# design 1

Figure 1. Clock distribution (design 1).
The bar under the picture is 20 um long.
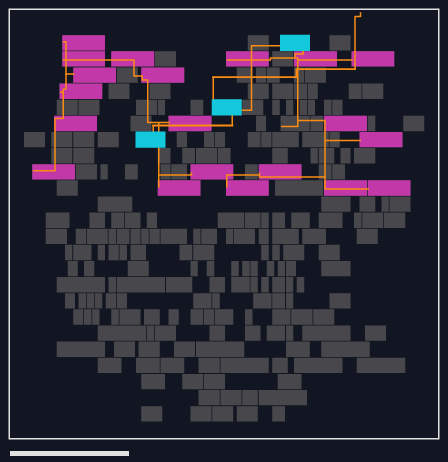

$ cat config.mk
export PLATFORM = sky130hd
export DESIGN_NAME = mux_rr_scheduler_flat
export DESIGN_NICKNAME = d
export VERILOG_FILES = /design/src/rtl/mux_rr_scheduler_if.sv /design/src/rtl/mux_rr_scheduler.sv /design/src/flat_wrapper.sv
export SDC_FILE = /design/constraint.sdc
export NUM_CORES = 1
export LEC_CHECK = 0
export ABC_CLOCK_PERIOD_IN_PS = 6530
export CORE_MARGIN = 2
export CORE_UTILIZATION = 40
export DETAILED_ROUTE_END_ITERATION = 7
export PLACE_DENSITY_LB_ADDON = 0.08
export SYNTH_ARGS = -nofsm -noshare
export SYNTH_HDL_FRONTEND = slang
export SYNTH_SLANG_ARGS = --single-unit
$ cat constraint.sdc
create_clock -name clk -period 6.53 [get_ports clk]
set_input_delay 0.9795 -clock clk [delete_from_list [all_inputs] [get_ports clk]]
set_output_delay 0.9795 -clock clk [all_outputs]
set_load 0.03 [all_outputs]
$ cat src/rtl/mux_rr_scheduler_if.sv
// Handshake bundle between requesters/consumer and the mux scheduler.
// master: drives req/ack; slave: scheduler, drives sel/grant/busy/beat_cnt.
interface mux_rr_scheduler_if #(
    parameter int N_REQ  = 8,
    parameter int SEL_W  = 3,
    parameter int BCNT_W = 4
);
    logic [N_REQ-1:0]  req;
    logic              ack;
    logic [SEL_W-1:0]  sel;
    logic [N_REQ-1:0]  grant;
    logic              busy;
    logic [BCNT_W-1:0] beat_cnt;

    modport master (
        output req, ack,
        input  sel, grant, busy, beat_cnt
    );

    modport slave (
        input  req, ack,
        output sel, grant, busy, beat_cnt
    );
endinterface

$ cat src/rtl/mux_rr_scheduler.sv
// Round-robin owner of the 8:1 mux select; bursts of up to MAX_BURST acked beats.
// Ports: clk, rst_n (sync, active-low), bus (slave modport: req, ack in;
// sel, grant, busy, beat_cnt out, all registered).
// Optional: define MUX_SCHED_PRIO0_EN to give req[0] strict priority at every
// arbitration point without disturbing round-robin order among 1..N_REQ-1.
module mux_rr_scheduler #(
    parameter int N_REQ     = 8,
    parameter int SEL_W     = 3,
    parameter int MAX_BURST = 4,
    parameter int BCNT_W    = 4
) (
    input  logic               clk,
    input  logic               rst_n,
    mux_rr_scheduler_if.slave  bus
);
    localparam logic [BCNT_W-1:0] LAST_BEAT = BCNT_W'(MAX_BURST - 1);

    typedef enum logic {IDLE, GRANT} state_t;

    state_t            state;
    logic [SEL_W-1:0]  sel_q;
    logic [SEL_W-1:0]  last_ptr;
    logic [N_REQ-1:0]  grant_q;
    logic              busy_q;
    logic [BCNT_W-1:0] cnt_q;

    logic              release_ev;
    logic [SEL_W-1:0]  base;
    logic [SEL_W-1:0]  idx;
    logic              found;
    logic [SEL_W-1:0]  win;

    assign bus.sel      = sel_q;
    assign bus.grant    = grant_q;
    assign bus.busy     = busy_q;
    assign bus.beat_cnt = cnt_q;

    always_comb begin
        release_ev = 1'b0;
        base       = last_ptr;
        idx        = '0;
        found      = 1'b0;
        win        = '0;

        if (state == GRANT) begin
            release_ev = !bus.req[sel_q] ||
                         (bus.ack && (cnt_q == LAST_BEAT));
            base = sel_q;
`ifdef MUX_SCHED_PRIO0_EN
            // A grant to requester 0 leaves the rotation pointer alone.
            if (sel_q == '0)
                base = last_ptr;
`endif
        end

        // Descending scan so the lowest offset from base+1 wins;
        // offset N_REQ wraps to base itself, i.e. the holder is searched last.
        for (int i = N_REQ; i >= 1; i--) begin
            idx = base + SEL_W'(i);
            if (bus.req[idx]) begin
                found = 1'b1;
                win   = idx;
            end
        end

`ifdef MUX_SCHED_PRIO0_EN
        if (bus.req[0]) begin
            found = 1'b1;
            win   = '0;
        end
`endif
    end

    always_ff @(posedge clk) begin
        if (!rst_n) begin
            state    <= IDLE;
            sel_q    <= '0;
            grant_q  <= '0;
            busy_q   <= 1'b0;
            cnt_q    <= '0;
            last_ptr <= SEL_W'(N_REQ - 1);
        end else begin
            case (state)
                IDLE: begin
                    if (found) begin
                        state   <= GRANT;
                        sel_q   <= win;
                        grant_q <= N_REQ'(1) << win;
                        busy_q  <= 1'b1;
                        cnt_q   <= '0;
                    end
                end
                GRANT: begin
                    if (release_ev) begin
                        last_ptr <= base;
                        cnt_q    <= '0;
                        if (found) begin
                            sel_q   <= win;
                            grant_q <= N_REQ'(1) << win;
                        end else begin
                            state   <= IDLE;
                            grant_q <= '0;
                            busy_q  <= 1'b0;
                        end
                    end else if (bus.ack) begin
                        cnt_q <= cnt_q + 1'b1;
                    end
                end
                default: begin
                    state   <= IDLE;
                    grant_q <= '0;
                    busy_q  <= 1'b0;
                    cnt_q   <= '0;
                end
            endcase
        end
    end
endmodule

$ cat src/flat_wrapper.sv
// flat-port wrapper written by rule: the top's interface ports become plain ports
module mux_rr_scheduler_flat 
#(
    parameter int N_REQ     = 8,
    parameter int SEL_W     = 3,
    parameter int MAX_BURST = 4,
    parameter int BCNT_W    = 4
)
  (clk, rst_n, bus_req, bus_ack, bus_sel, bus_grant, bus_busy, bus_beat_cnt);
  mux_rr_scheduler_if #(.N_REQ(N_REQ), .SEL_W(SEL_W), .BCNT_W(BCNT_W)) bus_i ();
  input  logic clk;
  input  logic rst_n;
  input wire logic [$bits(bus_i.req)-1:0] bus_req;
  input wire logic [$bits(bus_i.ack)-1:0] bus_ack;
  output wire logic [$bits(bus_i.sel)-1:0] bus_sel;
  output wire logic [$bits(bus_i.grant)-1:0] bus_grant;
  output wire logic [$bits(bus_i.busy)-1:0] bus_busy;
  output wire logic [$bits(bus_i.beat_cnt)-1:0] bus_beat_cnt;
  assign bus_i.req = bus_req;
  assign bus_i.ack = bus_ack;
  assign bus_sel = bus_i.sel;
  assign bus_grant = bus_i.grant;
  assign bus_busy = bus_i.busy;
  assign bus_beat_cnt = bus_i.beat_cnt;
  mux_rr_scheduler #(.N_REQ(N_REQ), .SEL_W(SEL_W), .MAX_BURST(MAX_BURST), .BCNT_W(BCNT_W)) u_core (.clk(clk), .rst_n(rst_n), .bus(bus_i));
endmodule
# design 2

$ cat config.mk
export PLATFORM = sky130hd
export DESIGN_NAME = seg_scan_ctrl
export DESIGN_NICKNAME = d
export VERILOG_FILES = /design/src/rtl/seg_scan_ctrl.sv
export SDC_FILE = /design/constraint.sdc
export NUM_CORES = 1
export LEC_CHECK = 0
export CAP_MARGIN = 10
export CORE_UTILIZATION = 58
export DETAILED_ROUTE_END_ITERATION = 8
export GPL_TIMING_DRIVEN = 0
export PLACE_DENSITY = 0.79
export SYNTH_ARGS = -nofsm -noshare
export SYNTH_HDL_FRONTEND = slang
export SYNTH_SLANG_ARGS = --single-unit
$ cat constraint.sdc
create_clock -name clk -period 2.4 [get_ports clk]
set_input_delay 0.24 -clock clk [delete_from_list [all_inputs] [get_ports clk]]
set_output_delay 0.24 -clock clk [all_outputs]
set_load 0.03 [all_outputs]
$ cat src/rtl/seg_scan_ctrl.sv
// -----------------------------------------------------------------------------
// seg_scan_ctrl
//   Display scheduler for a 4-digit, active-low 7-segment panel.
//   A 14-bit binary value arrives over a valid/ready handshake. It is
//   saturated to 9999 and converted to BCD one bit per clock (shift-add-3).
//   The finished BCD word is committed to the display register in a single
//   clock. The four anodes are then time-multiplexed at SCAN_DIV clocks per
//   digit, and each digit can blink with a half-period of BLINK_FRAMES frames.
//
// Parameters
//   SCAN_DIV      clocks each digit stays lit (1..65535)
//   BLINK_FRAMES  full 4-digit frames per blink half-period (1..255)
//
// Ports
//   clk          system clock
//   rst_n        asynchronous, active-low reset
//   value_in     binary value to display
//   value_valid  value_in is offered this cycle
//   value_ready  block can accept a value (converter idle)
//   blink_mask   bit i = 1 makes the digit on an[i] blink
//   busy         conversion shift phase in progress
//   an           anodes, active-low; an[3] = thousands .. an[0] = units
//   seg          segments, active-low, {g,f,e,d,c,b,a}
//
// Build option
//   SEG_LZ_BLANK_EN  when defined, leading zeros on the thousands, hundreds
//                    and tens digits are blanked. The units digit is always
//                    shown.
// -----------------------------------------------------------------------------
module seg_scan_ctrl #(
  parameter int unsigned SCAN_DIV     = 50000,
  parameter int unsigned BLINK_FRAMES = 125
) (
  input  logic        clk,
  input  logic        rst_n,
  input  logic [13:0] value_in,
  input  logic        value_valid,
  output logic        value_ready,
  input  logic [3:0]  blink_mask,
  output logic        busy,
  output logic [3:0]  an,
  output logic [6:0]  seg
);

  localparam logic [1:0]  ST_IDLE    = 2'd0;
  localparam logic [1:0]  ST_SHIFT   = 2'd1;
  localparam logic [1:0]  ST_COMMIT  = 2'd2;

  localparam logic [15:0] SCAN_LAST  = 16'(SCAN_DIV - 1);
  localparam logic [7:0]  BLINK_LAST = 8'(BLINK_FRAMES - 1);
  localparam logic [13:0] VALUE_MAX  = 14'd9999;
  localparam logic [6:0]  SEG_OFF    = 7'b1111111;

  // Segment patterns for the digits 0..9. Any other code turns the digit off.
  function automatic logic [6:0] seg_encode(input logic [3:0] digit);
    case (digit)
      4'd0:    seg_encode = 7'b1000000;
      4'd1:    seg_encode = 7'b1111001;
      4'd2:    seg_encode = 7'b0100100;
      4'd3:    seg_encode = 7'b0110000;
      4'd4:    seg_encode = 7'b0011001;
      4'd5:    seg_encode = 7'b0010010;
      4'd6:    seg_encode = 7'b0000010;
      4'd7:    seg_encode = 7'b1111000;
      4'd8:    seg_encode = 7'b0000000;
      4'd9:    seg_encode = 7'b0010000;
      default: seg_encode = SEG_OFF;
    endcase
  endfunction

  // Add 3 to every BCD nibble that is 5 or more, so that the next left shift
  // carries correctly into the following decade.
  function automatic logic [15:0] bcd_adjust(input logic [15:0] bcd);
    logic [15:0] res;
    for (int i = 0; i < 4; i++) begin
      res[4*i +: 4] = (bcd[4*i +: 4] >= 4'd5) ? bcd[4*i +: 4] + 4'd3 : bcd[4*i +: 4];
    end
    return res;
  endfunction

  // ---------------------------------------------------------------------------
  // Conversion FSM
  // ---------------------------------------------------------------------------
  logic [1:0]  state;
  logic [29:0] dd_reg;     // {bcd[15:0], binary[13:0]} double-dabble register
  logic [29:0] dd_adj;
  logic [3:0]  shift_cnt;
  logic [15:0] disp_bcd;   // committed display value; changes only in COMMIT

  assign dd_adj      = {bcd_adjust(dd_reg[29:14]), dd_reg[13:0]};
  assign value_ready = (state == ST_IDLE);
  assign busy        = (state == ST_SHIFT);

  // NOTE: state registers use non-blocking assignments so that every flop
  // samples the values from before the clock edge, whatever order the
  // statements appear in.
  always_ff @(posedge clk or negedge rst_n) begin
    if (!rst_n) begin
      state     <= ST_IDLE;
      dd_reg    <= '0;
      shift_cnt <= '0;
      disp_bcd  <= '0;
    end else begin
      case (state)
        ST_IDLE: begin
          if (value_valid) begin
            dd_reg    <= {16'd0, (value_in > VALUE_MAX) ? VALUE_MAX : value_in};
            shift_cnt <= '0;
            state     <= ST_SHIFT;
          end
        end
        ST_SHIFT: begin
          dd_reg    <= {dd_adj[28:0], 1'b0};
          shift_cnt <= shift_cnt + 4'd1;
          if (shift_cnt == 4'd13) state <= ST_COMMIT;
        end
        ST_COMMIT: begin
          disp_bcd <= dd_reg[29:14];
          state    <= ST_IDLE;
        end
        default: state <= ST_IDLE;
      endcase
    end
  end

  // ---------------------------------------------------------------------------
  // Scan timing: digit index, frame counter, blink phase
  // ---------------------------------------------------------------------------
  logic [15:0] scan_cnt;
  logic [1:0]  digit_idx;
  logic [7:0]  frame_cnt;
  logic        blink_phase;
  logic        refresh;    // the index moved last clock, so reload an/seg
  logic        scan_wrap;

  assign scan_wrap = (scan_cnt == SCAN_LAST);

  always_ff @(posedge clk or negedge rst_n) begin
    if (!rst_n) begin
      scan_cnt    <= '0;
      digit_idx   <= '0;
      frame_cnt   <= '0;
      blink_phase <= 1'b0;
      refresh     <= 1'b1;  // light the thousands digit on the first clock
    end else begin
      refresh <= scan_wrap;
      if (scan_wrap) begin
        scan_cnt  <= '0;
        digit_idx <= digit_idx + 2'd1;
        if (digit_idx == 2'd3) begin
          if (frame_cnt == BLINK_LAST) begin
            frame_cnt   <= '0;
            blink_phase <= ~blink_phase;
          end else begin
            frame_cnt <= frame_cnt + 8'd1;
          end
        end
      end else begin
        scan_cnt <= scan_cnt + 16'd1;
      end
    end
  end

  // ---------------------------------------------------------------------------
  // Digit selection and registered outputs
  // ---------------------------------------------------------------------------
  logic [3:0] an_next;
  logic [3:0] digit;
  logic       lz_blank;

  // NOTE: every output of a combinational block gets a default first, so no
  // path through the case can leave a value held and infer a latch.
  always_comb begin
    an_next  = 4'b1111;
    digit    = 4'd0;
    lz_blank = 1'b0;
    case (digit_idx)
      2'd0: begin
        an_next  = 4'b0111;
        digit    = disp_bcd[15:12];
        lz_blank = (disp_bcd[15:12] == 4'd0);
      end
      2'd1: begin
        an_next  = 4'b1011;
        digit    = disp_bcd[11:8];
        lz_blank = (disp_bcd[15:8] == 8'd0);
      end
      2'd2: begin
        an_next  = 4'b1101;
        digit    = disp_bcd[7:4];
        lz_blank = (disp_bcd[15:4] == 12'd0);
      end
      default: begin
        an_next  = 4'b1110;
        digit    = disp_bcd[3:0];
        lz_blank = 1'b0;
      end
    endcase
`ifndef SEG_LZ_BLANK_EN
    lz_blank = 1'b0;
`endif
  end

  // an and seg load together, so the panel never pairs one digit's anode
  // with another digit's segments. The blink mask is sampled at that moment.
  always_ff @(posedge clk or negedge rst_n) begin
    if (!rst_n) begin
      an  <= 4'b1111;
      seg <= SEG_OFF;
    end else if (refresh) begin
      an <= an_next;
      if ((blink_phase && |(blink_mask & ~an_next)) || lz_blank) seg <= SEG_OFF;
      else                                                      seg <= seg_encode(digit);
    end
  end

endmodule

# design 3

File: config.mk
export PLATFORM = sky130hd
export DESIGN_NAME = mux4_rr_arbiter
export DESIGN_NICKNAME = d
export VERILOG_FILES = /design/src/rtl/mux4_rr_arbiter.sv
export SDC_FILE = /design/constraint.sdc
export NUM_CORES = 1
export LEC_CHECK = 0
export CAP_MARGIN = 10
export CORE_AREA = 2 2 87 89
export DETAILED_ROUTE_END_ITERATION = 8
export DIE_AREA = 0 0 89 91
export PLACE_DENSITY = 0.86
export SETUP_SLACK_MARGIN = 0.5
export SYNTH_ARGS = -nofsm -noshare
export SYNTH_HDL_FRONTEND = slang
export SYNTH_SLANG_ARGS = --single-unit
File: constraint.sdc
create_clock -name clk -period 2.1 [get_ports clk]
set_input_delay 0.42 -clock clk [delete_from_list [all_inputs] [get_ports clk]]
set_output_delay 0.42 -clock clk [all_outputs]
set_load 0.02 [all_outputs]
File: src/rtl/mux4_rr_arbiter.sv
// Round-robin arbiter sharing one 4:1 word mux, with a valid/ready output register.
// Optional ARB_LOCK_EN adds lock[3:0] so a winner can hold the path across captures.
module mux4_rr_arbiter #(
  parameter int WIDTH = 32
) (
  input  logic             clk,
  input  logic             clrn,
  input  logic [3:0]       req,
  input  logic [WIDTH-1:0] a0,
  input  logic [WIDTH-1:0] a1,
  input  logic [WIDTH-1:0] a2,
  input  logic [WIDTH-1:0] a3,
`ifdef ARB_LOCK_EN
  input  logic [3:0]       lock,
`endif
  output logic [3:0]       gnt,
  output logic [1:0]       sel,
  output logic [WIDTH-1:0] y,
  output logic             y_valid,
  input  logic             y_ready,
  output logic             busy
);

  typedef enum logic {EMPTY, FULL} state_t;

  state_t           r_state, w_state_nxt;
  logic [3:0]       r_gnt;
  logic [1:0]       r_sel;
  logic [1:0]       r_last;
  logic [WIDTH-1:0] r_y;

  logic [3:0]       w_lock_mask;
  logic [3:0]       w_elig;
  logic [1:0]       w_win;
  logic [1:0]       w_idx;
  logic             w_found;
  logic             w_capture;
  logic [WIDTH-1:0] w_mux;

`ifdef ARB_LOCK_EN
  logic             r_locked;
  logic [1:0]       r_lock_idx;
  assign w_lock_mask = r_locked ? (4'b0001 << r_lock_idx) : 4'b1111;
`else
  assign w_lock_mask = 4'b1111;
`endif

  // Masking the requester granted last cycle keeps its stale word from being re-captured.
  assign w_elig = req & ~r_gnt & w_lock_mask;

  always_comb begin
    w_win   = r_last;
    w_found = 1'b0;
    w_idx   = r_last;
    for (int k = 1; k <= 4; k++) begin
      w_idx = r_last + 2'(k);
      if (!w_found && w_elig[w_idx]) begin
        w_win   = w_idx;
        w_found = 1'b1;
      end
    end
  end

  assign w_capture = w_found & ((r_state == EMPTY) | y_ready);

  always_comb begin
    w_mux = a0;
    case (w_win)
      2'd0: w_mux = a0;
      2'd1: w_mux = a1;
      2'd2: w_mux = a2;
      2'd3: w_mux = a3;
      default: w_mux = a0;
    endcase
  end

  always_ff @(posedge clk) begin
    if (!clrn) r_state <= EMPTY;
    else       r_state <= w_state_nxt;
  end

  always_comb begin
    w_state_nxt = r_state;
    case (r_state)
      EMPTY: if (w_capture)              w_state_nxt = FULL;
      FULL:  if (y_ready && !w_capture)  w_state_nxt = EMPTY;
      default:                           w_state_nxt = EMPTY;
    endcase
  end

  always_ff @(posedge clk) begin
    if (!clrn) begin
      r_y    <= '0;
      r_sel  <= 2'd0;
      r_last <= 2'd3;
      r_gnt  <= 4'b0000;
`ifdef ARB_LOCK_EN
      r_locked   <= 1'b0;
      r_lock_idx <= 2'd0;
`endif
    end else begin
      r_gnt <= 4'b0000;
      if (w_capture) begin
        r_y   <= w_mux;
        r_sel <= w_win;
        r_gnt <= 4'b0001 << w_win;
`ifdef ARB_LOCK_EN
        // Pointer freezes while locked; rotation resumes from the releasing winner.
        if (lock[w_win]) begin
          r_locked   <= 1'b1;
          r_lock_idx <= w_win;
        end else begin
          r_locked <= 1'b0;
          r_last   <= w_win;
        end
`else
        r_last <= w_win;
`endif
      end
    end
  end

  assign gnt     = r_gnt;
  assign sel     = r_sel;
  assign y       = r_y;
  assign y_valid = (r_state == FULL);
  assign busy    = y_valid;

endmodule

Figure 2. Cells coloured by class (design 3).
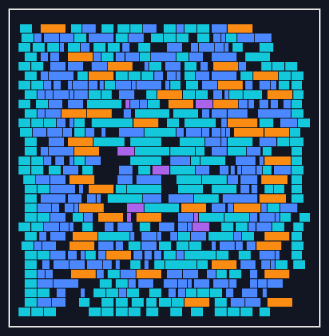
- blue: all other logic (cells 232)
- cyan: other buffers and delay cells (cells 214)
- purple: clock drivers and dummy loads (cells 8)
- orange: flops (cells 41)
Final Instance Area: 5690 sq um
count of standard-cell rows: 31
flip-flop and latch share of the layout cell area: 14.6%

==> PnR_summary.wiki, design 3 <==
== Run summary ==
{| class="wikitable"
! Metric !! Value
|-
| Status || completed
|-
| Sequential cell area || between 800 and 900 sq um
|-
| Destination of the worst hold path || y[9]
|-
| Remaining antenna violation count after routing || 0
|-
| Overall power || between 4000 and 5000 uW
|-
| Layout area overhead || 125%
|-
| Depth of the worst register-to-register path || 8
|-
| Area of the core || about 7100 sq um
|-
| Startpoint kind of the worst setup timing path || register
|-
| Area after detailed placement || around 4700 sq um
|-
| Final WS setup || approximately 0.28 ns
|-
| Count leader, synth || sky130_fd_sc_hd__and3_1
|-
| Combinational gate area || around 2200 sq um
|-
| Final Routed Wirelength || 12000 um
|-
| Post-synth area hogs || sky130_fd_sc_hd__dfxtp_1 (33%), sky130_fd_sc_hd__a211oi_1 (18%), sky130_fd_sc_hd__and3_1 (16%)
|-
| Number of global-route vias before repair || between 3000 and 4000
|-
| Internal power consumption || between 2000 and 3000 uW
|-
| Start-to-end type of the worst setup path || register to register
|-
| Post-CTS repair timing setup buffer count || 6
|-
| Number of nets at floorplan || around 450
|-
| Sequential Power Share || around 23%
|-
| Max Slew Vio Count || 0
|-
| Clk. pwr || approximately 520 uW
|-
| CTS buffer count || 5
|-
| Largest net degree at the start of global routing || between 40 and 50
|-
| Io pins || approximately 180
|-
| DRC Markers || 0
|-
| Non-clock buffering overhead in the final layout || 43.7%
|-
| Tally of OpenROAD warnings || 30
|}
==> design 3: metal layers <==
layer | wire (um) | share of wire, % | GRT usage [%]
met1 | 4590 | 38 | 29.6
met2 | 6420 | 53 | 45.8
met3 | 845 | 7.0 | 6.09
met4 | 187 | 1.6 | 8.83
met5 | 0 | 0 | 0
==> design 3: kinds of logic after synthesis <==
group,count (synthesis)
AND-OR/OR-AND,107
buffers and inverters,39
flip-flops,41
AND/OR/NAND/NOR,123
==> design 3: registers in the layout (all words and copies together), names as in the netlist <==
register / cells
r_last: 2
sel: 2
busy: 1
gnt: 4
y: 32
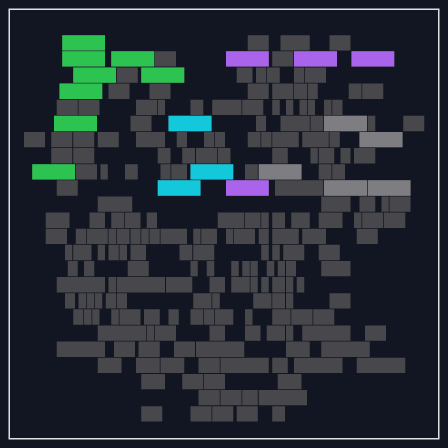
Figure 3: design 1, register map, names as in the netlist.
Other sequential cells in the stronger grey, the rest of the logic in the fainter grey.
- cyan: `u_core.bus.sel` (flops 3)
- green: `u_core.bus.grant` (flops 8; where top left)
- purple: `u_core.bus.beat_cnt` (flops 4)
- not coloured: 5
reported sequential group power: 194 uW
flip-flop and latch share of the layout cell area: 18.3%
sequential cell area: 400 sq um
post-layout utilization of the core: 49.7%

## Picture notes: Figure 1
- cyan: cells driving clock nets (count 3)
- orange: clock wires (length 245 um)
- magenta: flip-flops (count 20)
- routed clock nets: 4
clock power share: 8.2%
Clk. pwr: 92.9 uW
post-route clock skew: 0.00544 ns
Latency at later pin: 0.26 ns

==> PnR_summary.wiki, design 1 <==
== Run summary ==
{| class="wikitable"
! Metric !! Value
|-
| Setup-failing EPs final || 0
|-
| Routed len/inst || between 15 and 20 um
|-
| Crit-path leading delay family || multiplexers
|-
| Largest area contributor in the synthesized netlist || sky130_fd_sc_hd__dfxtp_1
|-
| Main synth FF type || sky130_fd_sc_hd__dfxtp_1
|-
| Final-layout clock buffer total || 4
|-
| Startpoint kind of the worst setup timing path || register
|-
| Post-synthesis share of cell area spent on and-or and or-and gates || between 20% and 30%
|-
| Status || completed
|-
| Vias || ~1700
|-
| GR met1 Demand/Resource || a little under a third
|-
| Total gr overflow || 0
|-
| Timing startpoint of the critical path || u_core.state
|-
| Busiest grt layer || met2
|-
| Antenna violations before repair || 0
|-
| Static power due to leakage || approximately 0.00082 uW
|-
| F_max || around 0.22 GHz
|}
## design 1: report_power, final
group	internal [uW]	switching (uW)
Combinational	363	478
Clock	53.6	39.3
Sequential	158	36.1
## design 1: through the flow
step / setup WS (ns) / cells / utilization, % / hold slack [ns] / area [sq um]
final: 1.98 / 278 / 49.7 / 0.482 / 2190
after global routing: 1.47 / 278 / 49.7 / 0.509 / 2190
after CTS: 2.02 / 278 / 49.7 / 0.488 / 2190
after detailed placement: 2.05 / 274 / 48.4 / 0.472 / 2140
after global placement: 2.19 / 274 / 48.4 / 0.452 / 2140
after floorplan: 3.25 / 204 / - / 0.444 / 1860
Figure 4. Cells coloured by class (design 2).
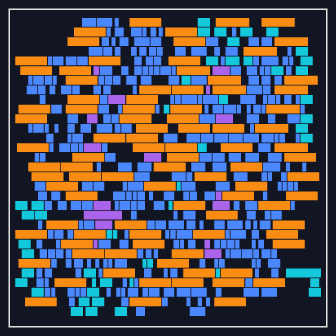
- blue: all other logic (cells 306)
- orange: flops (cells 91)
- purple: clock drivers and dummy loads (cells 16)
- cyan: other buffers and delay cells (cells 50)

Figure 5. Wiring heat map (design 2).
18 x 18 tiles, from dark blue (low) to red (high), scaled to the fullest tile. Values are wire area over tile area, all layers added.
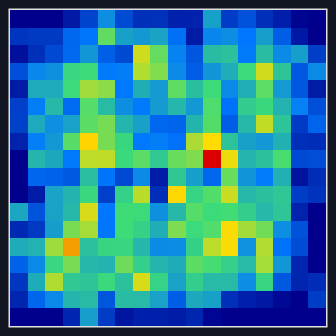
- fullest tile: 0.51
- mean over tiles: 0.16
- tiles over half the peak: 18%
Final Routed Wirelength: 8480 um
Vias: 3203
routed len/inst: 15.1 um
GRT Util Overall: 23.7%

==> PnR_summary.wiki, design 2 <==
== Run summary ==
{| class="wikitable"
! Metric !! Value
|-
| Non-clock buffering overhead in the final layout || between 8 and 9%
|-
| Number of well taps || 99
|-
| Setup-failing EPs final || 0
|-
| Final weighted congestion in routability-driven placement || about 0.86
|-
| Adders+Majority by Area || under 10%
|-
| Sequential cell area || between 2000 and 2500 sq um
|-
| Count of multi-input gates || ~280
|-
| Clock tree from TritonCTS || yes
|-
| Combinational Power Share || a little over a third
|-
| Area of the core || approximately 7300 sq um
|-
| TNS Setup || 0 ns
|-
| Combinational power || 1750 uW
|-
| Status || completed
|-
| CTS buffer count || 9
|-
| Fillers || 587
|-
| Largest area contributor in the synthesized netlist || sky130_fd_sc_hd__dfrtp_1
|-
| DRC Markers || 0
|-
| Main logic family after synthesis || AND-OR/OR-AND gates
|-
| Yosys cell types || about 47
|-
| Clock power share || 20.1%
|-
| Remaining antenna violation count after routing || 0
|-
| Final WS setup || around 0.11 ns
|-
| Share of the clock period used by the worst path after layout || 95.4%
|-
| Static power due to leakage || 0.00232 uW
|-
| Total inserted antenna cells || 0
|-
| Tally of OpenROAD warnings || 38
|-
| Timing startpoint of the critical path || digit_idx[0]
|-
| Reg2reg start || digit_idx[0]
|-
| Internal power consumption || about 3200 uW
|}
==> design 2: through the flow <==
step	hold WS (ns)	std cells	total power (uW)	utilization [%]	cell area, sq um
after floorplan	-0.0556	409	3450	-	4410
after global placement	0.452	541	3860	66.7	4860
after global routing	0.492	562	5300	70.1	5110
after detailed placement	0.289	542	3950	67.0	4890
final	0.433	562	4960	70.1	5110
after CTS	0.456	559	4950	69.7	5080

# design 4

`src/rtl/debug_cfg_types_pkg.sv`:
```
// Shared types for the debug module: abstract command FSM states, cmderr codes,
// register layouts of abstract_command / abstractcs and the supported regno ranges.
package debug_cfg_types;

    typedef enum logic [1:0] {
        IDLE  = 2'd0,
        CHECK = 2'd1,
        REQ   = 2'd2
    } abstract_cmd_state_t;

    typedef enum logic [2:0] {
        NONE          = 3'd0,
        BUSY          = 3'd1,
        NOT_SUPPORTED = 3'd2,
        EXCEPTION     = 3'd3,
        HALT_RESUME   = 3'd4,
        OTHER         = 3'd7
    } cmderr_t;

    localparam logic [15:0] GPR_BASE = 16'h1000;
    localparam logic [15:0] GPR_LAST = 16'h101F;
    localparam logic [15:0] CSR_LAST = 16'h0FFF;

    localparam logic [7:0] ACCESS_REGISTER = 8'd0;
    localparam logic [2:0] AARSIZE_32      = 3'd2;
    localparam logic [3:0] DATACOUNT       = 4'd1;

    typedef struct packed {
        logic [7:0]  cmdtype;
        logic        reserved0;
        logic [2:0]  aarsize;
        logic        aarpostincrement;
        logic        postexec;
        logic        transfer;
        logic        write;
        logic [15:0] regno;
    } abstract_command_t;

    typedef struct packed {
        logic [2:0]  zero3;
        logic [4:0]  progbufsize;
        logic [10:0] zero2;
        logic        busy;
        logic        zero1;
        logic [2:0]  cmderr;
        logic [3:0]  zero0;
        logic [3:0]  datacount;
    } abstract_control_and_status_t;

    function automatic logic regno_supported(input logic [15:0] regno);
        return (regno <= CSR_LAST) || ((regno >= GPR_BASE) && (regno <= GPR_LAST));
    endfunction

endpackage

```
`src/rtl/debug_abstract_cmd_ctrl_decode.sv`:
```
// Combinational validation of a latched Access Register command against the
// selected hart; yields the cmderr to raise and whether a hart access is needed.
module debug_abstract_cmd_decode
    import debug_cfg_types::*;
#(
    parameter int NUM_HARTS  = 4,
    parameter int HARTSELLEN = 9
) (
    input  abstract_command_t     cmd_i,
    input  logic [HARTSELLEN-1:0] hartsel_i,
    input  logic [NUM_HARTS-1:0]  hart_halted_i,
    output cmderr_t               err_o,
    output logic                  no_transfer_o
);

    logic sel_halted;
    logic unused_cmd_bits;

    // Postincrement and the reserved bit carry no meaning for a single access.
    assign unused_cmd_bits = ^{cmd_i.reserved0, cmd_i.aarpostincrement};

    always_comb begin
        // Harts outside 0..NUM_HARTS-1 never match, so they read as not halted.
        sel_halted = 1'b0;
        for (int i = 0; i < NUM_HARTS; i++) begin
            if (hartsel_i == HARTSELLEN'(i)) begin
                sel_halted = hart_halted_i[i];
            end
        end

        err_o = NONE;
        if ((cmd_i.cmdtype != ACCESS_REGISTER) || (cmd_i.aarsize != AARSIZE_32) || cmd_i.postexec) begin
            err_o = NOT_SUPPORTED;
        end else if (cmd_i.transfer && !regno_supported(cmd_i.regno)) begin
            err_o = NOT_SUPPORTED;
        end else if (!sel_halted) begin
            err_o = HALT_RESUME;
        end

        no_transfer_o = !cmd_i.transfer;
    end

endmodule

```
`src/rtl/debug_abstract_cmd_ctrl.sv`:
```
// Abstract command sequencer: accepts DMI writes to command/abstractcs/data0,
// validates Access Register commands and runs one req/ack transaction per command.
module debug_abstract_cmd_ctrl
    import debug_cfg_types::*;
#(
    parameter int NUM_HARTS      = 4,
    parameter int HARTSELLEN     = 9,
    parameter int TIMEOUT_CYCLES = 1023
) (
    input  logic                         clk,
    input  logic                         rst_n,
    input  logic                         dmactive,
    input  logic [HARTSELLEN-1:0]        hartsel,
    input  logic [NUM_HARTS-1:0]         hart_halted,
    input  logic                         cmd_write,
    input  logic [31:0]                  cmd_wdata,
    input  logic                         abstractcs_write,
    input  logic [31:0]                  abstractcs_wdata,
    input  logic                         data0_write,
    input  logic [31:0]                  data0_wdata,
    output logic [31:0]                  data0_rdata,
    output logic [31:0]                  abstractcs_rdata,
    output logic                         busy,
    output logic                         hart_req,
    output logic [$clog2(NUM_HARTS)-1:0] hart_id,
    output logic [15:0]                  hart_regno,
    output logic                         hart_write,
    output logic [31:0]                  hart_wdata,
    input  logic                         hart_ack,
    input  logic [31:0]                  hart_rdata,
    input  logic                         hart_err
);

    localparam int ID_W  = $clog2(NUM_HARTS);
    localparam int CNT_W = $clog2(TIMEOUT_CYCLES + 1);

    abstract_cmd_state_t          state_q;
    logic                         busy_q;
    logic                         hart_req_q;
    logic                         hart_write_q;
    logic [ID_W-1:0]              hart_id_q;
    logic [15:0]                  hart_regno_q;
    logic [31:0]                  hart_wdata_q;
    logic [31:0]                  data0_q;
    logic [2:0]                   cmderr_q;
    logic [2:0]                   cmderr_d;
    abstract_command_t            cmd_q;
    logic [HARTSELLEN-1:0]        hartsel_q;
    logic [CNT_W-1:0]             timeout_cnt_q;

    cmderr_t                      dec_err;
    logic                         dec_no_transfer;
    cmderr_t                      new_err;
    logic                         ack_valid;
    logic                         timeout_hit;
    logic                         busy_write;
    abstract_control_and_status_t cs;
    logic                         unused_cs_bits;

    debug_abstract_cmd_decode #(
        .NUM_HARTS  (NUM_HARTS),
        .HARTSELLEN (HARTSELLEN)
    ) u_decode (
        .cmd_i         (cmd_q),
        .hartsel_i     (hartsel_q),
        .hart_halted_i (hart_halted),
        .err_o         (dec_err),
        .no_transfer_o (dec_no_transfer)
    );

    assign ack_valid      = hart_req_q && hart_ack;
    assign timeout_hit    = (timeout_cnt_q == CNT_W'(TIMEOUT_CYCLES - 1));
    assign busy_write     = busy_q && (cmd_write || data0_write);
    assign unused_cs_bits = ^{abstractcs_wdata[31:11], abstractcs_wdata[7:0]};

    // A fresh error beats a same-cycle W1C, but nothing replaces a nonzero cmderr.
    always_comb begin
        new_err = NONE;
        case (state_q)
            CHECK: new_err = dec_err;
            REQ: begin
                if (ack_valid && hart_err) begin
                    new_err = EXCEPTION;
                end else if (!ack_valid && timeout_hit) begin
                    new_err = OTHER;
                end
            end
            default: new_err = NONE;
        endcase
        if ((new_err == NONE) && busy_write) begin
            new_err = BUSY;
        end

        cmderr_d = cmderr_q;
        if (!busy_q && abstractcs_write) begin
            cmderr_d = cmderr_q & ~abstractcs_wdata[10:8];
        end
        if ((cmderr_q == NONE) && (new_err != NONE)) begin
            cmderr_d = new_err;
        end
    end

    always_ff @(posedge clk or negedge rst_n) begin
        if (!rst_n) begin
            state_q       <= IDLE;
            busy_q        <= 1'b0;
            hart_req_q    <= 1'b0;
            hart_write_q  <= 1'b0;
            hart_id_q     <= '0;
            hart_regno_q  <= '0;
            hart_wdata_q  <= '0;
            data0_q       <= '0;
            cmderr_q      <= '0;
            cmd_q         <= '0;
            hartsel_q     <= '0;
            timeout_cnt_q <= '0;
        end else if (!dmactive) begin
            state_q       <= IDLE;
            busy_q        <= 1'b0;
            hart_req_q    <= 1'b0;
            hart_write_q  <= 1'b0;
            hart_id_q     <= '0;
            hart_regno_q  <= '0;
            hart_wdata_q  <= '0;
            data0_q       <= '0;
            cmderr_q      <= '0;
            cmd_q         <= '0;
            hartsel_q     <= '0;
            timeout_cnt_q <= '0;
        end else begin
            cmderr_q <= cmderr_d;
            case (state_q)
                IDLE: begin
                    if (data0_write) begin
                        data0_q <= data0_wdata;
                    end
                    if (cmd_write && (cmderr_q == NONE)) begin
                        cmd_q     <= cmd_wdata;
                        hartsel_q <= hartsel;
                        state_q   <= CHECK;
                        busy_q    <= 1'b1;
                    end
                end
                CHECK: begin
                    if ((dec_err != NONE) || dec_no_transfer) begin
                        state_q <= IDLE;
                        busy_q  <= 1'b0;
                    end else begin
                        // data0 already holds any same-cycle DMI write made at accept.
                        state_q       <= REQ;
                        hart_req_q    <= 1'b1;
                        hart_id_q     <= hartsel_q[ID_W-1:0];
                        hart_regno_q  <= cmd_q.regno;
                        hart_write_q  <= cmd_q.write;
                        hart_wdata_q  <= data0_q;
                        timeout_cnt_q <= '0;
                    end
                end
                REQ: begin
                    if (ack_valid || timeout_hit) begin
                        if (ack_valid && !hart_err && !hart_write_q) begin
                            data0_q <= hart_rdata;
                        end
                        state_q       <= IDLE;
                        busy_q        <= 1'b0;
                        hart_req_q    <= 1'b0;
                        timeout_cnt_q <= '0;
                    end else begin
                        timeout_cnt_q <= timeout_cnt_q + 1'b1;
                    end
                end
                default: begin
                    state_q    <= IDLE;
                    busy_q     <= 1'b0;
                    hart_req_q <= 1'b0;
                end
            endcase
        end
    end

    always_comb begin
        cs             = '0;
        cs.progbufsize = 5'd0;
        cs.datacount   = DATACOUNT;
        cs.busy        = busy_q;
        cs.cmderr      = cmderr_q;
    end

    assign abstractcs_rdata = cs;
    assign data0_rdata      = data0_q;
    assign busy             = busy_q;
    assign hart_req         = hart_req_q;
    assign hart_id          = hart_id_q;
    assign hart_regno       = hart_regno_q;
    assign hart_write       = hart_write_q;
    assign hart_wdata       = hart_wdata_q;

endmodule

```
`config.mk`:
```
export PLATFORM = sky130hd
export DESIGN_NAME = debug_abstract_cmd_ctrl
export DESIGN_NICKNAME = d
export VERILOG_FILES = /design/src/rtl/debug_cfg_types_pkg.sv /design/src/rtl/debug_abstract_cmd_ctrl_decode.sv /design/src/rtl/debug_abstract_cmd_ctrl.sv
export SDC_FILE = /design/constraint.sdc
export NUM_CORES = 1
export LEC_CHECK = 0
export ABC_AREA = 1
export CORE_UTILIZATION = 39
export CTS_CLUSTER_DIAMETER = 100
export DETAILED_ROUTE_END_ITERATION = 10
export PLACE_DENSITY = 0.81
export SYNTH_ARGS = -nofsm -noshare
export SYNTH_HDL_FRONTEND = slang
export SYNTH_SLANG_ARGS = --single-unit
```
`constraint.sdc`:
```
create_clock -name clk -period 1.74 [get_ports clk]
set_input_delay 0.348 -clock clk [delete_from_list [all_inputs] [get_ports clk]]
set_output_delay 0.348 -clock clk [all_outputs]
set_load 0.02 [all_outputs]
```
# design 5

--- src/rtl/aes_iter_ctrl_if.sv ---
// aes_iter_ctrl_if
//   Key-load, plaintext and ciphertext handshakes of the iterative AES-128
//   sequencer, bundled so the bus adapter and the controller share one port.
//   master : upstream/downstream side (drives key, plaintext and out_ready)
//   slave  : aes_iter_ctrl side (drives key_ready, in_ready and ciphertext)
interface aes_iter_ctrl_if;
  logic         key_load;
  logic [127:0] key_in;
  logic         key_ready;
  logic         in_valid;
  logic         in_ready;
  logic [127:0] in_data;
  logic         out_valid;
  logic         out_ready;
  logic [127:0] out_data;

  modport master (
    output key_load, key_in, in_valid, in_data, out_ready,
    input  key_ready, in_ready, out_valid, out_data
  );

  modport slave (
    input  key_load, key_in, in_valid, in_data, out_ready,
    output key_ready, in_ready, out_valid, out_data
  );
endinterface

--- src/rtl/aes_iter_ctrl.sv ---
// aes_iter_ctrl
//   Sequencer for an iterative AES-128 encryptor. Holds the cipher key, does
//   the initial AddRoundKey on accept, then steps one external combinational
//   round unit and one key-generation unit through 10 rounds, one per cycle.
//
// Ports
//   clk, rst        rising-edge clock, synchronous active-high reset
//   bus             key / plaintext / ciphertext handshakes (slave modport)
//   busy            high while a block is in ROUND or DONE
//   rnd_state_in    state register fed to the round unit
//   rnd_key         round key fed to the round unit (= kg_key_out)
//   rnd_last        final round (no MixColumns) when the round counter is 9
//   rnd_state_out   round unit result
//   kg_round        round index 0..9 for Rcon selection
//   kg_key_in       previous round key (running key register)
//   kg_key_out      next round key from the key-generation unit
//   blk_cnt         completed-block count
//
// Build option
//   AES_ITER_CTRL_BLKCNT_EN : when defined, blk_cnt counts output handshakes
//   (wrapping); otherwise blk_cnt is tied to zero and no counter exists.
//
// state  | meaning
// IDLE   | waiting for key_load / plaintext
// ROUND  | one AES round per cycle, rc = 0..9
// DONE   | ciphertext held on out_data until out_ready
module aes_iter_ctrl #(
  parameter int NR    = 10,
  parameter int CNT_W = 32
) (
  input  logic               clk,
  input  logic               rst,
  aes_iter_ctrl_if.slave     bus,
  output logic               busy,
  output logic [127:0]       rnd_state_in,
  output logic [127:0]       rnd_key,
  output logic               rnd_last,
  input  logic [127:0]       rnd_state_out,
  output logic [3:0]         kg_round,
  output logic [127:0]       kg_key_in,
  input  logic [127:0]       kg_key_out,
  output logic [CNT_W-1:0]   blk_cnt
);

  typedef enum logic [1:0] {S_IDLE, S_ROUND, S_DONE} state_t;

  localparam logic [3:0] RC_LAST = 4'(NR - 1);

  state_t       state, state_nxt;
  logic [127:0] mkey;
  logic [127:0] st;
  logic [127:0] rk;
  logic [3:0]   rc;
  logic         accept;
  logic         hshk;
  logic         last_rnd;

  assign accept   = bus.in_valid & bus.in_ready;
  assign hshk     = bus.out_valid & bus.out_ready;
  assign last_rnd = (rc == RC_LAST);

  always_ff @(posedge clk) begin
    if (rst) state <= S_IDLE;
    else     state <= state_nxt;
  end

  always_comb begin
    state_nxt = state;
    case (state)
      S_IDLE:  if (accept)   state_nxt = S_ROUND;
      S_ROUND: if (last_rnd) state_nxt = S_DONE;
      S_DONE:  if (hshk)     state_nxt = S_IDLE;
      default:               state_nxt = S_IDLE;
    endcase
  end

  // key_load wins over in_valid in the same cycle so a block never starts
  // with a key that is being replaced on that very edge.
  always_comb begin
    bus.in_ready = (state == S_IDLE) & bus.key_ready & ~bus.key_load;
    busy         = (state != S_IDLE);
  end

  always_ff @(posedge clk) begin
    if (rst) begin
      mkey          <= '0;
      st            <= '0;
      rk            <= '0;
      rc            <= '0;
      bus.key_ready <= 1'b0;
      bus.out_valid <= 1'b0;
      bus.out_data  <= '0;
    end else begin
      // keys arriving mid-block are dropped, not queued
      if (state == S_IDLE && bus.key_load) begin
        mkey          <= bus.key_in;
        bus.key_ready <= 1'b1;
      end
      if (accept) begin
        st <= bus.in_data ^ mkey;
        rk <= mkey;
        rc <= '0;
      end
      if (state == S_ROUND) begin
        st <= rnd_state_out;
        rk <= kg_key_out;
        // rc parks at the last round index instead of wrapping
        if (last_rnd) begin
          bus.out_data  <= rnd_state_out;
          bus.out_valid <= 1'b1;
        end else begin
          rc <= rc + 4'd1;
        end
      end
      if (hshk) bus.out_valid <= 1'b0;
    end
  end

  assign rnd_state_in = st;
  assign rnd_key      = kg_key_out;
  assign rnd_last     = last_rnd;
  assign kg_round     = rc;
  assign kg_key_in    = rk;

`ifdef AES_ITER_CTRL_BLKCNT_EN
  logic [CNT_W-1:0] blk_cnt_q;

  always_ff @(posedge clk) begin
    if (rst)       blk_cnt_q <= '0;
    else if (hshk) blk_cnt_q <= blk_cnt_q + 1'b1;
  end

  assign blk_cnt = blk_cnt_q;
`else
  assign blk_cnt = '0;
`endif

endmodule

--- src/flat_wrapper.sv ---
// flat-port wrapper written by rule: the top's interface ports become plain ports
module aes_iter_ctrl_flat 
#(
  parameter int NR    = 10,
  parameter int CNT_W = 32
)
  (clk, rst, busy, rnd_state_in, rnd_key, rnd_last, rnd_state_out, kg_round, kg_key_in, kg_key_out, blk_cnt, bus_key_load, bus_key_in, bus_in_valid, bus_in_data, bus_out_ready, bus_key_ready, bus_in_ready, bus_out_valid, bus_out_data);
  aes_iter_ctrl_if bus_i ();
  input  logic clk;
  input  logic rst;
  output logic busy;
  output logic [127:0] rnd_state_in;
  output logic [127:0] rnd_key;
  output logic rnd_last;
  input  logic [127:0] rnd_state_out;
  output logic [3:0] kg_round;
  output logic [127:0] kg_key_in;
  input  logic [127:0] kg_key_out;
  output logic [CNT_W-1:0] blk_cnt;
  input wire logic [$bits(bus_i.key_load)-1:0] bus_key_load;
  input wire logic [$bits(bus_i.key_in)-1:0] bus_key_in;
  input wire logic [$bits(bus_i.in_valid)-1:0] bus_in_valid;
  input wire logic [$bits(bus_i.in_data)-1:0] bus_in_data;
  input wire logic [$bits(bus_i.out_ready)-1:0] bus_out_ready;
  output wire logic [$bits(bus_i.key_ready)-1:0] bus_key_ready;
  output wire logic [$bits(bus_i.in_ready)-1:0] bus_in_ready;
  output wire logic [$bits(bus_i.out_valid)-1:0] bus_out_valid;
  output wire logic [$bits(bus_i.out_data)-1:0] bus_out_data;
  assign bus_i.key_load = bus_key_load;
  assign bus_i.key_in = bus_key_in;
  assign bus_i.in_valid = bus_in_valid;
  assign bus_i.in_data = bus_in_data;
  assign bus_i.out_ready = bus_out_ready;
  assign bus_key_ready = bus_i.key_ready;
  assign bus_in_ready = bus_i.in_ready;
  assign bus_out_valid = bus_i.out_valid;
  assign bus_out_data = bus_i.out_data;
  aes_iter_ctrl #(.NR(NR), .CNT_W(CNT_W)) u_core (.clk(clk), .rst(rst), .bus(bus_i), .busy(busy), .rnd_state_in(rnd_state_in), .rnd_key(rnd_key), .rnd_last(rnd_last), .rnd_state_out(rnd_state_out), .kg_round(kg_round), .kg_key_in(kg_key_in), .kg_key_out(kg_key_out), .blk_cnt(blk_cnt));
endmodule
--- config.mk ---
export PLATFORM = sky130hd
export DESIGN_NAME = aes_iter_ctrl_flat
export DESIGN_NICKNAME = d
export VERILOG_FILES = /design/src/rtl/aes_iter_ctrl_if.sv /design/src/rtl/aes_iter_ctrl.sv /design/src/flat_wrapper.sv
export SDC_FILE = /design/constraint.sdc
export NUM_CORES = 1
export LEC_CHECK = 0
export CORE_AREA = 2 2 417 419
export CTS_BUF_LIST = sky130_fd_sc_hd__clkbuf_8
export CTS_CLUSTER_DIAMETER = 120
export DETAILED_ROUTE_END_ITERATION = 8
export DIE_AREA = 0 0 419 421
export PLACE_DENSITY = 0.32
export SLEW_MARGIN = 40
export SYNTH_ARGS = -nofsm -noshare
export SYNTH_HDL_FRONTEND = slang
export SYNTH_SLANG_ARGS = --single-unit
--- constraint.sdc ---
create_clock -name clk -period 2.2 [get_ports clk]
set_clock_uncertainty 0.1 [all_clocks]
set_input_delay 0.33 -clock clk [delete_from_list [all_inputs] [get_ports clk]]
set_output_delay 0.33 -clock clk [all_outputs]
set_load 0.02 [all_outputs]
# design 6

<file path="src/rtl/ita_lsu_initiator_if.sv">
// Signal bundle between the EXU, the LSU initiator and the interrupt-agent register window.
// master = the initiator's view; slave = the EXU/intagent side driving the opposite directions.
interface ita_lsu_initiator_if;
    logic        req_valid;
    logic        req_ready;
    logic        req_wr;
    logic [31:0] req_addr;
    logic [31:0] req_wdata;
    logic [1:0]  req_size;

    logic        resp_valid;
    logic        resp_ready;
    logic [31:0] resp_rdata;
    logic        resp_err;

    logic        ita_o_exu_valid;
    logic        ita_o_exu_wr;
    logic        ita_o_exu_rd;
    logic [31:0] ita_o_exu_addr;
    logic [31:0] ita_o_exu_wdata;
    logic [31:0] ita_i_exu_rdata;
    logic        ita_i_exu_ready;

    modport master (
        input  req_valid, req_wr, req_addr, req_wdata, req_size,
        input  resp_ready, ita_i_exu_rdata, ita_i_exu_ready,
        output req_ready, resp_valid, resp_rdata, resp_err,
        output ita_o_exu_valid, ita_o_exu_wr, ita_o_exu_rd, ita_o_exu_addr, ita_o_exu_wdata
    );

    modport slave (
        output req_valid, req_wr, req_addr, req_wdata, req_size,
        output resp_ready, ita_i_exu_rdata, ita_i_exu_ready,
        input  req_ready, resp_valid, resp_rdata, resp_err,
        input  ita_o_exu_valid, ita_o_exu_wr, ita_o_exu_rd, ita_o_exu_addr, ita_o_exu_wdata
    );
endinterface

</file>
<file path="src/rtl/ita_lsu_initiator.sv">
// LSU-side master for the interrupt-agent register window: one load/store at a time,
// address/size checking, bounded wait on the intagent and an error response instead of a stall.
//
//  state  | meaning
//  IDLE   | req_ready=1, waiting for a request
//  ACCESS | strobe held at the intagent until ready or timeout
//  RESP   | response presented until resp_ready
module ita_lsu_initiator #(
    parameter logic [31:0] BASE_ADDR  = 32'h1000_0000,
    parameter int          NUM_REGS   = 5,
    parameter int          TMO_CYCLES = 16
) (
    input  logic clk,
    input  logic rst_n,
    ita_lsu_initiator_if.master bus
);
    localparam int              CW       = $clog2(TMO_CYCLES) + 1;
    localparam logic [32:0]     END_ADDR = {1'b0, BASE_ADDR} + 33'(4 * NUM_REGS);
    localparam logic [CW-1:0]   TMO_LAST = CW'(TMO_CYCLES - 1);

    typedef enum logic [1:0] {S_IDLE, S_ACCESS, S_RESP} state_t;

    state_t        state_q, state_d;
    logic [CW-1:0] cnt_q;
    logic          wr_q;
    logic [31:0]   addr_q;
    logic [31:0]   wdata_q;
    logic [31:0]   rdata_q;
    logic          err_q;
    logic          accept;
    logic          illegal;

    assign accept  = (state_q == S_IDLE) && bus.req_valid;
    assign illegal = (bus.req_size != 2'd2) || (bus.req_addr[1:0] != 2'b00) ||
                     (bus.req_addr < BASE_ADDR) || ({1'b0, bus.req_addr} >= END_ADDR);

    always_ff @(posedge clk or negedge rst_n) begin
        if (!rst_n) state_q <= S_IDLE;
        else        state_q <= state_d;
    end

    always_comb begin
        state_d = state_q;
        case (state_q)
            S_IDLE:   if (accept) state_d = illegal ? S_RESP : S_ACCESS;
            S_ACCESS: if (bus.ita_i_exu_ready || (cnt_q == TMO_LAST)) state_d = S_RESP;
            S_RESP:   if (bus.resp_ready) state_d = S_IDLE;
            default:  state_d = S_IDLE;
        endcase
    end

    // Access context and response payload; the counter saturates at TMO_LAST by leaving ACCESS.
    always_ff @(posedge clk or negedge rst_n) begin
        if (!rst_n) begin
            cnt_q   <= '0;
            wr_q    <= 1'b0;
            addr_q  <= '0;
            wdata_q <= '0;
            rdata_q <= '0;
            err_q   <= 1'b0;
        end else begin
            case (state_q)
                S_IDLE: begin
                    cnt_q <= '0;
                    if (accept) begin
                        rdata_q <= '0;
                        err_q   <= illegal;
                        if (!illegal) begin
                            wr_q    <= bus.req_wr;
                            addr_q  <= bus.req_addr;
                            wdata_q <= bus.req_wdata;
                        end
                    end
                end
                S_ACCESS: begin
                    if (bus.ita_i_exu_ready) begin
                        rdata_q <= wr_q ? 32'h0 : bus.ita_i_exu_rdata;
                        err_q   <= 1'b0;
                    end else if (cnt_q == TMO_LAST) begin
                        rdata_q <= '0;
                        err_q   <= 1'b1;
                    end else begin
                        cnt_q <= cnt_q + 1'b1;
                    end
                end
                S_RESP: if (bus.resp_ready) cnt_q <= '0;
                default: cnt_q <= '0;
            endcase
        end
    end

    always_comb begin
        bus.req_ready       = 1'b0;
        bus.resp_valid      = 1'b0;
        bus.ita_o_exu_valid = 1'b0;
        bus.ita_o_exu_wr    = 1'b0;
        bus.ita_o_exu_rd    = 1'b0;
        case (state_q)
            S_IDLE:   bus.req_ready = 1'b1;
            S_ACCESS: begin
                bus.ita_o_exu_valid = 1'b1;
                bus.ita_o_exu_wr    = wr_q;
                bus.ita_o_exu_rd    = ~wr_q;
            end
            S_RESP:   bus.resp_valid = 1'b1;
            default:  bus.req_ready = 1'b0;
        endcase
    end

    assign bus.ita_o_exu_addr  = addr_q;
    assign bus.ita_o_exu_wdata = wdata_q;
    assign bus.resp_rdata      = rdata_q;
    assign bus.resp_err        = err_q;
endmodule

</file>
<file path="src/flat_wrapper.sv">
// flat-port wrapper written by rule: the top's interface ports become plain ports
module ita_lsu_initiator_flat 
#(
    parameter logic [31:0] BASE_ADDR  = 32'h1000_0000,
    parameter int          NUM_REGS   = 5,
    parameter int          TMO_CYCLES = 16
)
  (clk, rst_n, bus_req_valid, bus_req_wr, bus_req_addr, bus_req_wdata, bus_req_size, bus_resp_ready, bus_ita_i_exu_rdata, bus_ita_i_exu_ready, bus_req_ready, bus_resp_valid, bus_resp_rdata, bus_resp_err, bus_ita_o_exu_valid, bus_ita_o_exu_wr, bus_ita_o_exu_rd, bus_ita_o_exu_addr, bus_ita_o_exu_wdata);
  ita_lsu_initiator_if bus_i ();
  input  logic clk;
  input  logic rst_n;
  input wire logic [$bits(bus_i.req_valid)-1:0] bus_req_valid;
  input wire logic [$bits(bus_i.req_wr)-1:0] bus_req_wr;
  input wire logic [$bits(bus_i.req_addr)-1:0] bus_req_addr;
  input wire logic [$bits(bus_i.req_wdata)-1:0] bus_req_wdata;
  input wire logic [$bits(bus_i.req_size)-1:0] bus_req_size;
  input wire logic [$bits(bus_i.resp_ready)-1:0] bus_resp_ready;
  input wire logic [$bits(bus_i.ita_i_exu_rdata)-1:0] bus_ita_i_exu_rdata;
  input wire logic [$bits(bus_i.ita_i_exu_ready)-1:0] bus_ita_i_exu_ready;
  output wire logic [$bits(bus_i.req_ready)-1:0] bus_req_ready;
  output wire logic [$bits(bus_i.resp_valid)-1:0] bus_resp_valid;
  output wire logic [$bits(bus_i.resp_rdata)-1:0] bus_resp_rdata;
  output wire logic [$bits(bus_i.resp_err)-1:0] bus_resp_err;
  output wire logic [$bits(bus_i.ita_o_exu_valid)-1:0] bus_ita_o_exu_valid;
  output wire logic [$bits(bus_i.ita_o_exu_wr)-1:0] bus_ita_o_exu_wr;
  output wire logic [$bits(bus_i.ita_o_exu_rd)-1:0] bus_ita_o_exu_rd;
  output wire logic [$bits(bus_i.ita_o_exu_addr)-1:0] bus_ita_o_exu_addr;
  output wire logic [$bits(bus_i.ita_o_exu_wdata)-1:0] bus_ita_o_exu_wdata;
  assign bus_i.req_valid = bus_req_valid;
  assign bus_i.req_wr = bus_req_wr;
  assign bus_i.req_addr = bus_req_addr;
  assign bus_i.req_wdata = bus_req_wdata;
  assign bus_i.req_size = bus_req_size;
  assign bus_i.resp_ready = bus_resp_ready;
  assign bus_i.ita_i_exu_rdata = bus_ita_i_exu_rdata;
  assign bus_i.ita_i_exu_ready = bus_ita_i_exu_ready;
  assign bus_req_ready = bus_i.req_ready;
  assign bus_resp_valid = bus_i.resp_valid;
  assign bus_resp_rdata = bus_i.resp_rdata;
  assign bus_resp_err = bus_i.resp_err;
  assign bus_ita_o_exu_valid = bus_i.ita_o_exu_valid;
  assign bus_ita_o_exu_wr = bus_i.ita_o_exu_wr;
  assign bus_ita_o_exu_rd = bus_i.ita_o_exu_rd;
  assign bus_ita_o_exu_addr = bus_i.ita_o_exu_addr;
  assign bus_ita_o_exu_wdata = bus_i.ita_o_exu_wdata;
  ita_lsu_initiator #(.BASE_ADDR(BASE_ADDR), .NUM_REGS(NUM_REGS), .TMO_CYCLES(TMO_CYCLES)) u_core (.clk(clk), .rst_n(rst_n), .bus(bus_i));
endmodule
</file>
<file path="config.mk">
export PLATFORM = sky130hd
export DESIGN_NAME = ita_lsu_initiator_flat
export DESIGN_NICKNAME = d
export VERILOG_FILES = /design/src/rtl/ita_lsu_initiator_if.sv /design/src/rtl/ita_lsu_initiator.sv /design/src/flat_wrapper.sv
export SDC_FILE = /design/constraint.sdc
export NUM_CORES = 1
export LEC_CHECK = 0
export CORE_MARGIN = 4
export CORE_UTILIZATION = 40
export DETAILED_ROUTE_END_ITERATION = 7
export PLACE_DENSITY_LB_ADDON = 0.05
export SETUP_SLACK_MARGIN = 0.1
export SKIP_CTS_REPAIR_TIMING = 1
export SLEW_MARGIN = 0
export SYNTH_ARGS = -nofsm -noshare
export SYNTH_HDL_FRONTEND = slang
export SYNTH_SLANG_ARGS = --single-unit
</file>
<file path="constraint.sdc">
create_clock -name clk -period 6.1 [get_ports clk]
set_input_delay 1.83 -clock clk [delete_from_list [all_inputs] [get_ports clk]]
set_output_delay 1.83 -clock clk [all_outputs]
set_load 0.05 [all_outputs]
</file>
Figure 6. Cells coloured by class (design 5).
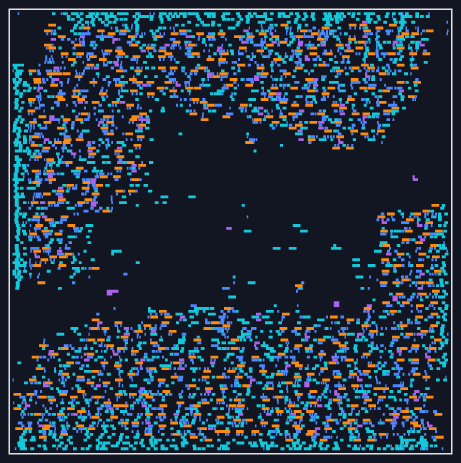
- cyan: other buffers and delay cells (cells 1552)
- orange: flops (cells 520)
- blue: all other logic (cells 1997)
- purple: clock drivers and dummy loads (cells 189)

==> PnR_summary.wiki, design 5 <==
== Run summary ==
{| class="wikitable"
! Metric !! Value
|-
| Synthesis area per yosys || about 25000 sq um
|-
| Setup-failing EPs final || 1
|-
| 1st-pass router iterations || 5
|-
| Required time of the worst setup path || around 1.8 ns
|-
| First-pass GRT wire length || between 200000 and 250000 um
|-
| Flip-flop and latch share of the layout cell area || approximately 24%
|-
| Dominant logic cell types in the final layout || sky130_fd_sc_hd__clkdlybuf4s50_1 (623), sky130_fd_sc_hd__dfxtp_1 (511), sky130_fd_sc_hd__nand3_1 (385), sky130_fd_sc_hd__dlygate4sd2_1 (310), sky130_fd_sc_hd__dlygate4sd3_1 (298)
|-
| Status || finished with violations
|-
| Area after detailed placement || between 30000 and 40000 sq um
|-
| Number of standard cells reported by yosys || ~3000
|-
| Clock tree from TritonCTS || yes
|-
| Depth of the worst register-to-register path || 6
|-
| Number of max-cap violations || 0
|-
| Reported sequential group power || 10300 uW
|-
| Largest area contributor in the synthesized netlist || sky130_fd_sc_hd__dfxtp_1
|-
| Failing checks || negative setup slack
|-
| Synthesized instance count || 2972
|-
| Buffers plus inverters on the worst setup path || 3
|-
| Final WS setup || -0.234 ns
|-
| Main synth FF type || sky130_fd_sc_hd__dfxtp_1
|-
| Comb area share || a little over a quarter
|-
| Sequential cell area || roughly 10000 sq um
|-
| Count leader, synth || sky130_fd_sc_hd__dfxtp_1
|-
| Combinational Power Share || between 20% and 30%
|-
| Highest cell delay on the worst timing path || between 0.5 and 0.6 ns
|}
## design 5: kinds of logic after synthesis
group,Yosys count,share of synthesized area [%]
AND-OR/OR-AND,782,23.5
XOR/XNOR,128,4.57
adder cells (fa/ha/maj),2,0.102
buffers and inverters,493,10.5
flip-flops,520,42.5
other,1,0.0153
AND/OR/NAND/NOR,1046,18.9
## design 5: state kept, by name (all words and copies together) (netlist names)
register	count
u_core.bus.out_data	128
u_core.mkey	128
u_core.state	2
u_core.rnd_state_in	128
u_core.kg_key_in	128
u_core.bus.key_ready	1
u_core.bus.out_valid	1
u_core.kg_round	4
Figure 7. Clock wiring as the flow saved it (design 4).
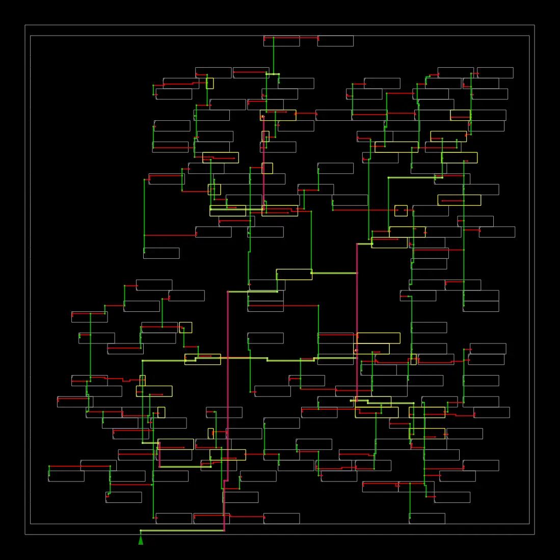
clock net sink count: 139
Clk. pwr: 3800 uW
CTS buffer count: 17

==> PnR_summary.wiki, design 4 <==
== Run summary ==
{| class="wikitable"
! Metric !! Value
|-
| Power group with the largest share || combinational cells
|-
| Start-to-end type of the worst setup path || register to register
|-
| DP Cell Count || approximately 1200
|-
| Port buffer count || 206
|-
| Final hold viol count || 0
|-
| Final WS setup || -0.204 ns
|-
| Failing checks || negative setup slack
|-
| Number of enable flip-flop cells || 0
|-
| Pin slew with the least headroom to its limit || 0.598 ns
|-
| Seq share, synth || between 50% and 60%
|-
| Number of standard cells reported by yosys || 765
|-
| XOR/XNOR share of the synthesized area || less than 1%
|-
| Post-layout utilization of the core || approximately 65%
|-
| Final weighted congestion in routability-driven placement || approximately 0.89
|-
| Combinational power || roughly 4600 uW
|-
| Latency at later pin || 0.41 ns
|-
| Maximum fanout along the worst path || 6
|-
| GRT Util Overall || between 20% and 30%
|-
| Remaining antenna violation count after routing || 0
|-
| GR met1 Demand/Resource || a little over a quarter
|-
| HPWL after detailed placement || ~13000 um
|-
| Setup-failing EPs final || between 60 and 70
|-
| Static power due to leakage || 0.00521 uW
|-
| Status || finished with violations
|-
| Fraction of layout cells with a size suffix above 1 || 20.5%
|-
| Internal power consumption || just over 8000 uW
|}
[design 4: registers in the layout, indices dropped and copies added (netlist names), 3 cells and up]
name / count
cmd_q: 30
cmderr_q: 3
data0_rdata: 32
hart_regno: 16
hart_wdata: 32
hartsel_q: 9
timeout_cnt_q: 10
[design 4: layout make-up]
| type | instances | area [sq um] |
|---|---|---|
| fillers | 1294 | 5660 |
| flip-flops and latches | 139 | 3480 |
| multi-input cells | 507 | 2920 |
| repair buffers | 268 | 2780 |
| clock buffers | 21 | 450 |
| inverters | 71 | 279 |
| well taps | 216 | 270 |
| clock inverters | 11 | 169 |
Figure 8. Clock distribution (design 6).
The bar under the picture is 20 um long.
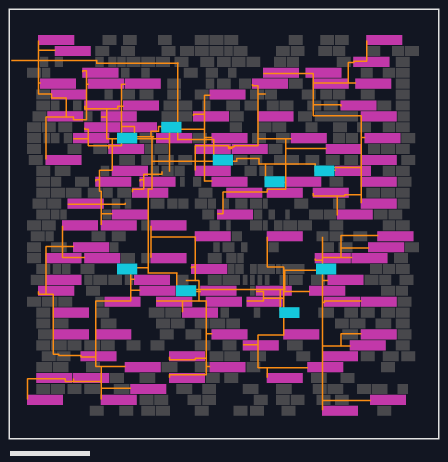
- magenta: flip-flops (count 105)
- cyan: cells driving clock nets (count 9)
- orange: clock wires (length 1140 um)
- flops lie: spread over the die
clock power share: 35.3%
Clk. pwr: 445 uW
post-route clock skew: 0.0113 ns
Latency at later pin: 0.36 ns

==> PnR_summary.wiki, design 6 <==
== Run summary ==
{| class="wikitable"
! Metric !! Value
|-
| Status || completed
|-
| Layout area overhead || 60.4%
|-
| Io pins || 206
|-
| Syn avg cell area || 14.6 sq um
|-
| Highest cell delay on the worst timing path || 0.98 ns
|-
| Capture point of the worst reg-to-reg path || u_core.bus.resp_err
|-
| Final-stage net count || just under 600
|-
| Non-clock buffering overhead in the final layout || around a third
|-
| Synthesis area per yosys || 3900 sq um
|-
| XOR/XNOR share of the synthesized area || less than 1%
|-
| Final Instance Area || ~6300 sq um
|-
| Destination of the worst hold path || u_core.bus.ita_o_exu_addr[28]
|-
| Synth async-reset ratio || 100%
|-
| Buffers plus inverters on the worst setup path || 1
|-
| Timing startpoint of the critical path || bus_req_addr[22]
|-
| Final min period || between 4 and 5 ns
|}
design 6: power breakdown:
group / internal (uW) / switching [uW]
sequential: 698 / 1.85
combinational: 68.4 / 48.4
clock: 199 / 246
total: 965 / 296
design 6: flip-flops by register name (all words and copies together) (netlist names):
name                        cells
u_core.wr_q                     1
u_core.cnt_q                    5
u_core.state_q                  2
u_core.bus.resp_err             1
u_core.bus.ita_o_exu_wdata     32
u_core.bus.resp_rdata          32
u_core.bus.ita_o_exu_addr      32

# design 7

Figure 9. Clock wiring as the flow saved it (design 7).
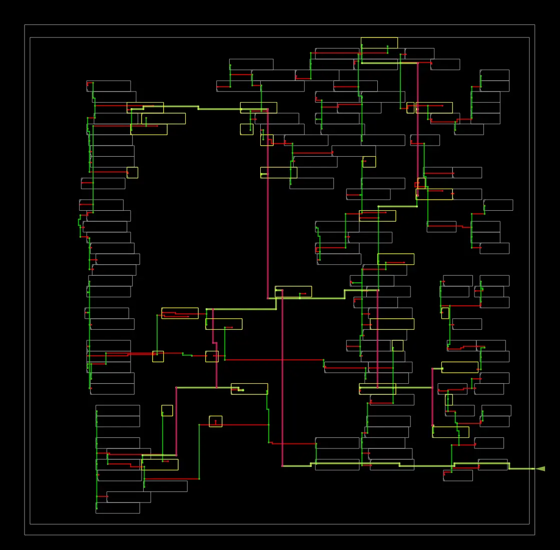

$ cat src/rtl/fp_i2f32_pkg.sv
// Shared FP32 definitions for the integer-to-float converters.
// Holds the FP32 field layout, exponent bias and rounding-mode encoding.
package fp32Pkg;

    localparam int EMSB = 7;
    localparam int FMSB = 22;
    localparam logic [EMSB:0] BIAS = 8'd127;

    typedef struct packed {
        logic            sign;
        logic [EMSB:0]   exp;
        logic [FMSB:0]   man;
    } FP32;

    typedef enum logic [2:0] {
        RM_RNE = 3'd0,
        RM_RTZ = 3'd1,
        RM_RDN = 3'd2,
        RM_RUP = 3'd3,
        RM_RMM = 3'd4
    } rm_e;

    // Reserved encodings 5-7 fall back to round-to-nearest-even.
    function automatic rm_e decode_rm(input logic [2:0] r);
        case (r)
            3'd1:    return RM_RTZ;
            3'd2:    return RM_RDN;
            3'd3:    return RM_RUP;
            3'd4:    return RM_RMM;
            default: return RM_RNE;
        endcase
    endfunction

endpackage

$ cat src/rtl/fp_i2f32_cntlz32.sv
// Combinational 32-bit leading-zero counter; a zero input reports 32.
module cntlz32 (
    input  logic [31:0] a,
    output logic [5:0]  cnt
);

    // Scan from LSB upward so the highest set bit wins.
    always_comb begin
        cnt = 6'd32;
        for (int unsigned b = 0; b < 32; b++) begin
            if (a[b]) cnt = 6'(31 - b);
        end
    end

endmodule

$ cat src/rtl/fp_i2f32.sv
// Three-stage pipelined 32-bit integer to IEEE-754 single converter with
// valid/ready flow control, a global clock enable and selectable rounding.
module fp_i2f32
    import fp32Pkg::*;
#(
    parameter int PIPE_STAGES = 3
) (
    input  logic        clk,
    input  logic        rst,
    input  logic        ce,
    input  logic        in_valid,
    output logic        in_ready,
    input  logic [31:0] i,
    input  logic        sgnd,
    input  logic [2:0]  rm,
    output logic        out_valid,
    input  logic        out_ready,
    output logic [31:0] o,
    output logic        inexact
);

    generate
        if (PIPE_STAGES != 3) begin : g_bad_depth
            $error("fp_i2f32: PIPE_STAGES must be 3");
        end
    endgenerate

    logic stall, adv;
    assign stall    = out_valid & ~out_ready;
    assign adv      = ce & ~stall;
    assign in_ready = adv;

    // Stage 1: capture, sign, magnitude
    logic        v1, sg1;
    logic [31:0] mag1;
    rm_e         rm1;

    always_ff @(posedge clk) begin
        if (rst) begin
            v1 <= 1'b0;
        end else if (adv) begin
            v1 <= in_valid;
            if (in_valid) begin
                sg1  <= sgnd & i[31];
                mag1 <= (sgnd & i[31]) ? (~i + 32'd1) : i;
                rm1  <= decode_rm(rm);
            end
        end
    end

    // Stage 2: leading-zero count and normalize
    logic [5:0]  lzc1;
    logic [31:0] sh1;

    cntlz32 u_lzc (
        .a   (mag1),
        .cnt (lzc1)
    );

    assign sh1 = mag1 << lzc1;

    logic        v2, sg2, zero2;
    logic [30:0] norm2;
    logic [7:0]  exp2;
    rm_e         rm2;

    always_ff @(posedge clk) begin
        if (rst) begin
            v2 <= 1'b0;
        end else if (adv) begin
            v2 <= v1;
            if (v1) begin
                sg2   <= sg1;
                rm2   <= rm1;
                zero2 <= ~sh1[31];
                norm2 <= sh1[30:0];
                exp2  <= (BIAS + 8'd31) - {2'b00, lzc1};
            end
        end
    end

    // Stage 3: round and pack
    logic        g, st, lsb, inc, ix;
    logic [23:0] sum;
    FP32         res;

    always_comb begin
        g   = norm2[7];
        st  = |norm2[6:0];
        lsb = norm2[8];
        case (rm2)
            RM_RNE:  inc = g & (st | lsb);
            RM_RTZ:  inc = 1'b0;
            RM_RDN:  inc = sg2 & (g | st);
            RM_RUP:  inc = ~sg2 & (g | st);
            RM_RMM:  inc = g;
            default: inc = 1'b0;
        endcase
        // A carry out of the significand leaves sum[22:0] zero already.
        sum      = {1'b0, norm2[30:8]} + {23'd0, inc};
        res.sign = sg2;
        res.exp  = exp2 + {7'd0, sum[23]};
        res.man  = sum[22:0];
        ix       = g | st;
        if (zero2) begin
            res = '0;
            ix  = 1'b0;
        end
    end

    always_ff @(posedge clk) begin
        if (rst) begin
            out_valid <= 1'b0;
            o         <= '0;
            inexact   <= 1'b0;
        end else if (adv) begin
            out_valid <= v2;
            if (v2) begin
                o       <= res;
                inexact <= ix;
            end
        end
    end

endmodule

$ cat config.mk
export PLATFORM = sky130hd
export DESIGN_NAME = fp_i2f32
export DESIGN_NICKNAME = d
export VERILOG_FILES = /design/src/rtl/fp_i2f32_pkg.sv /design/src/rtl/fp_i2f32_cntlz32.sv /design/src/rtl/fp_i2f32.sv
export SDC_FILE = /design/constraint.sdc
export NUM_CORES = 1
export LEC_CHECK = 0
export ABC_CLOCK_PERIOD_IN_PS = 4760
export CAP_MARGIN = 20
export CORE_UTILIZATION = 45
export CTS_CLUSTER_DIAMETER = 120
export CTS_CLUSTER_SIZE = 10
export DETAILED_ROUTE_END_ITERATION = 16
export GPL_TIMING_DRIVEN = 0
export PLACE_DENSITY = 0.71
export SLEW_MARGIN = 10
export SYNTH_ARGS = -nofsm -noshare
export SYNTH_HDL_FRONTEND = slang
export SYNTH_SLANG_ARGS = --single-unit
$ cat constraint.sdc
create_clock -name clk -period 4.76 [get_ports clk]
set_input_delay 0.952 -clock clk [delete_from_list [all_inputs] [get_ports clk]]
set_output_delay 0.952 -clock clk [all_outputs]
set_load 0.005 [all_outputs]
# design 8

### src/rtl/fabric_stream_dma.sv
// fabric_stream_dma: read-side DMA sequencer that fetches depth words at base + i*stride*(DATA_WIDTH/8) and streams them in order to the fabric lanes.
//   s_axi_aclk / s_axi_aresetn : clock and synchronous active-low reset
//   fabric_base_addr/depth/stride/start : run request, latched on the IDLE start
//   fabric_done / fabric_busy          : one-cycle completion pulse, run-in-progress flag
//   m_rd_addr/valid/ready              : memory read request channel
//   m_rd_data/dvalid                   : in-order read return (no backpressure)
//   t_data/valid/last/ready            : output stream to the fabric lanes
module fabric_stream_dma #(
    parameter int ADDR_WIDTH = 32,
    parameter int DATA_WIDTH = 32,
    parameter int FIFO_DEPTH = 4
) (
    input  logic                  s_axi_aclk,
    input  logic                  s_axi_aresetn,
    input  logic [ADDR_WIDTH-1:0] fabric_base_addr,
    input  logic [15:0]           fabric_depth,
    input  logic [7:0]            fabric_stride,
    input  logic                  fabric_start,
    output logic                  fabric_done,
    output logic                  fabric_busy,
    output logic [ADDR_WIDTH-1:0] m_rd_addr,
    output logic                  m_rd_valid,
    input  logic                  m_rd_ready,
    input  logic [DATA_WIDTH-1:0] m_rd_data,
    input  logic                  m_rd_dvalid,
    output logic [DATA_WIDTH-1:0] t_data,
    output logic                  t_valid,
    output logic                  t_last,
    input  logic                  t_ready
);
    localparam int PW = $clog2(FIFO_DEPTH);
    localparam int CW = PW + 1;
    localparam logic [CW-1:0] FD = CW'(FIFO_DEPTH);
    localparam logic [ADDR_WIDTH-1:0] BYTES = ADDR_WIDTH'(DATA_WIDTH / 8);

    typedef enum logic [1:0] {IDLE, RUN, DRAIN, DONE} state_e;

    state_e                state_q, state_d;
    logic [ADDR_WIDTH-1:0] addr_q, addr_d;
    logic [15:0]           depth_q, depth_d;
    logic [7:0]            stride_q, stride_d;
    logic [15:0]           issued_q, issued_d;
    logic [15:0]           delivered_q, delivered_d;
    logic [CW-1:0]         outst_q, outst_d;
    logic [CW-1:0]         count_q, count_d;
    logic [CW-1:0]         credit;
    logic [PW-1:0]         wr_ptr_q, rd_ptr_q;
    logic [DATA_WIDTH-1:0] mem_q [FIFO_DEPTH];
    logic                  active, accept, push, pop;

    always_comb begin
        active      = (state_q == RUN) || (state_q == DRAIN);
        // Every in-flight read owns a FIFO slot, so the buffer can never overflow.
        credit      = FD - count_q - outst_q;
        m_rd_valid  = (state_q == RUN) && (issued_q < depth_q) && (credit != '0);
        m_rd_addr   = addr_q;
        accept      = m_rd_valid && m_rd_ready;
        // Returns that land outside a run belong to an aborted run and are dropped.
        push        = active && m_rd_dvalid;
        t_valid     = count_q != '0;
        t_data      = t_valid ? mem_q[rd_ptr_q] : '0;
        t_last      = t_valid && (delivered_q == depth_q - 16'd1);
        pop         = t_valid && t_ready;
        fabric_done = state_q == DONE;
        fabric_busy = active;
        outst_d     = outst_q + CW'(accept) - CW'(push);
        count_d     = count_q + CW'(push) - CW'(pop);
        issued_d    = issued_q + 16'(accept);
        delivered_d = delivered_q + 16'(pop);
        addr_d      = accept ? addr_q + ADDR_WIDTH'(stride_q) * BYTES : addr_q;
        depth_d     = depth_q;
        stride_d    = stride_q;
        state_d     = state_q;
        case (state_q)
            IDLE: if (fabric_start) begin
                addr_d      = fabric_base_addr;
                depth_d     = fabric_depth;
                stride_d    = fabric_stride;
                issued_d    = '0;
                delivered_d = '0;
                state_d     = (fabric_depth == '0) ? DONE : RUN;
            end
            RUN:   state_d = (accept && issued_d == depth_q) ? DRAIN : RUN;
            DRAIN: state_d = (pop && delivered_d == depth_q) ? DONE : DRAIN;
            DONE:  state_d = IDLE;
        endcase
    end

    always_ff @(posedge s_axi_aclk) begin
        if (!s_axi_aresetn) begin
            state_q     <= IDLE;
            addr_q      <= '0;
            depth_q     <= '0;
            stride_q    <= '0;
            issued_q    <= '0;
            delivered_q <= '0;
            outst_q     <= '0;
            count_q     <= '0;
            wr_ptr_q    <= '0;
            rd_ptr_q    <= '0;
        end else begin
            state_q     <= state_d;
            addr_q      <= addr_d;
            depth_q     <= depth_d;
            stride_q    <= stride_d;
            issued_q    <= issued_d;
            delivered_q <= delivered_d;
            outst_q     <= outst_d;
            count_q     <= count_d;
            wr_ptr_q    <= wr_ptr_q + PW'(push);
            rd_ptr_q    <= rd_ptr_q + PW'(pop);
        end
    end

    always_ff @(posedge s_axi_aclk) begin
        if (push) mem_q[wr_ptr_q] <= m_rd_data;
    end

    a_no_overflow: assert property (@(posedge s_axi_aclk) disable iff (!s_axi_aresetn)
        !(push && count_q == FD));
endmodule
### config.mk
export PLATFORM = sky130hd
export DESIGN_NAME = fabric_stream_dma
export DESIGN_NICKNAME = d
export VERILOG_FILES = /design/src/rtl/fabric_stream_dma.sv
export SDC_FILE = /design/constraint.sdc
export NUM_CORES = 1
export LEC_CHECK = 0
export CORE_ASPECT_RATIO = 0.6
export CORE_MARGIN = 2
export CORE_UTILIZATION = 57
export CTS_CLUSTER_SIZE = 12
export DETAILED_ROUTE_END_ITERATION = 8
export GPL_ROUTABILITY_DRIVEN = 1
export PLACE_DENSITY_LB_ADDON = 0.12
export SKIP_LAST_GASP = 1
export SYNTH_ARGS = -nofsm -noshare
export SYNTH_HDL_FRONTEND = slang
export SYNTH_SLANG_ARGS = --single-unit
### constraint.sdc
create_clock -name s_axi_aclk -period 12.3 [get_ports s_axi_aclk]
set_clock_uncertainty 0.1 [all_clocks]
set_input_delay 1.23 -clock s_axi_aclk [delete_from_list [all_inputs] [get_ports s_axi_aclk]]
set_output_delay 1.23 -clock s_axi_aclk [all_outputs]
set_load 0.005 [all_outputs]
# design 9

--- src/rtl/window_valid_gen_layer1.sv ---
// Layer-1 sliding-window valid generator: tracks the raster position of the
// incoming pixel stream and flags every position that completes a KxK window.
module window_valid_gen_layer1 #(
    parameter int IMG_W = 224,
    parameter int IMG_H = 224,
    parameter int K     = 3
) (
    input  logic        clk,
    input  logic        rst,
    input  logic        start,
    input  logic        abort,
    input  logic        pixel_valid_in,
    output logic        window_valid,
    output logic [9:0]  out_row,
    output logic [9:0]  out_col,
    output logic [19:0] win_cnt,
    output logic        busy,
    output logic        frame_done
);

    typedef enum logic [1:0] {S_IDLE, S_FILL, S_RUN, S_DONE} state_t;

    localparam logic [9:0] LP_COL_MAX = 10'(IMG_W - 1);
    localparam logic [9:0] LP_ROW_MAX = 10'(IMG_H - 1);
    localparam logic [9:0] LP_KM1     = 10'(K - 1);

    state_t     r_state;
    state_t     w_next;
    logic [9:0] r_col;
    logic [9:0] r_row;

    logic w_active;
    logic w_accept;
    logic w_at_win;
    logic w_last_col;
    logic w_last_pix;
    logic w_fill_end;

    assign w_active   = (r_state == S_FILL) || (r_state == S_RUN);
    assign w_accept   = w_active && pixel_valid_in && !abort;
    assign w_at_win   = (r_row >= LP_KM1) && (r_col >= LP_KM1);
    assign w_last_col = (r_col == LP_COL_MAX);
    assign w_last_pix = w_last_col && (r_row == LP_ROW_MAX);
    assign w_fill_end = (r_row == LP_KM1) && (r_col == LP_KM1);
    assign busy       = w_active;

    always_comb begin
        w_next = r_state;
        case (r_state)
            S_IDLE: if (start) w_next = S_FILL;
            // a 3x3 image finishes the frame on the same pixel that ends the fill
            S_FILL: if (w_accept) begin
                if (w_last_pix)      w_next = S_DONE;
                else if (w_fill_end) w_next = S_RUN;
            end
            S_RUN:  if (w_accept && w_last_pix) w_next = S_DONE;
            S_DONE: w_next = S_IDLE;
            default: w_next = S_IDLE;
        endcase
        if (abort) w_next = S_IDLE;
    end

    always_ff @(posedge clk) begin
        if (!rst) begin
            r_state      <= S_IDLE;
            r_col        <= '0;
            r_row        <= '0;
            window_valid <= 1'b0;
            out_row      <= '0;
            out_col      <= '0;
            win_cnt      <= '0;
            frame_done   <= 1'b0;
        end else begin
            r_state      <= w_next;
            window_valid <= w_accept && w_at_win;
            // pulse follows the DONE cycle, so it lands one cycle after the last window
            frame_done   <= (r_state == S_DONE) && !abort;
            if (abort) begin
                r_col   <= '0;
                r_row   <= '0;
                win_cnt <= '0;
            end else if ((r_state == S_IDLE) && start) begin
                r_col   <= '0;
                r_row   <= '0;
                win_cnt <= '0;
            end else if (w_accept) begin
                if (w_at_win) begin
                    out_row <= r_row - LP_KM1;
                    out_col <= r_col - LP_KM1;
                    win_cnt <= win_cnt + 20'd1;
                end
                if (w_last_col) begin
                    r_col <= '0;
                    r_row <= (r_row == LP_ROW_MAX) ? '0 : r_row + 10'd1;
                end else begin
                    r_col <= r_col + 10'd1;
                end
            end
        end
    end

endmodule

--- config.mk ---
export PLATFORM = sky130hd
export DESIGN_NAME = window_valid_gen_layer1
export DESIGN_NICKNAME = d
export VERILOG_FILES = /design/src/rtl/window_valid_gen_layer1.sv
export SDC_FILE = /design/constraint.sdc
export NUM_CORES = 1
export LEC_CHECK = 0
export CORE_MARGIN = 4
export CORE_UTILIZATION = 45
export DETAILED_ROUTE_END_ITERATION = 12
export GPL_TIMING_DRIVEN = 0
export MAX_ROUTING_LAYER = met4
export PLACE_DENSITY = 0.73
export SYNTH_ARGS = -nofsm -noshare
export SYNTH_HDL_FRONTEND = slang
export SYNTH_SLANG_ARGS = --single-unit
--- constraint.sdc ---
create_clock -name clk -period 6.8 [get_ports clk]
set_clock_uncertainty 0.2 [all_clocks]
set_input_delay 1.7 -clock clk [delete_from_list [all_inputs] [get_ports clk]]
set_output_delay 1.7 -clock clk [all_outputs]
set_load 0.02 [all_outputs]
# design 10

$ cat config.mk
export PLATFORM = sky130hd
export DESIGN_NAME = line_clear_engine
export DESIGN_NICKNAME = d
export VERILOG_FILES = /design/src/rtl/tetris_pkg.sv /design/src/rtl/line_clear_scorer.sv /design/src/rtl/line_clear_engine.sv
export SDC_FILE = /design/constraint.sdc
export NUM_CORES = 1
export LEC_CHECK = 0
export CORE_MARGIN = 2
export CORE_UTILIZATION = 55
export CTS_CLUSTER_DIAMETER = 80
export DETAILED_ROUTE_END_ITERATION = 6
export GPL_ROUTABILITY_DRIVEN = 0
export PLACE_DENSITY = 0.88
export SLEW_MARGIN = 10
export SYNTH_ARGS = -nofsm -noshare
export SYNTH_HDL_FRONTEND = slang
export SYNTH_SLANG_ARGS = --single-unit
$ cat constraint.sdc
create_clock -name clk -period 20.6 [get_ports clk]
set_input_delay 3.09 -clock clk [delete_from_list [all_inputs] [get_ports clk]]
set_output_delay 3.09 -clock clk [all_outputs]
set_load 0.02 [all_outputs]
$ cat src/rtl/tetris_pkg.sv
// Shared types, defaults and arithmetic helpers for the line-clear datapath.
package tetris_pkg;

    localparam int COLS_DEF = 10;
    localparam int ROWS_DEF = 20;

    localparam int PTS_1 = 40;
    localparam int PTS_2 = 100;
    localparam int PTS_3 = 300;
    localparam int PTS_4 = 1200;

    typedef enum logic [2:0] {IDLE, SCAN, SCORE, LEVEL, DONE} state_t;

    // Base points for a clear of n lines; anything past four pays the tetris rate.
    function automatic logic [31:0] ptsFor(input logic [31:0] n);
        if (n == 32'd0)      return 32'd0;
        else if (n == 32'd1) return 32'(PTS_1);
        else if (n == 32'd2) return 32'(PTS_2);
        else if (n == 32'd3) return 32'(PTS_3);
        else                 return 32'(PTS_4);
    endfunction

    function automatic logic [63:0] satAdd(input logic [63:0] a, input logic [63:0] b,
                                           input logic [63:0] maxVal);
        logic [64:0] sum;
        sum = {1'b0, a} + {1'b0, b};
        return (sum > {1'b0, maxVal}) ? maxVal : sum[63:0];
    endfunction

endpackage

$ cat src/rtl/line_clear_scorer.sv
// Score/lines/level bookkeeping: one strobe cycle of scoring, then a level-up loop.
module line_clear_scorer import tetris_pkg::*; #(
    parameter int ROWS            = ROWS_DEF,
    parameter int LINES_PER_LEVEL = 10,
    parameter int LVL_W           = 10,
    parameter int SCORE_W         = 24,
    localparam int CW             = $clog2(ROWS + 1)
) (
    input  logic               clk,
    input  logic               reset,
    input  logic               strobe,
    input  logic [CW-1:0]      cnt,
    output logic               ready,
    output logic [CW-1:0]      lines_cleared,
    output logic [15:0]        total_lines,
    output logic [LVL_W-1:0]   level,
    output logic [SCORE_W-1:0] score
);

    localparam int PRW = $clog2(LINES_PER_LEVEL + ROWS);
    localparam logic [63:0] SCORE_MAX = (64'd1 << SCORE_W) - 64'd1;

    logic [PRW-1:0] progress;
    logic           active;
    logic [63:0]    award;
    logic           canLevel;

    // Multiplier uses the level in effect before this clear's level-ups.
    assign award    = 64'(ptsFor(32'(cnt))) * (64'(level) + 64'd1);
    assign canLevel = progress >= PRW'(LINES_PER_LEVEL);
    assign ready    = active && !canLevel;

    always_ff @(posedge clk) begin
        if (reset) begin
            lines_cleared <= '0;
            total_lines   <= '0;
            level         <= '0;
            score         <= '0;
            progress      <= '0;
            active        <= 1'b0;
        end else if (strobe) begin
            score         <= SCORE_W'(satAdd(64'(score), award, SCORE_MAX));
            total_lines   <= 16'(satAdd(64'(total_lines), 64'(cnt), 64'hFFFF));
            progress      <= progress + PRW'(cnt);
            lines_cleared <= cnt;
            active        <= 1'b1;
        end else if (active) begin
            if (canLevel) begin
                progress <= progress - PRW'(LINES_PER_LEVEL);
                level    <= (&level) ? level : level + 1'b1;
            end else begin
                active <= 1'b0;
            end
        end
    end

endmodule

$ cat src/rtl/line_clear_engine.sv
// Multi-line clear engine: bottom-up scan with gravity shift, then scoring/level update.
module line_clear_engine import tetris_pkg::*; #(
    parameter int COLS            = COLS_DEF,
    parameter int ROWS            = ROWS_DEF,
    parameter int LINES_PER_LEVEL = 10,
    parameter int LVL_W           = 10,
    parameter int SCORE_W         = 24,
    localparam int CW             = $clog2(ROWS + 1)
) (
    input  logic                      clk,
    input  logic                      reset,
    input  logic                      start,
    input  logic [ROWS-1:0][COLS-1:0] board_in,
    output logic                      busy,
    output logic                      done,
    output logic [ROWS-1:0][COLS-1:0] board_out,
    output logic [CW-1:0]             lines_cleared,
    output logic [15:0]               total_lines,
    output logic [LVL_W-1:0]          level,
    output logic [SCORE_W-1:0]        score
);

    localparam int PW = $clog2(ROWS);

    state_t         state, nextState;
    logic [PW-1:0]  ptr;
    logic [CW-1:0]  cnt;
    logic           rowFull;
    logic           scorerReady;

    assign rowFull = &board_out[ptr];

    always_ff @(posedge clk) begin
        if (reset) state <= IDLE;
        else       state <= nextState;
    end

    always_comb begin
        nextState = state;
        case (state)
            IDLE:    if (start) nextState = SCAN;
            SCAN:    if (!rowFull && ptr == '0) nextState = SCORE;
            SCORE:   nextState = LEVEL;
            LEVEL:   if (scorerReady) nextState = DONE;
            DONE:    nextState = IDLE;
            default: nextState = IDLE;
        endcase
    end

    always_ff @(posedge clk) begin
        if (reset) begin
            board_out <= '0;
            ptr       <= '0;
            cnt       <= '0;
            busy      <= 1'b0;
            done      <= 1'b0;
        end else begin
            done <= 1'b0;
            case (state)
                IDLE: if (start) begin
                    board_out <= board_in;
                    ptr       <= PW'(ROWS - 1);
                    cnt       <= '0;
                    busy      <= 1'b1;
                end
                SCAN: begin
                    // A cleared row pulls everything above it down one; ptr stays put
                    // because the row that dropped in may itself be full.
                    if (rowFull) begin
                        for (int r = ROWS - 1; r > 0; r--)
                            if (r <= int'(ptr)) board_out[r] <= board_out[r-1];
                        board_out[0] <= '0;
                        cnt          <= cnt + 1'b1;
                    end else if (ptr != '0) begin
                        ptr <= ptr - 1'b1;
                    end
                end
                LEVEL: if (scorerReady) busy <= 1'b0;
                DONE:  done <= 1'b1;
                default: ;
            endcase
        end
    end

    line_clear_scorer #(
        .ROWS(ROWS), .LINES_PER_LEVEL(LINES_PER_LEVEL), .LVL_W(LVL_W), .SCORE_W(SCORE_W)
    ) uScorer (
        .clk(clk),
        .reset(reset),
        .strobe(state == SCORE),
        .cnt(cnt),
        .ready(scorerReady),
        .lines_cleared(lines_cleared),
        .total_lines(total_lines),
        .level(level),
        .score(score)
    );

endmodule

Figure 10. Wiring heat map (design 9).
19 x 19 tiles, from dark blue (low) to red (high), scaled to the fullest tile. Values are wire area over tile area, all layers added.
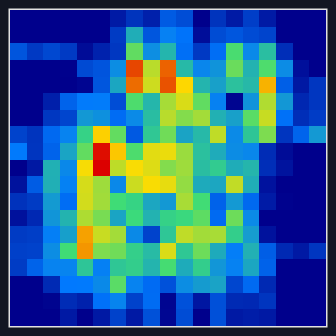
- mean over tiles: 0.14
- tiles over half the peak: 20%
- densest ninth of the die: middle
- fullest tile: 0.51
- emptiest ninth of the die: top left

Figure 11. Cells coloured by class (design 9).
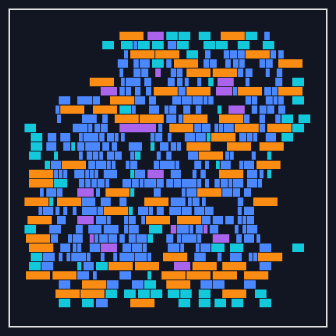
- blue: all other logic (cells 297)
- cyan: other buffers and delay cells (cells 69)
- orange: flops (cells 64)
- purple: clock drivers and dummy loads (cells 16)
flip-flop and latch share of the layout cell area: 31.5%
Final Instance Area: 4070 sq um
count of standard-cell rows: 30
area of the core: 6940 sq um

==> PnR_summary.wiki, design 9 <==
== Run summary ==
{| class="wikitable"
! Metric !! Value
|-
| Status || completed
|-
| Number of well taps || between 90 and 100
|-
| Met2 capacity usage during global routing || a little under a third
|-
| Final-stage net count || between 400 and 500
|-
| Synth async-reset ratio || 0%
|-
| 1st-pass router iterations || 4
|-
| Count of multi-input gates || between 200 and 300
|-
| Setup-failing EPs final || 0
|-
| Clock net sink count || 64
|-
| Most numerous cell types in the synthesized netlist || sky130_fd_sc_hd__dfxtp_1 (64), sky130_fd_sc_hd__nand2_1 (45), sky130_fd_sc_hd__nor2_1 (38)
|-
| Post-synth area hogs || sky130_fd_sc_hd__dfxtp_1 (39%), sky130_fd_sc_hd__xnor2_1 (6.1%), sky130_fd_sc_hd__o211a_1 (5.5%)
|-
| Hold WS || 0.301 ns
|-
| Final weighted congestion in routability-driven placement || about 0.87
|-
| Post-layout instance count excluding filler cells || 542
|-
| Number of buffers between clock root and the deepest sink || 2
|-
| Post-CTS repair timing setup buffer count || 0
|-
| Crit-path cells || clkdlybuf4s50_1 > nand3b_1 > a31oi_1 > nand4_1 > buf_2 > or3_1 > a21oi_1
|-
| Crit-path leading delay family || simple AND/OR/NAND/NOR gates
|-
| Port buffer count || 47
|-
| Required time of the worst setup path || 6.88 ns
|-
| Sequential Power Share || about half
|-
| Mean number of vias per cell || approximately 5.4
|}
==> design 9: registers in the layout, indices dropped and copies added (netlist names) <==
name          cells
window_valid      1
r_state           2
r_col            10
win_cnt          20
out_row          10
out_col          10
r_row            10
frame_done        1
==> design 9: worst paths after layout <==
check                                    to  slack, ns  depth (start not counted)
worst max-delay path            win_cnt[11]       2.79                          7
worst min-delay path             out_row[6]       0.30                          1
worst max register to register  win_cnt[11]       3.77                          8
worst min register to register   out_row[6]       0.30                          1
==> design 9: metal layers <==
metal	part of all wire (%)	routed length (um)
met5	0	0
met4	1.5	116
met3	4.5	342
met2	47	3570
met1	47	3580
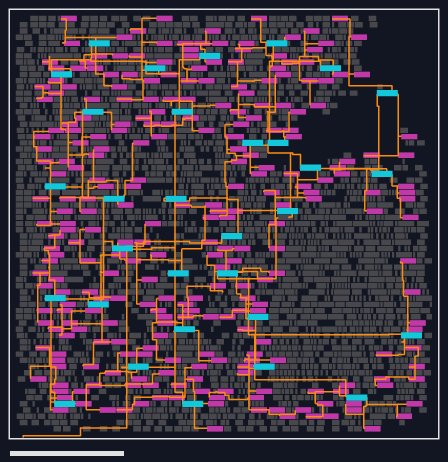
Figure 12: design 10, clock distribution.
The bar under the picture is 50 um long.
- cyan: cells driving clock nets (count 31)
- magenta: flip-flops (count 275)
- orange: clock wires (length 3780 um)
- flops lie: spread over the die
- routed clock nets: 32
post-route clock skew: 0.0297 ns
Clk. pwr: 589 uW
clock power share: 27.6%
Latency at later pin: 0.61 ns

==> PnR_summary.wiki, design 10 <==
== Run summary ==
{| class="wikitable"
! Metric !! Value
|-
| Most instantiated logic cell after routing || sky130_fd_sc_hd__nand2_1
|-
| Maximum fanout along the worst path || 22
|-
| Final Routed Wirelength || 70900 um
|-
| Pin slew with the least headroom to its limit || 1.18 ns
|-
| FP Util || 55.6%
|-
| Io pins || 460
|-
| Number of global-route vias before repair || approximately 19000
|-
| Count leader, synth || sky130_fd_sc_hd__nand2_1
|-
| Fillers || between 2000 and 2500
|-
| H-tree Lvls || 1
|-
| 1st-pass router iterations || 6
|-
| Status || completed
|-
| Count of yosys warnings during synthesis || 0
|-
| First-pass GRT wire length || about 110000 um
|-
| Worst Path Arrival || around 9.4 ns
|-
| Flip-flop and latch share of the layout cell area || roughly 23%
|-
| Clock net sink count || 275
|-
| Top cell by count, worst path || sky130_fd_sc_hd__fa_1
|-
| Highest-delay cell along the critical path || sky130_fd_sc_hd__fa_1
|-
| Number of flip-flops under the largest register name || 200
|-
| Sequential cell area || approximately 5500 sq um
|-
| Mean number of vias per cell || around 6.3
|-
| CTS buffer count || 31
|-
| Antenna violations before repair || 6
|-
| Combinational gate area || around 12000 sq um
|-
| Die boundary height || 187 um
|-
| Synth Register Bits || 275
|-
| Adders+Majority by Area || between 10 and 15%
|-
| XOR/XNOR share of the synthesized area || between 2 and 3%
|-
| Timing startpoint of the critical path || uScorer.level[0]
|-
| Tally of OpenROAD warnings || ~44
|-
| Post_cts resized || 0
|-
| Routed len/inst || between 20 and 25 um
|-
| Hold path start || uScorer.lines_cleared[0]
|-
| FFs & Latches || about 280
|-
| Combinational Power Share || a little under two fifths
|-
| Total inserted antenna cells || 2
|-
| Die area || roughly 35000 sq um
|}
-- design 10: worst register-to-register path, delay by kind of cell, from the launching register on --
family | cells | cell delay, ns
fa+ha+maj | 8 | 3.47
simple gates | 10 | 2.71
compound gates | 6 | 1.83
flops | 1 | 0.52
buf+inv | 3 | 0.16
xor+xnor | 1 | 0.16
-- design 10: layer usage --
metal  global-route usage, %  share of wire [%]  vias up
met4                    29.2                9.0        6
met1                    43.9                 33     9033
met3                    8.52                 10      346
met2                    65.0                 47     1326
li1                        -                  -     8499
met5                       0              0.051        -
Figure 13. Met4 routing (design 8).
Cells faint in the background.
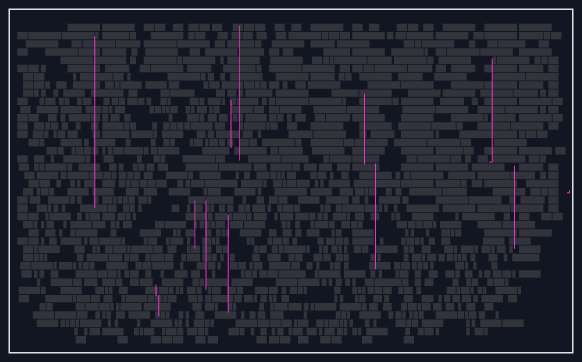
- wire length on this layer: 325 um
- main direction: vertical
Vias: 8588
Final Routed Wirelength: 28400 um

==> PnR_summary.wiki, design 8 <==
== Run summary ==
{| class="wikitable"
! Metric !! Value
|-
| Yosys cell types || ~65
|-
| Mapped Area || 11300 sq um
|-
| Top cell by count, worst path || sky130_fd_sc_hd__ha_1
|-
| Remaining antenna violation count after routing || 0
|-
| Routed len/inst || 19.5 um
|-
| Port buffer count || approximately 160
|-
| Final hold viol count || 0
|-
| Clock tree from TritonCTS || yes
|-
| GRT Util Overall || a little over a quarter
|-
| Share of the clock period used by the worst path after layout || between 40% and 50%
|-
| Static power due to leakage || 0.00471 uW
|-
| Met2 WL || around 11000 um
|-
| Number of standard cells reported by yosys || approximately 1000
|-
| Io pins || about 160
|-
| RSZ-0062 raised after global routing || false
|-
| Clock net sink count || approximately 230
|-
| Latency at later pin || between 0.5 and 0.6 ns
|-
| Synth async-reset ratio || 0%
|-
| Synthesis area per yosys || ~11000 sq um
|-
| Post-CTS repair timing setup buffer count || 0
|-
| Required time of the worst setup path || 12.59 ns
|-
| FP Util || about three fifths
|-
| Post-synth area hogs || sky130_fd_sc_hd__edfxtp_1 (34%), sky130_fd_sc_hd__dfxtp_1 (18%), sky130_fd_sc_hd__mux4_2 (6.4%)
|-
| Comb area share || 37.0%
|-
| Status || completed
|-
| Largest net degree at the start of global routing || a little over 90
|-
| Dominant logic cell types in the final layout || sky130_fd_sc_hd__clkdlybuf4s50_1 (162), sky130_fd_sc_hd__edfxtp_1 (128), sky130_fd_sc_hd__dfxtp_1 (99), sky130_fd_sc_hd__nand2_1 (94), sky130_fd_sc_hd__nor2_1 (66)
|}
-- design 8: stage by stage --
step                area, sq um  std cells  power [uW]  setup slack [ns]
detailed placement        13100       1413        1920              6.83
finish                    13800       1453        2540              6.98
global placement          13100       1413        1900              6.97
CTS                       13800       1453        2550              6.99
floorplan                 11300       1037        1530              7.98
global route              13800       1453        2680              6.51
Figure 14. Cells coloured by class (design 7).
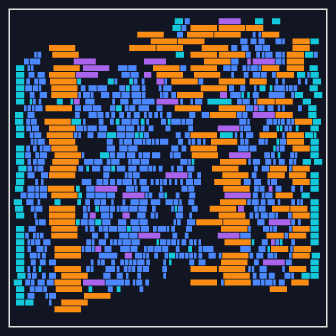
- orange: flops (cells 116)
- cyan: other buffers and delay cells (cells 126)
- blue: all other logic (cells 582)
- purple: clock drivers and dummy loads (cells 32)
post-layout utilization of the core: 57.6%
count of standard-cell rows: 45
area of the core: 15400 sq um
Final Instance Area: 8850 sq um
flip-flop and latch share of the layout cell area: 35.3%

Figure 15. Wiring heat map (design 7).
26 x 26 tiles, from dark blue (low) to red (high), scaled to the fullest tile. Values are wire area over tile area, all layers added.
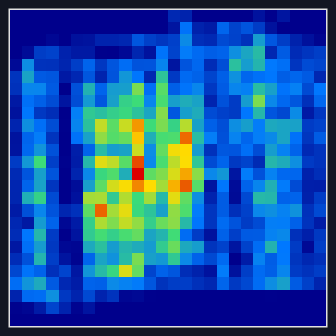
- tiles over half the peak: 11%
- fullest tile: 0.78
- mean over tiles: 0.17
- densest ninth of the die: middle
Vias: 5950
GRT Util Overall: 21.4%

## Picture notes: Figure 9
final-layout clock buffer total: 17
FFs & Latches: 116
Latency at later pin: 0.42 ns

==> PnR_summary.wiki, design 7 <==
== Run summary ==
{| class="wikitable"
! Metric !! Value
|-
| Timing startpoint of the critical path || norm2[2]
|-
| Die boundary height || around 130 um
|-
| Busiest grt layer || met2
|-
| Hold path start || rm1[0]
|-
| First-pass GRT wire length || about 27000 um
|-
| Area fraction in and, or, nand and nor cells || 17.5%
|-
| Crit-path cells || or4_1 > nor4_1 > a211oi_1 > o22a_1 > ha_1 > nand3_1 > nor2_1 > and3_1 > and2_1 > clkbuf_1 > nand3_1 > nor2_1 > ha_1 > ha_1 > and3_1 > nand3_1 > xnor2_1 > a22oi_1 > nor2_1
|-
| Number of enable flip-flop cells || 80
|-
| Clock buf/inv share || ~6.5%
|-
| Final WS setup || 0.813 ns
|-
| Status || completed
|-
| Clk. pwr || roughly 1200 uW
|-
| Hold WS || 0.416 ns
|-
| Reg2reg start || norm2[2]
|-
| Post-synth area hogs || sky130_fd_sc_hd__edfxtp_1 (33%), sky130_fd_sc_hd__dfxtp_1 (10%), sky130_fd_sc_hd__mux2i_1 (7.9%)
|-
| Synthesized instance count || 745
|-
| DRC Markers || 0
|-
| Required time of the worst setup path || 5.06 ns
|-
| Count of multi-input gates || between 500 and 600
|-
| Combinational Power Share || between 10% and 20%
|-
| Comb area share || around 43%
|-
| Layout area overhead || 23.2%
|-
| Routed len/inst || 15.9 um
|-
| Yosys cell types || 69
|-
| Io pins || about 76
|-
| Fraction of layout cells with a size suffix above 1 || 10.4%
|-
| Final min period || a little under 4 ns
|-
| Combinational power || approximately 270 uW
|-
| Remaining antenna violation count after routing || 0
|-
| Synth async-reset ratio || 0%
|-
| Syn avg cell area || between 9 and 10 sq um
|-
| Min-Delay Path Class || register to register
|-
| Capture point of the worst reg-to-reg path || o[29]
|-
| Last element of the critical path || o[29]
|-
| Number of standard cells reported by yosys || ~750
|-
| Destination of the worst hold path || rm2[0]
|-
| Post_cts resized || 0
|-
| Critical path capture point type || register
|-
| Maximum vdd drop || 0.000256 V
|-
| Top Layer Used || met4
|-
| Sequential cell area || 3120 sq um
|-
| Number of well taps || 211
|-
| Post-route clock skew || between 0.008 and 0.009 ns
|-
| GR met1 Demand/Resource || around a quarter
|-
| Power group with the largest share || clock
|}
## design 7: stage by stage
step / cell area (sq um) / std cells / setup TNS [ns] / power (uW)
3_5_place_dp: 8270 / 1035 / 0 / 1410
3_3_place_gp: 8190 / 1030 / -39.10 / 1410
6_report: 8850 / 1067 / 0 / 2640
5_1_grt: 8850 / 1067 / 0 / 2720
2_1_floorplan: 7190 / 745 / 0 / 1310
4_1_cts: 8850 / 1067 / 0 / 2650

# design 11

Figure 16. Cells coloured by class (design 11).
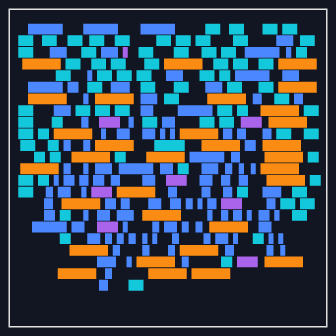

## src/rtl/uart_tx_arbiter.sv

```systemverilog
// rtl/uart_tx_arbiter.sv - round-robin, packet-locked arbiter sharing one UART transmit handshake
module uart_tx_arbiter #(
    parameter int N_REQ        = 4,
    parameter int LOCK_TIMEOUT = 16,
    parameter int START_GUARD  = 3
) (
    input  logic                 Clk,
    input  logic                 Rst,
    input  logic [N_REQ-1:0]     Req_Valid,
    input  logic [8*N_REQ-1:0]   Req_Data,
    input  logic [N_REQ-1:0]     Req_Last,
    output logic [N_REQ-1:0]     Req_Ready,
    output logic [N_REQ-1:0]     Grant,
    output logic                 TX_Valid,
    output logic [7:0]           TX_DataIn,
    input  logic                 TX_Ready,
    output logic                 Busy,
    output logic [N_REQ-1:0]     Timeout_Err
);

    localparam int IW = $clog2(N_REQ);
    localparam int LW = (LOCK_TIMEOUT < 2) ? 1 : $clog2(LOCK_TIMEOUT);
    localparam int GW = (START_GUARD < 1) ? 1 : $clog2(START_GUARD + 1);

    typedef enum logic [2:0] {
        S_IDLE,
        S_LOAD,
        S_ISSUE,
        S_WAIT_START,
        S_WAIT_DONE
    } state_t;

    state_t             state_q, state_d;
    logic [N_REQ-1:0]   grant_q, grant_d;
    logic [IW-1:0]      owner_q, owner_d;
    logic [IW-1:0]      ptr_q, ptr_d;
    logic               valid_q, valid_d;
    logic [7:0]         data_q, data_d;
    logic               last_q, last_d;
    logic [LW-1:0]      lock_q, lock_d;
    logic [GW-1:0]      guard_q, guard_d;
    logic [N_REQ-1:0]   err_q, err_d;

    logic               hit;
    logic [IW-1:0]      hit_idx;
    logic [IW:0]        cand_sum;
    logic [IW-1:0]      cand;
    logic [GW-1:0]      guard_inc;

    // Successor of the owner, wrapping the last requester back to 0
    function automatic logic [IW-1:0] next_idx(input logic [IW-1:0] i);
        return (i == IW'(N_REQ - 1)) ? '0 : i + IW'(1);
    endfunction

    // Round-robin search: first valid requester at or after the pointer
    always_comb begin
        hit      = 1'b0;
        hit_idx  = '0;
        cand_sum = '0;
        cand     = '0;
        for (int k = 0; k < N_REQ; k++) begin
            cand_sum = {1'b0, ptr_q} + (IW+1)'(k);
            if (cand_sum >= (IW+1)'(N_REQ)) begin
                cand_sum = cand_sum - (IW+1)'(N_REQ);
            end
            cand = cand_sum[IW-1:0];
            if (!hit && Req_Valid[cand]) begin
                hit     = 1'b1;
                hit_idx = cand;
            end
        end
    end

    // Next-state logic for the grant/byte sequencing FSM
    always_comb begin
        state_d   = state_q;
        grant_d   = grant_q;
        owner_d   = owner_q;
        ptr_d     = ptr_q;
        valid_d   = valid_q;
        data_d    = data_q;
        last_d    = last_q;
        lock_d    = lock_q;
        guard_d   = guard_q;
        err_d     = '0;
        guard_inc = guard_q + GW'(1);

        case (state_q)
            S_IDLE: begin
                if (hit) begin
                    grant_d          = '0;
                    grant_d[hit_idx] = 1'b1;
                    owner_d          = hit_idx;
                    lock_d           = '0;
                    state_d          = S_LOAD;
                end
            end
            S_LOAD: begin
                if (Req_Valid[owner_q]) begin
                    data_d  = Req_Data[{owner_q, 3'b000} +: 8];
                    last_d  = Req_Last[owner_q];
                    valid_d = 1'b1;
                    lock_d  = '0;
                    state_d = S_ISSUE;
                end else if (lock_q == LW'(LOCK_TIMEOUT - 1)) begin
                    // Owner stalled mid-packet: revoke and abandon the packet
                    err_d   = grant_q;
                    grant_d = '0;
                    ptr_d   = next_idx(owner_q);
                    lock_d  = '0;
                    state_d = S_IDLE;
                end else begin
                    lock_d = lock_q + LW'(1);
                end
            end
            S_ISSUE: begin
                if (TX_Ready) begin
                    valid_d = 1'b0;
                    guard_d = '0;
                    state_d = S_WAIT_START;
                end
            end
            S_WAIT_START: begin
                // Wait for the UART to show busy, but never longer than the guard
                if (!TX_Ready) begin
                    state_d = S_WAIT_DONE;
                end else begin
                    guard_d = guard_inc;
                    if (guard_inc == GW'(START_GUARD)) begin
                        state_d = S_WAIT_DONE;
                    end
                end
            end
            S_WAIT_DONE: begin
                if (TX_Ready) begin
                    if (last_q) begin
                        grant_d = '0;
                        ptr_d   = next_idx(owner_q);
                        state_d = S_IDLE;
                    end else begin
                        state_d = S_LOAD;
                    end
                end
            end
            default: begin
                state_d = S_IDLE;
                grant_d = '0;
                valid_d = 1'b0;
            end
        endcase
    end

    // State and registered outputs, asynchronously cleared
    always_ff @(posedge Clk or posedge Rst) begin
        if (Rst) begin
            state_q <= S_IDLE;
            grant_q <= '0;
            owner_q <= '0;
            ptr_q   <= '0;
            valid_q <= 1'b0;
            data_q  <= 8'h00;
            last_q  <= 1'b0;
            lock_q  <= '0;
            guard_q <= '0;
            err_q   <= '0;
        end else begin
            state_q <= state_d;
            grant_q <= grant_d;
            owner_q <= owner_d;
            ptr_q   <= ptr_d;
            valid_q <= valid_d;
            data_q  <= data_d;
            last_q  <= last_d;
            lock_q  <= lock_d;
            guard_q <= guard_d;
            err_q   <= err_d;
        end
    end

    assign Req_Ready   = (state_q == S_LOAD) ? grant_q : '0;
    assign Grant       = grant_q;
    assign TX_Valid    = valid_q;
    assign TX_DataIn   = data_q;
    assign Busy        = (state_q != S_IDLE);
    assign Timeout_Err = err_q;

endmodule

```

## config.mk

```make
export PLATFORM = sky130hd
export DESIGN_NAME = uart_tx_arbiter
export DESIGN_NICKNAME = d
export VERILOG_FILES = /design/src/rtl/uart_tx_arbiter.sv
export SDC_FILE = /design/constraint.sdc
export NUM_CORES = 1
export LEC_CHECK = 0
export ABC_CLOCK_PERIOD_IN_PS = 2930
export CAP_MARGIN = 30
export CELL_PAD_IN_SITES_DETAIL_PLACEMENT = 1
export CELL_PAD_IN_SITES_GLOBAL_PLACEMENT = 1
export CORE_UTILIZATION = 33
export CTS_CLUSTER_DIAMETER = 50
export CTS_CLUSTER_SIZE = 10
export DETAILED_ROUTE_END_ITERATION = 8
export PLACE_DENSITY = 0.88
export SETUP_SLACK_MARGIN = 0.05
export SLEW_MARGIN = 10
export SYNTH_ARGS = -nofsm -noshare
export SYNTH_HDL_FRONTEND = slang
export SYNTH_SLANG_ARGS = --single-unit
```

## constraint.sdc

```tcl
create_clock -name Clk -period 2.93 [get_ports Clk]
set_clock_uncertainty 0.05 [all_clocks]
set_input_delay 0.879 -clock Clk [delete_from_list [all_inputs] [get_ports Clk]]
set_output_delay 0.879 -clock Clk [all_outputs]
set_load 0.05 [all_outputs]
```

# design 12

File: src/rtl/mult_seq_signed_if.sv
// Handshake bundle for mult_seq_signed.
//   start     : request a multiply (master -> slave), sampled only while idle
//   in_signed : 1 = two's-complement operands, 0 = unsigned
//   x, y      : multiplicand / multiplier, WIDTH bits each
//   busy      : high while the multiplier iterates (slave -> master)
//   done      : one-cycle pulse, prod updated this cycle
//   prod      : full 2*WIDTH-bit product, held until next completion or reset
interface mult_seq_signed_if #(
  parameter int unsigned WIDTH = 8
) ();
  logic                   start;
  logic                   in_signed;
  logic [WIDTH-1:0]       x;
  logic [WIDTH-1:0]       y;
  logic                   busy;
  logic                   done;
  logic [2*WIDTH-1:0]     prod;

  modport master (
    output start, in_signed, x, y,
    input  busy, done, prod
  );

  modport slave (
    input  start, in_signed, x, y,
    output busy, done, prod
  );
endinterface

File: src/rtl/mult_seq_signed.sv
// Sequential shift-add multiplier, full 2*WIDTH-bit product, signed or unsigned per operation.
// One shift-add step per cycle over WIDTH cycles; start/busy/done handshake.
// Ports:
//   clk : rising-edge clock
//   rst : synchronous active-high reset
//   bus : mult_seq_signed_if slave (start, in_signed, x, y in; busy, done, prod out)
// WIDTH must match the interface instance's WIDTH (legal range 2..32).
module mult_seq_signed #(
  parameter int unsigned WIDTH = 8
) (
  input logic               clk,
  input logic               rst,
  mult_seq_signed_if.slave  bus
);

  localparam int unsigned PW   = 2 * WIDTH;
  localparam int unsigned CntW = (WIDTH > 1) ? $clog2(WIDTH) : 1;

  typedef enum logic [0:0] {StIdle, StRun} state_e;

  state_e           state_q;
  logic [CntW-1:0]  cnt_q;
  logic [PW-1:0]    acc_q;
  logic [PW-1:0]    mcand_q;   // extended multiplicand, shifted left once per step
  logic [WIDTH-1:0] mplier_q;  // multiplier, shifted right so bit 0 is the current bit
  logic             sgn_q;
  logic             busy_q;
  logic             done_q;
  logic [PW-1:0]    prod_q;

  logic             last;
  logic [PW-1:0]    term;
  logic [PW-1:0]    acc_next;

  always_comb begin
    last = (cnt_q == CntW'(WIDTH - 1));
    term = mplier_q[0] ? mcand_q : '0;
    // In signed mode the multiplier MSB carries negative weight.
    if (sgn_q && last) begin
      acc_next = acc_q - term;
    end else begin
      acc_next = acc_q + term;
    end
  end

  always_ff @(posedge clk) begin
    if (rst) begin
      state_q  <= StIdle;
      cnt_q    <= '0;
      acc_q    <= '0;
      mcand_q  <= '0;
      mplier_q <= '0;
      sgn_q    <= 1'b0;
      busy_q   <= 1'b0;
      done_q   <= 1'b0;
      prod_q   <= '0;
    end else begin
      done_q <= 1'b0;
      case (state_q)
        StIdle: begin
          if (bus.start) begin
            mcand_q  <= bus.in_signed ? {{WIDTH{bus.x[WIDTH-1]}}, bus.x}
                                      : {{WIDTH{1'b0}}, bus.x};
            mplier_q <= bus.y;
            sgn_q    <= bus.in_signed;
            acc_q    <= '0;
            cnt_q    <= '0;
            busy_q   <= 1'b1;
            state_q  <= StRun;
          end
        end
        StRun: begin
          acc_q    <= acc_next;
          mcand_q  <= mcand_q << 1;
          mplier_q <= mplier_q >> 1;
          cnt_q    <= cnt_q + 1'b1;
          if (last) begin
            prod_q  <= acc_next;
            done_q  <= 1'b1;
            busy_q  <= 1'b0;
            state_q <= StIdle;
          end
        end
        default: state_q <= StIdle;
      endcase
    end
  end

  assign bus.busy = busy_q;
  assign bus.done = done_q;
  assign bus.prod = prod_q;

endmodule

File: src/flat_wrapper.sv
// flat-port wrapper written by rule: the top's interface ports become plain ports
module mult_seq_signed_flat 
#(
  parameter int unsigned WIDTH = 8
)
  (clk, rst, bus_start, bus_in_signed, bus_x, bus_y, bus_busy, bus_done, bus_prod);
  mult_seq_signed_if #(.WIDTH(WIDTH)) bus_i ();
  input logic clk;
  input logic rst;
  input wire logic [$bits(bus_i.start)-1:0] bus_start;
  input wire logic [$bits(bus_i.in_signed)-1:0] bus_in_signed;
  input wire logic [$bits(bus_i.x)-1:0] bus_x;
  input wire logic [$bits(bus_i.y)-1:0] bus_y;
  output wire logic [$bits(bus_i.busy)-1:0] bus_busy;
  output wire logic [$bits(bus_i.done)-1:0] bus_done;
  output wire logic [$bits(bus_i.prod)-1:0] bus_prod;
  assign bus_i.start = bus_start;
  assign bus_i.in_signed = bus_in_signed;
  assign bus_i.x = bus_x;
  assign bus_i.y = bus_y;
  assign bus_busy = bus_i.busy;
  assign bus_done = bus_i.done;
  assign bus_prod = bus_i.prod;
  mult_seq_signed #(.WIDTH(WIDTH)) u_core (.clk(clk), .rst(rst), .bus(bus_i));
endmodule
File: config.mk
export PLATFORM = sky130hd
export DESIGN_NAME = mult_seq_signed_flat
export DESIGN_NICKNAME = d
export VERILOG_FILES = /design/src/rtl/mult_seq_signed_if.sv /design/src/rtl/mult_seq_signed.sv /design/src/flat_wrapper.sv
export SDC_FILE = /design/constraint.sdc
export NUM_CORES = 1
export LEC_CHECK = 0
export CORE_MARGIN = 2
export CORE_UTILIZATION = 39
export DETAILED_ROUTE_END_ITERATION = 10
export SLEW_MARGIN = 20
export SYNTH_ARGS = -nofsm -noshare
export SYNTH_HDL_FRONTEND = slang
export SYNTH_SLANG_ARGS = --single-unit
File: constraint.sdc
create_clock -name clk -period 10.45 [get_ports clk]
set_clock_uncertainty 0.1 [all_clocks]
set_input_delay 1.5675 -clock clk [delete_from_list [all_inputs] [get_ports clk]]
set_output_delay 1.5675 -clock clk [all_outputs]
set_load 0.005 [all_outputs]

==> screenshots <==
Wiring heat map.
shot_01.png
15 x 15 tiles, from dark blue (low) to red (high), scaled to the fullest tile. Values are wire area over tile area, all layers added.
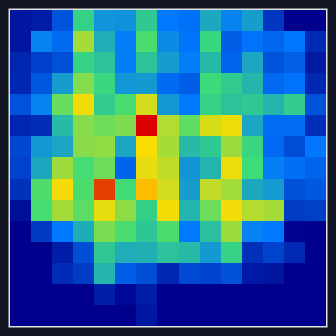
shot_02.png
21 x 21 tiles, from dark blue (low) to red (high), scaled to the fullest tile. Values are wire area over tile area, all layers added.
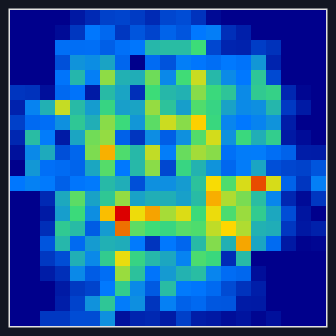
- design 12 = shot_02.png
- design 11 = shot_01.png

Figure 17. Clock distribution (design 11).
The bar under the picture is 20 um long.
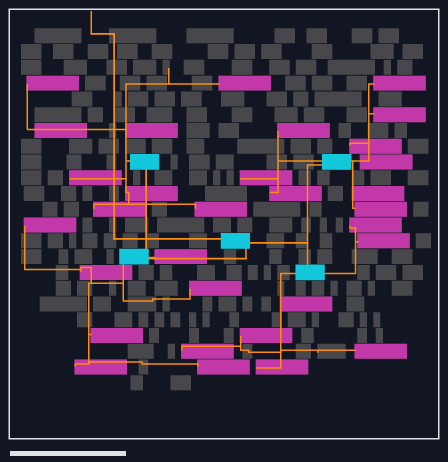
- orange: clock wires (length 466 um)
- cyan: cells driving clock nets (count 5)
- magenta: flip-flops (count 31)
- routed clock nets: 6
Latency at later pin: 0.28 ns
clock power share: 14.4%

## Picture notes: Figure 16
- blue: all other logic (cells 114)
- cyan: other buffers and delay cells (cells 79)
- purple: clock drivers and dummy loads (cells 8)
- orange: flops (cells 31)
flip-flop and latch share of the layout cell area: 29.6%
Final Instance Area: 2620 sq um
area of the core: 4850 sq um
count of standard-cell rows: 25
post-layout utilization of the core: 54.1%

==> PnR_summary.wiki, design 11 <==
== Run summary ==
{| class="wikitable"
! Metric !! Value
|-
| Largest area contributor in the synthesized netlist || sky130_fd_sc_hd__dfrtp_1
|-
| Met1 wire length || 2330 um
|-
| Crit-path cells || or3_1 > clkdlybuf4s50_1
|-
| Clock tree from TritonCTS || yes
|-
| Yosys cell types || 38
|-
| Setup-failing EPs final || 0
|-
| Status || completed
|-
| Number of violations reported at the end of detailed-routing iteration 0 || 90
|-
| Post_cts resized || 0
|-
| Clock buf/inv share || 3.82%
|-
| Synthesis area per yosys || 1700 sq um
|-
| Worst-case setup slack after placement || -0.0243 ns
|-
| FFs & Latches || 31
|-
| Count of multi-input gates || between 100 and 150
|-
| Max Slew Vio Count || 0
|-
| Pin slew with the least headroom to its limit || roughly 0.58 ns
|-
| DRC Markers || 0
|-
| Met2 WL || roughly 3300 um
|-
| Worst slew slack as a fraction of its limit || 60.8%
|-
| Final-stage net count || roughly 280
|-
| Main synth FF type || sky130_fd_sc_hd__dfrtp_1
|-
| Clock net sink count || 31
|-
| Post-layout instance count excluding filler cells || 299
|-
| Syn avg cell area || between 10 and 15 sq um
|-
| Count of yosys warnings during synthesis || 0
|-
| Antenna violations before repair || 0
|-
| Count of buffers not belonging to the clock network in the layout || 79
|-
| GR met1 Demand/Resource || between 20% and 30%
|-
| Final Routed Wirelength || 5890 um
|-
| Clk. pwr || 376 uW
|-
| Port buffer count || about 64
|-
| TNS Setup || 0 ns
|-
| Most instantiated logic cell after routing || sky130_fd_sc_hd__clkdlybuf4s50_1
|-
| Largest net degree at the start of global routing || 32
|-
| Adders+Majority by Area || 2.21%
|-
| Mean number of vias per cell || between 5 and 6
|-
| Number of standard cells reported by yosys || approximately 150
|-
| Combinational Power Share || 58.8%
|-
| HPWL after detailed placement || between 4000 and 5000 um
|-
| Largest type area fraction || 45.6%
|-
| Tally of OpenROAD warnings || 26
|-
| Power group with the largest share || combinational cells
|-
| Comb area share || between 30% and 40%
|-
| Total inserted antenna cells || 0
|-
| Post-synth area hogs || sky130_fd_sc_hd__dfrtp_1 (46%), sky130_fd_sc_hd__mux4_2 (13%), sky130_fd_sc_hd__mux2_2 (6.0%)
|-
| Post-synthesis share of cell area spent on and-or and or-and gates || 13.8%
|}
## design 11: final timing paths
| check | depth (start not counted) | start | to | slack [ns] |
|---|---|---|---|---|
| worst max register to register | 4 | owner_q[0] | ptr_q[1] | 0.89 |
| worst max-delay path | 2 | state_q[2] | Busy | 0.20 |
| max in group asynchronous | 3 | Rst | state_q[2] | 1.59 |
| worst min-delay path | 2 | guard_q[0] | guard_q[0] | 0.43 |
| min in group asynchronous | 3 | Rst | TX_DataIn[6] | 0.94 |
| worst min register to register | 2 | guard_q[0] | guard_q[0] | 0.43 |
Figure 18. Met4 routing (design 12).
Cells faint in the background.
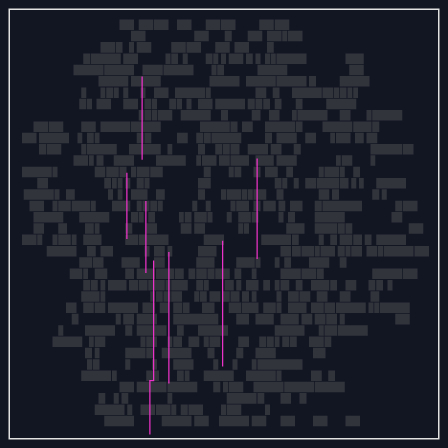
- longest straight run: 31.3 um
- nets with wire on the layer: 5
- share of all routed wire: 2.0%
- wire length on this layer: 180 um
- main direction: vertical
Final Routed Wirelength: 8850 um
Vias: 3391

==> PnR_summary.wiki, design 12 <==
== Run summary ==
{| class="wikitable"
! Metric !! Value
|-
| Status || completed
|-
| Layout area overhead || 16.2%
|-
| Top Layer Used || met4
|-
| Largest net degree at the start of global routing || slightly below 80
|-
| Final WS setup || 6.40 ns
|-
| TNS Setup || 0 ns
|-
| Area of the core || 9640 sq um
|-
| Mapped Area || ~3800 sq um
|-
| Worst slew slack as a fraction of its limit || between 30% and 40%
|-
| Latency at later pin || between 0.3 and 0.4 ns
|-
| Seq share, synth || 33.1%
|-
| Highest-delay cell along the critical path || sky130_fd_sc_hd__dfxtp_1
|-
| Worst-case setup slack after placement || ~6.4 ns
|-
| Maximum fanout along the worst path || 29
|-
| First-pass GRT wire length || around 15000 um
|-
| Count of yosys warnings during synthesis || 0
|-
| Most numerous cell types in the synthesized netlist || sky130_fd_sc_hd__a21oi_1 (71), sky130_fd_sc_hd__nor2_1 (68), sky130_fd_sc_hd__dfxtp_1 (63)
|-
| Met1 wire length || 4200 um
|-
| Post_cts resized || 0
|-
| Startpoint kind of the worst setup timing path || register
|-
| Post-CTS repair timing setup buffer count || 0
|-
| Number of violations reported at the end of detailed-routing iteration 0 || between 100 and 150
|-
| Yosys cell types || slightly below 60
|-
| Adders+Majority by Area || under 10%
|-
| CTS buffer count || 9
|-
| Setup-failing EPs final || 0
|-
| Overall power || about 760 uW
|-
| Syn avg cell area || approximately 8 sq um
|-
| Critical path capture point type || register
|-
| Start-to-end type of the worst setup path || register to register
|-
| Min-Delay Path Class || register to register
|-
| RSZ-0062 raised after global routing || false
|-
| Crit-path leading delay family || AND-OR/OR-AND gates
|-
| Synth async-reset ratio || 0%
|-
| Main logic family after synthesis || simple AND/OR/NAND/NOR gates
|-
| Busiest grt layer || met2
|-
| Final Instance Area || between 4000 and 5000 sq um
|-
| Routed len/inst || 13.9 um
|-
| Final weighted congestion in routability-driven placement || 0.904
|-
| Synth Register Bits || between 60 and 70
|-
| Hold path start || u_core.bus.prod[12]
|-
| Number of buffers between clock root and the deepest sink || 2
|-
| Pin slew with the least headroom to its limit || around 0.97 ns
|}
## design 12: cell type report
| cell class | instances | area, sq um |
|---|---|---|
| fill | 994 | 5220 |
| timing repair buffer | 39 | 375 |
| inverter | 10 | 37.5 |
| multi-input combinational | 376 | 2350 |
| clock buffer | 12 | 165 |
| tap | 133 | 166 |
| clock inverter | 3 | 65.1 |
| sequential | 63 | 1260 |
## design 12: power breakdown
group / switching [uW] / internal [uW]
clock: 95.9 / 152
sequential: 16.4 / 256
combinational: 137 / 105
total: 249 / 513


==> gallery <==
Wiring heat map.
(a)
21 x 21 tiles, from dark blue (low) to red (high), scaled to the fullest tile. Values are wire area over tile area, all layers added.
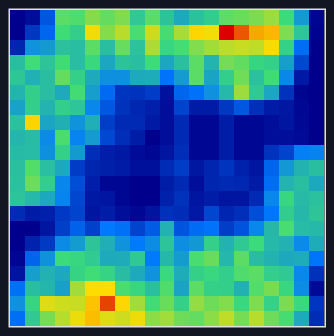
(b)
18 x 18 tiles, from dark blue (low) to red (high), scaled to the fullest tile. Values are wire area over tile area, all layers added.
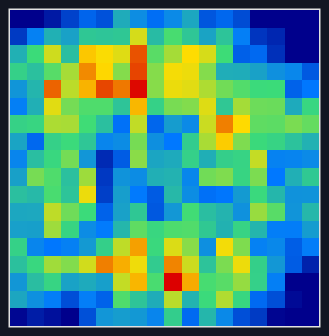
(c)
21 x 21 tiles, from dark blue (low) to red (high), scaled to the fullest tile. Values are wire area over tile area, all layers added.
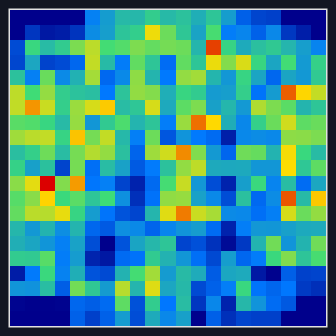
(d)
37 x 37 tiles, from dark blue (low) to red (high), scaled to the fullest tile. Values are wire area over tile area, all layers added.
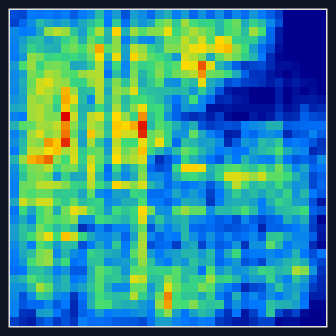
(e)
14 x 14 tiles, from dark blue (low) to red (high), scaled to the fullest tile. Values are wire area over tile area, all layers added.
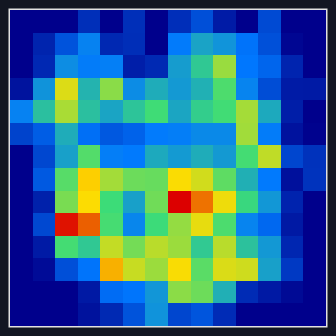
(f)
37 x 23 tiles, from dark blue (low) to red (high), scaled to the fullest tile. Values are wire area over tile area, all layers added.
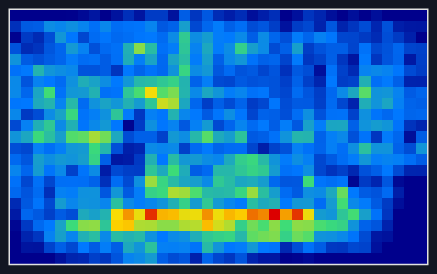
| from | picture |
|---|---|
| design 5 | (a) |
| design 1 | (e) |
| design 8 | (f) |
| design 10 | (d) |
| design 6 | (c) |
| design 3 | (b) |

Key to (b):
- tiles over half the peak: 33%
- mean over tiles: 0.24
- fullest tile: 0.56


==> layout pictures side by side <==
Cells coloured by class.
image #1
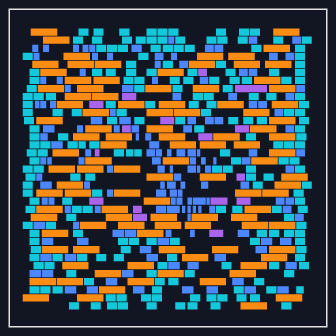
image #2
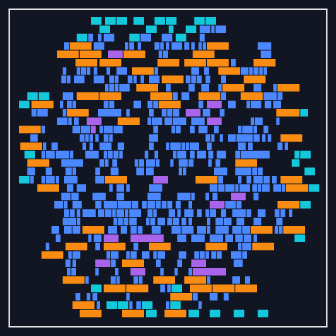
image #3
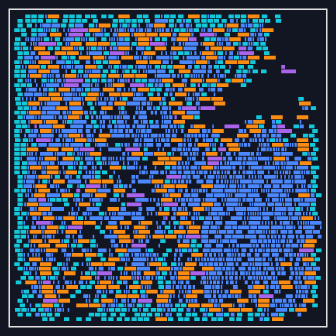
image #4
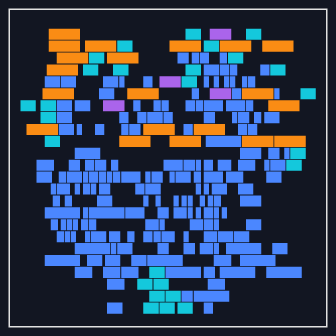
image #5
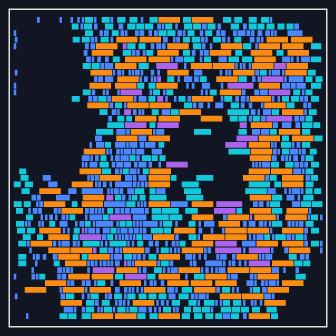
image #6
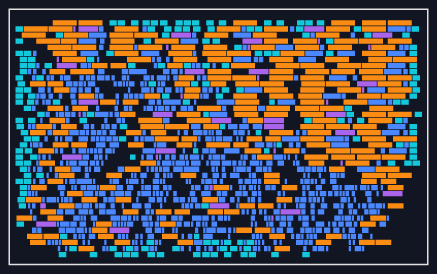
The one with the fewest cells is image #4.
design 8 -> image #6
design 10 -> image #3
design 6 -> image #1
design 1 -> image #4
design 4 -> image #5
design 12 -> image #2

No activity file was given, so power comes from the tool's default toggle rates.
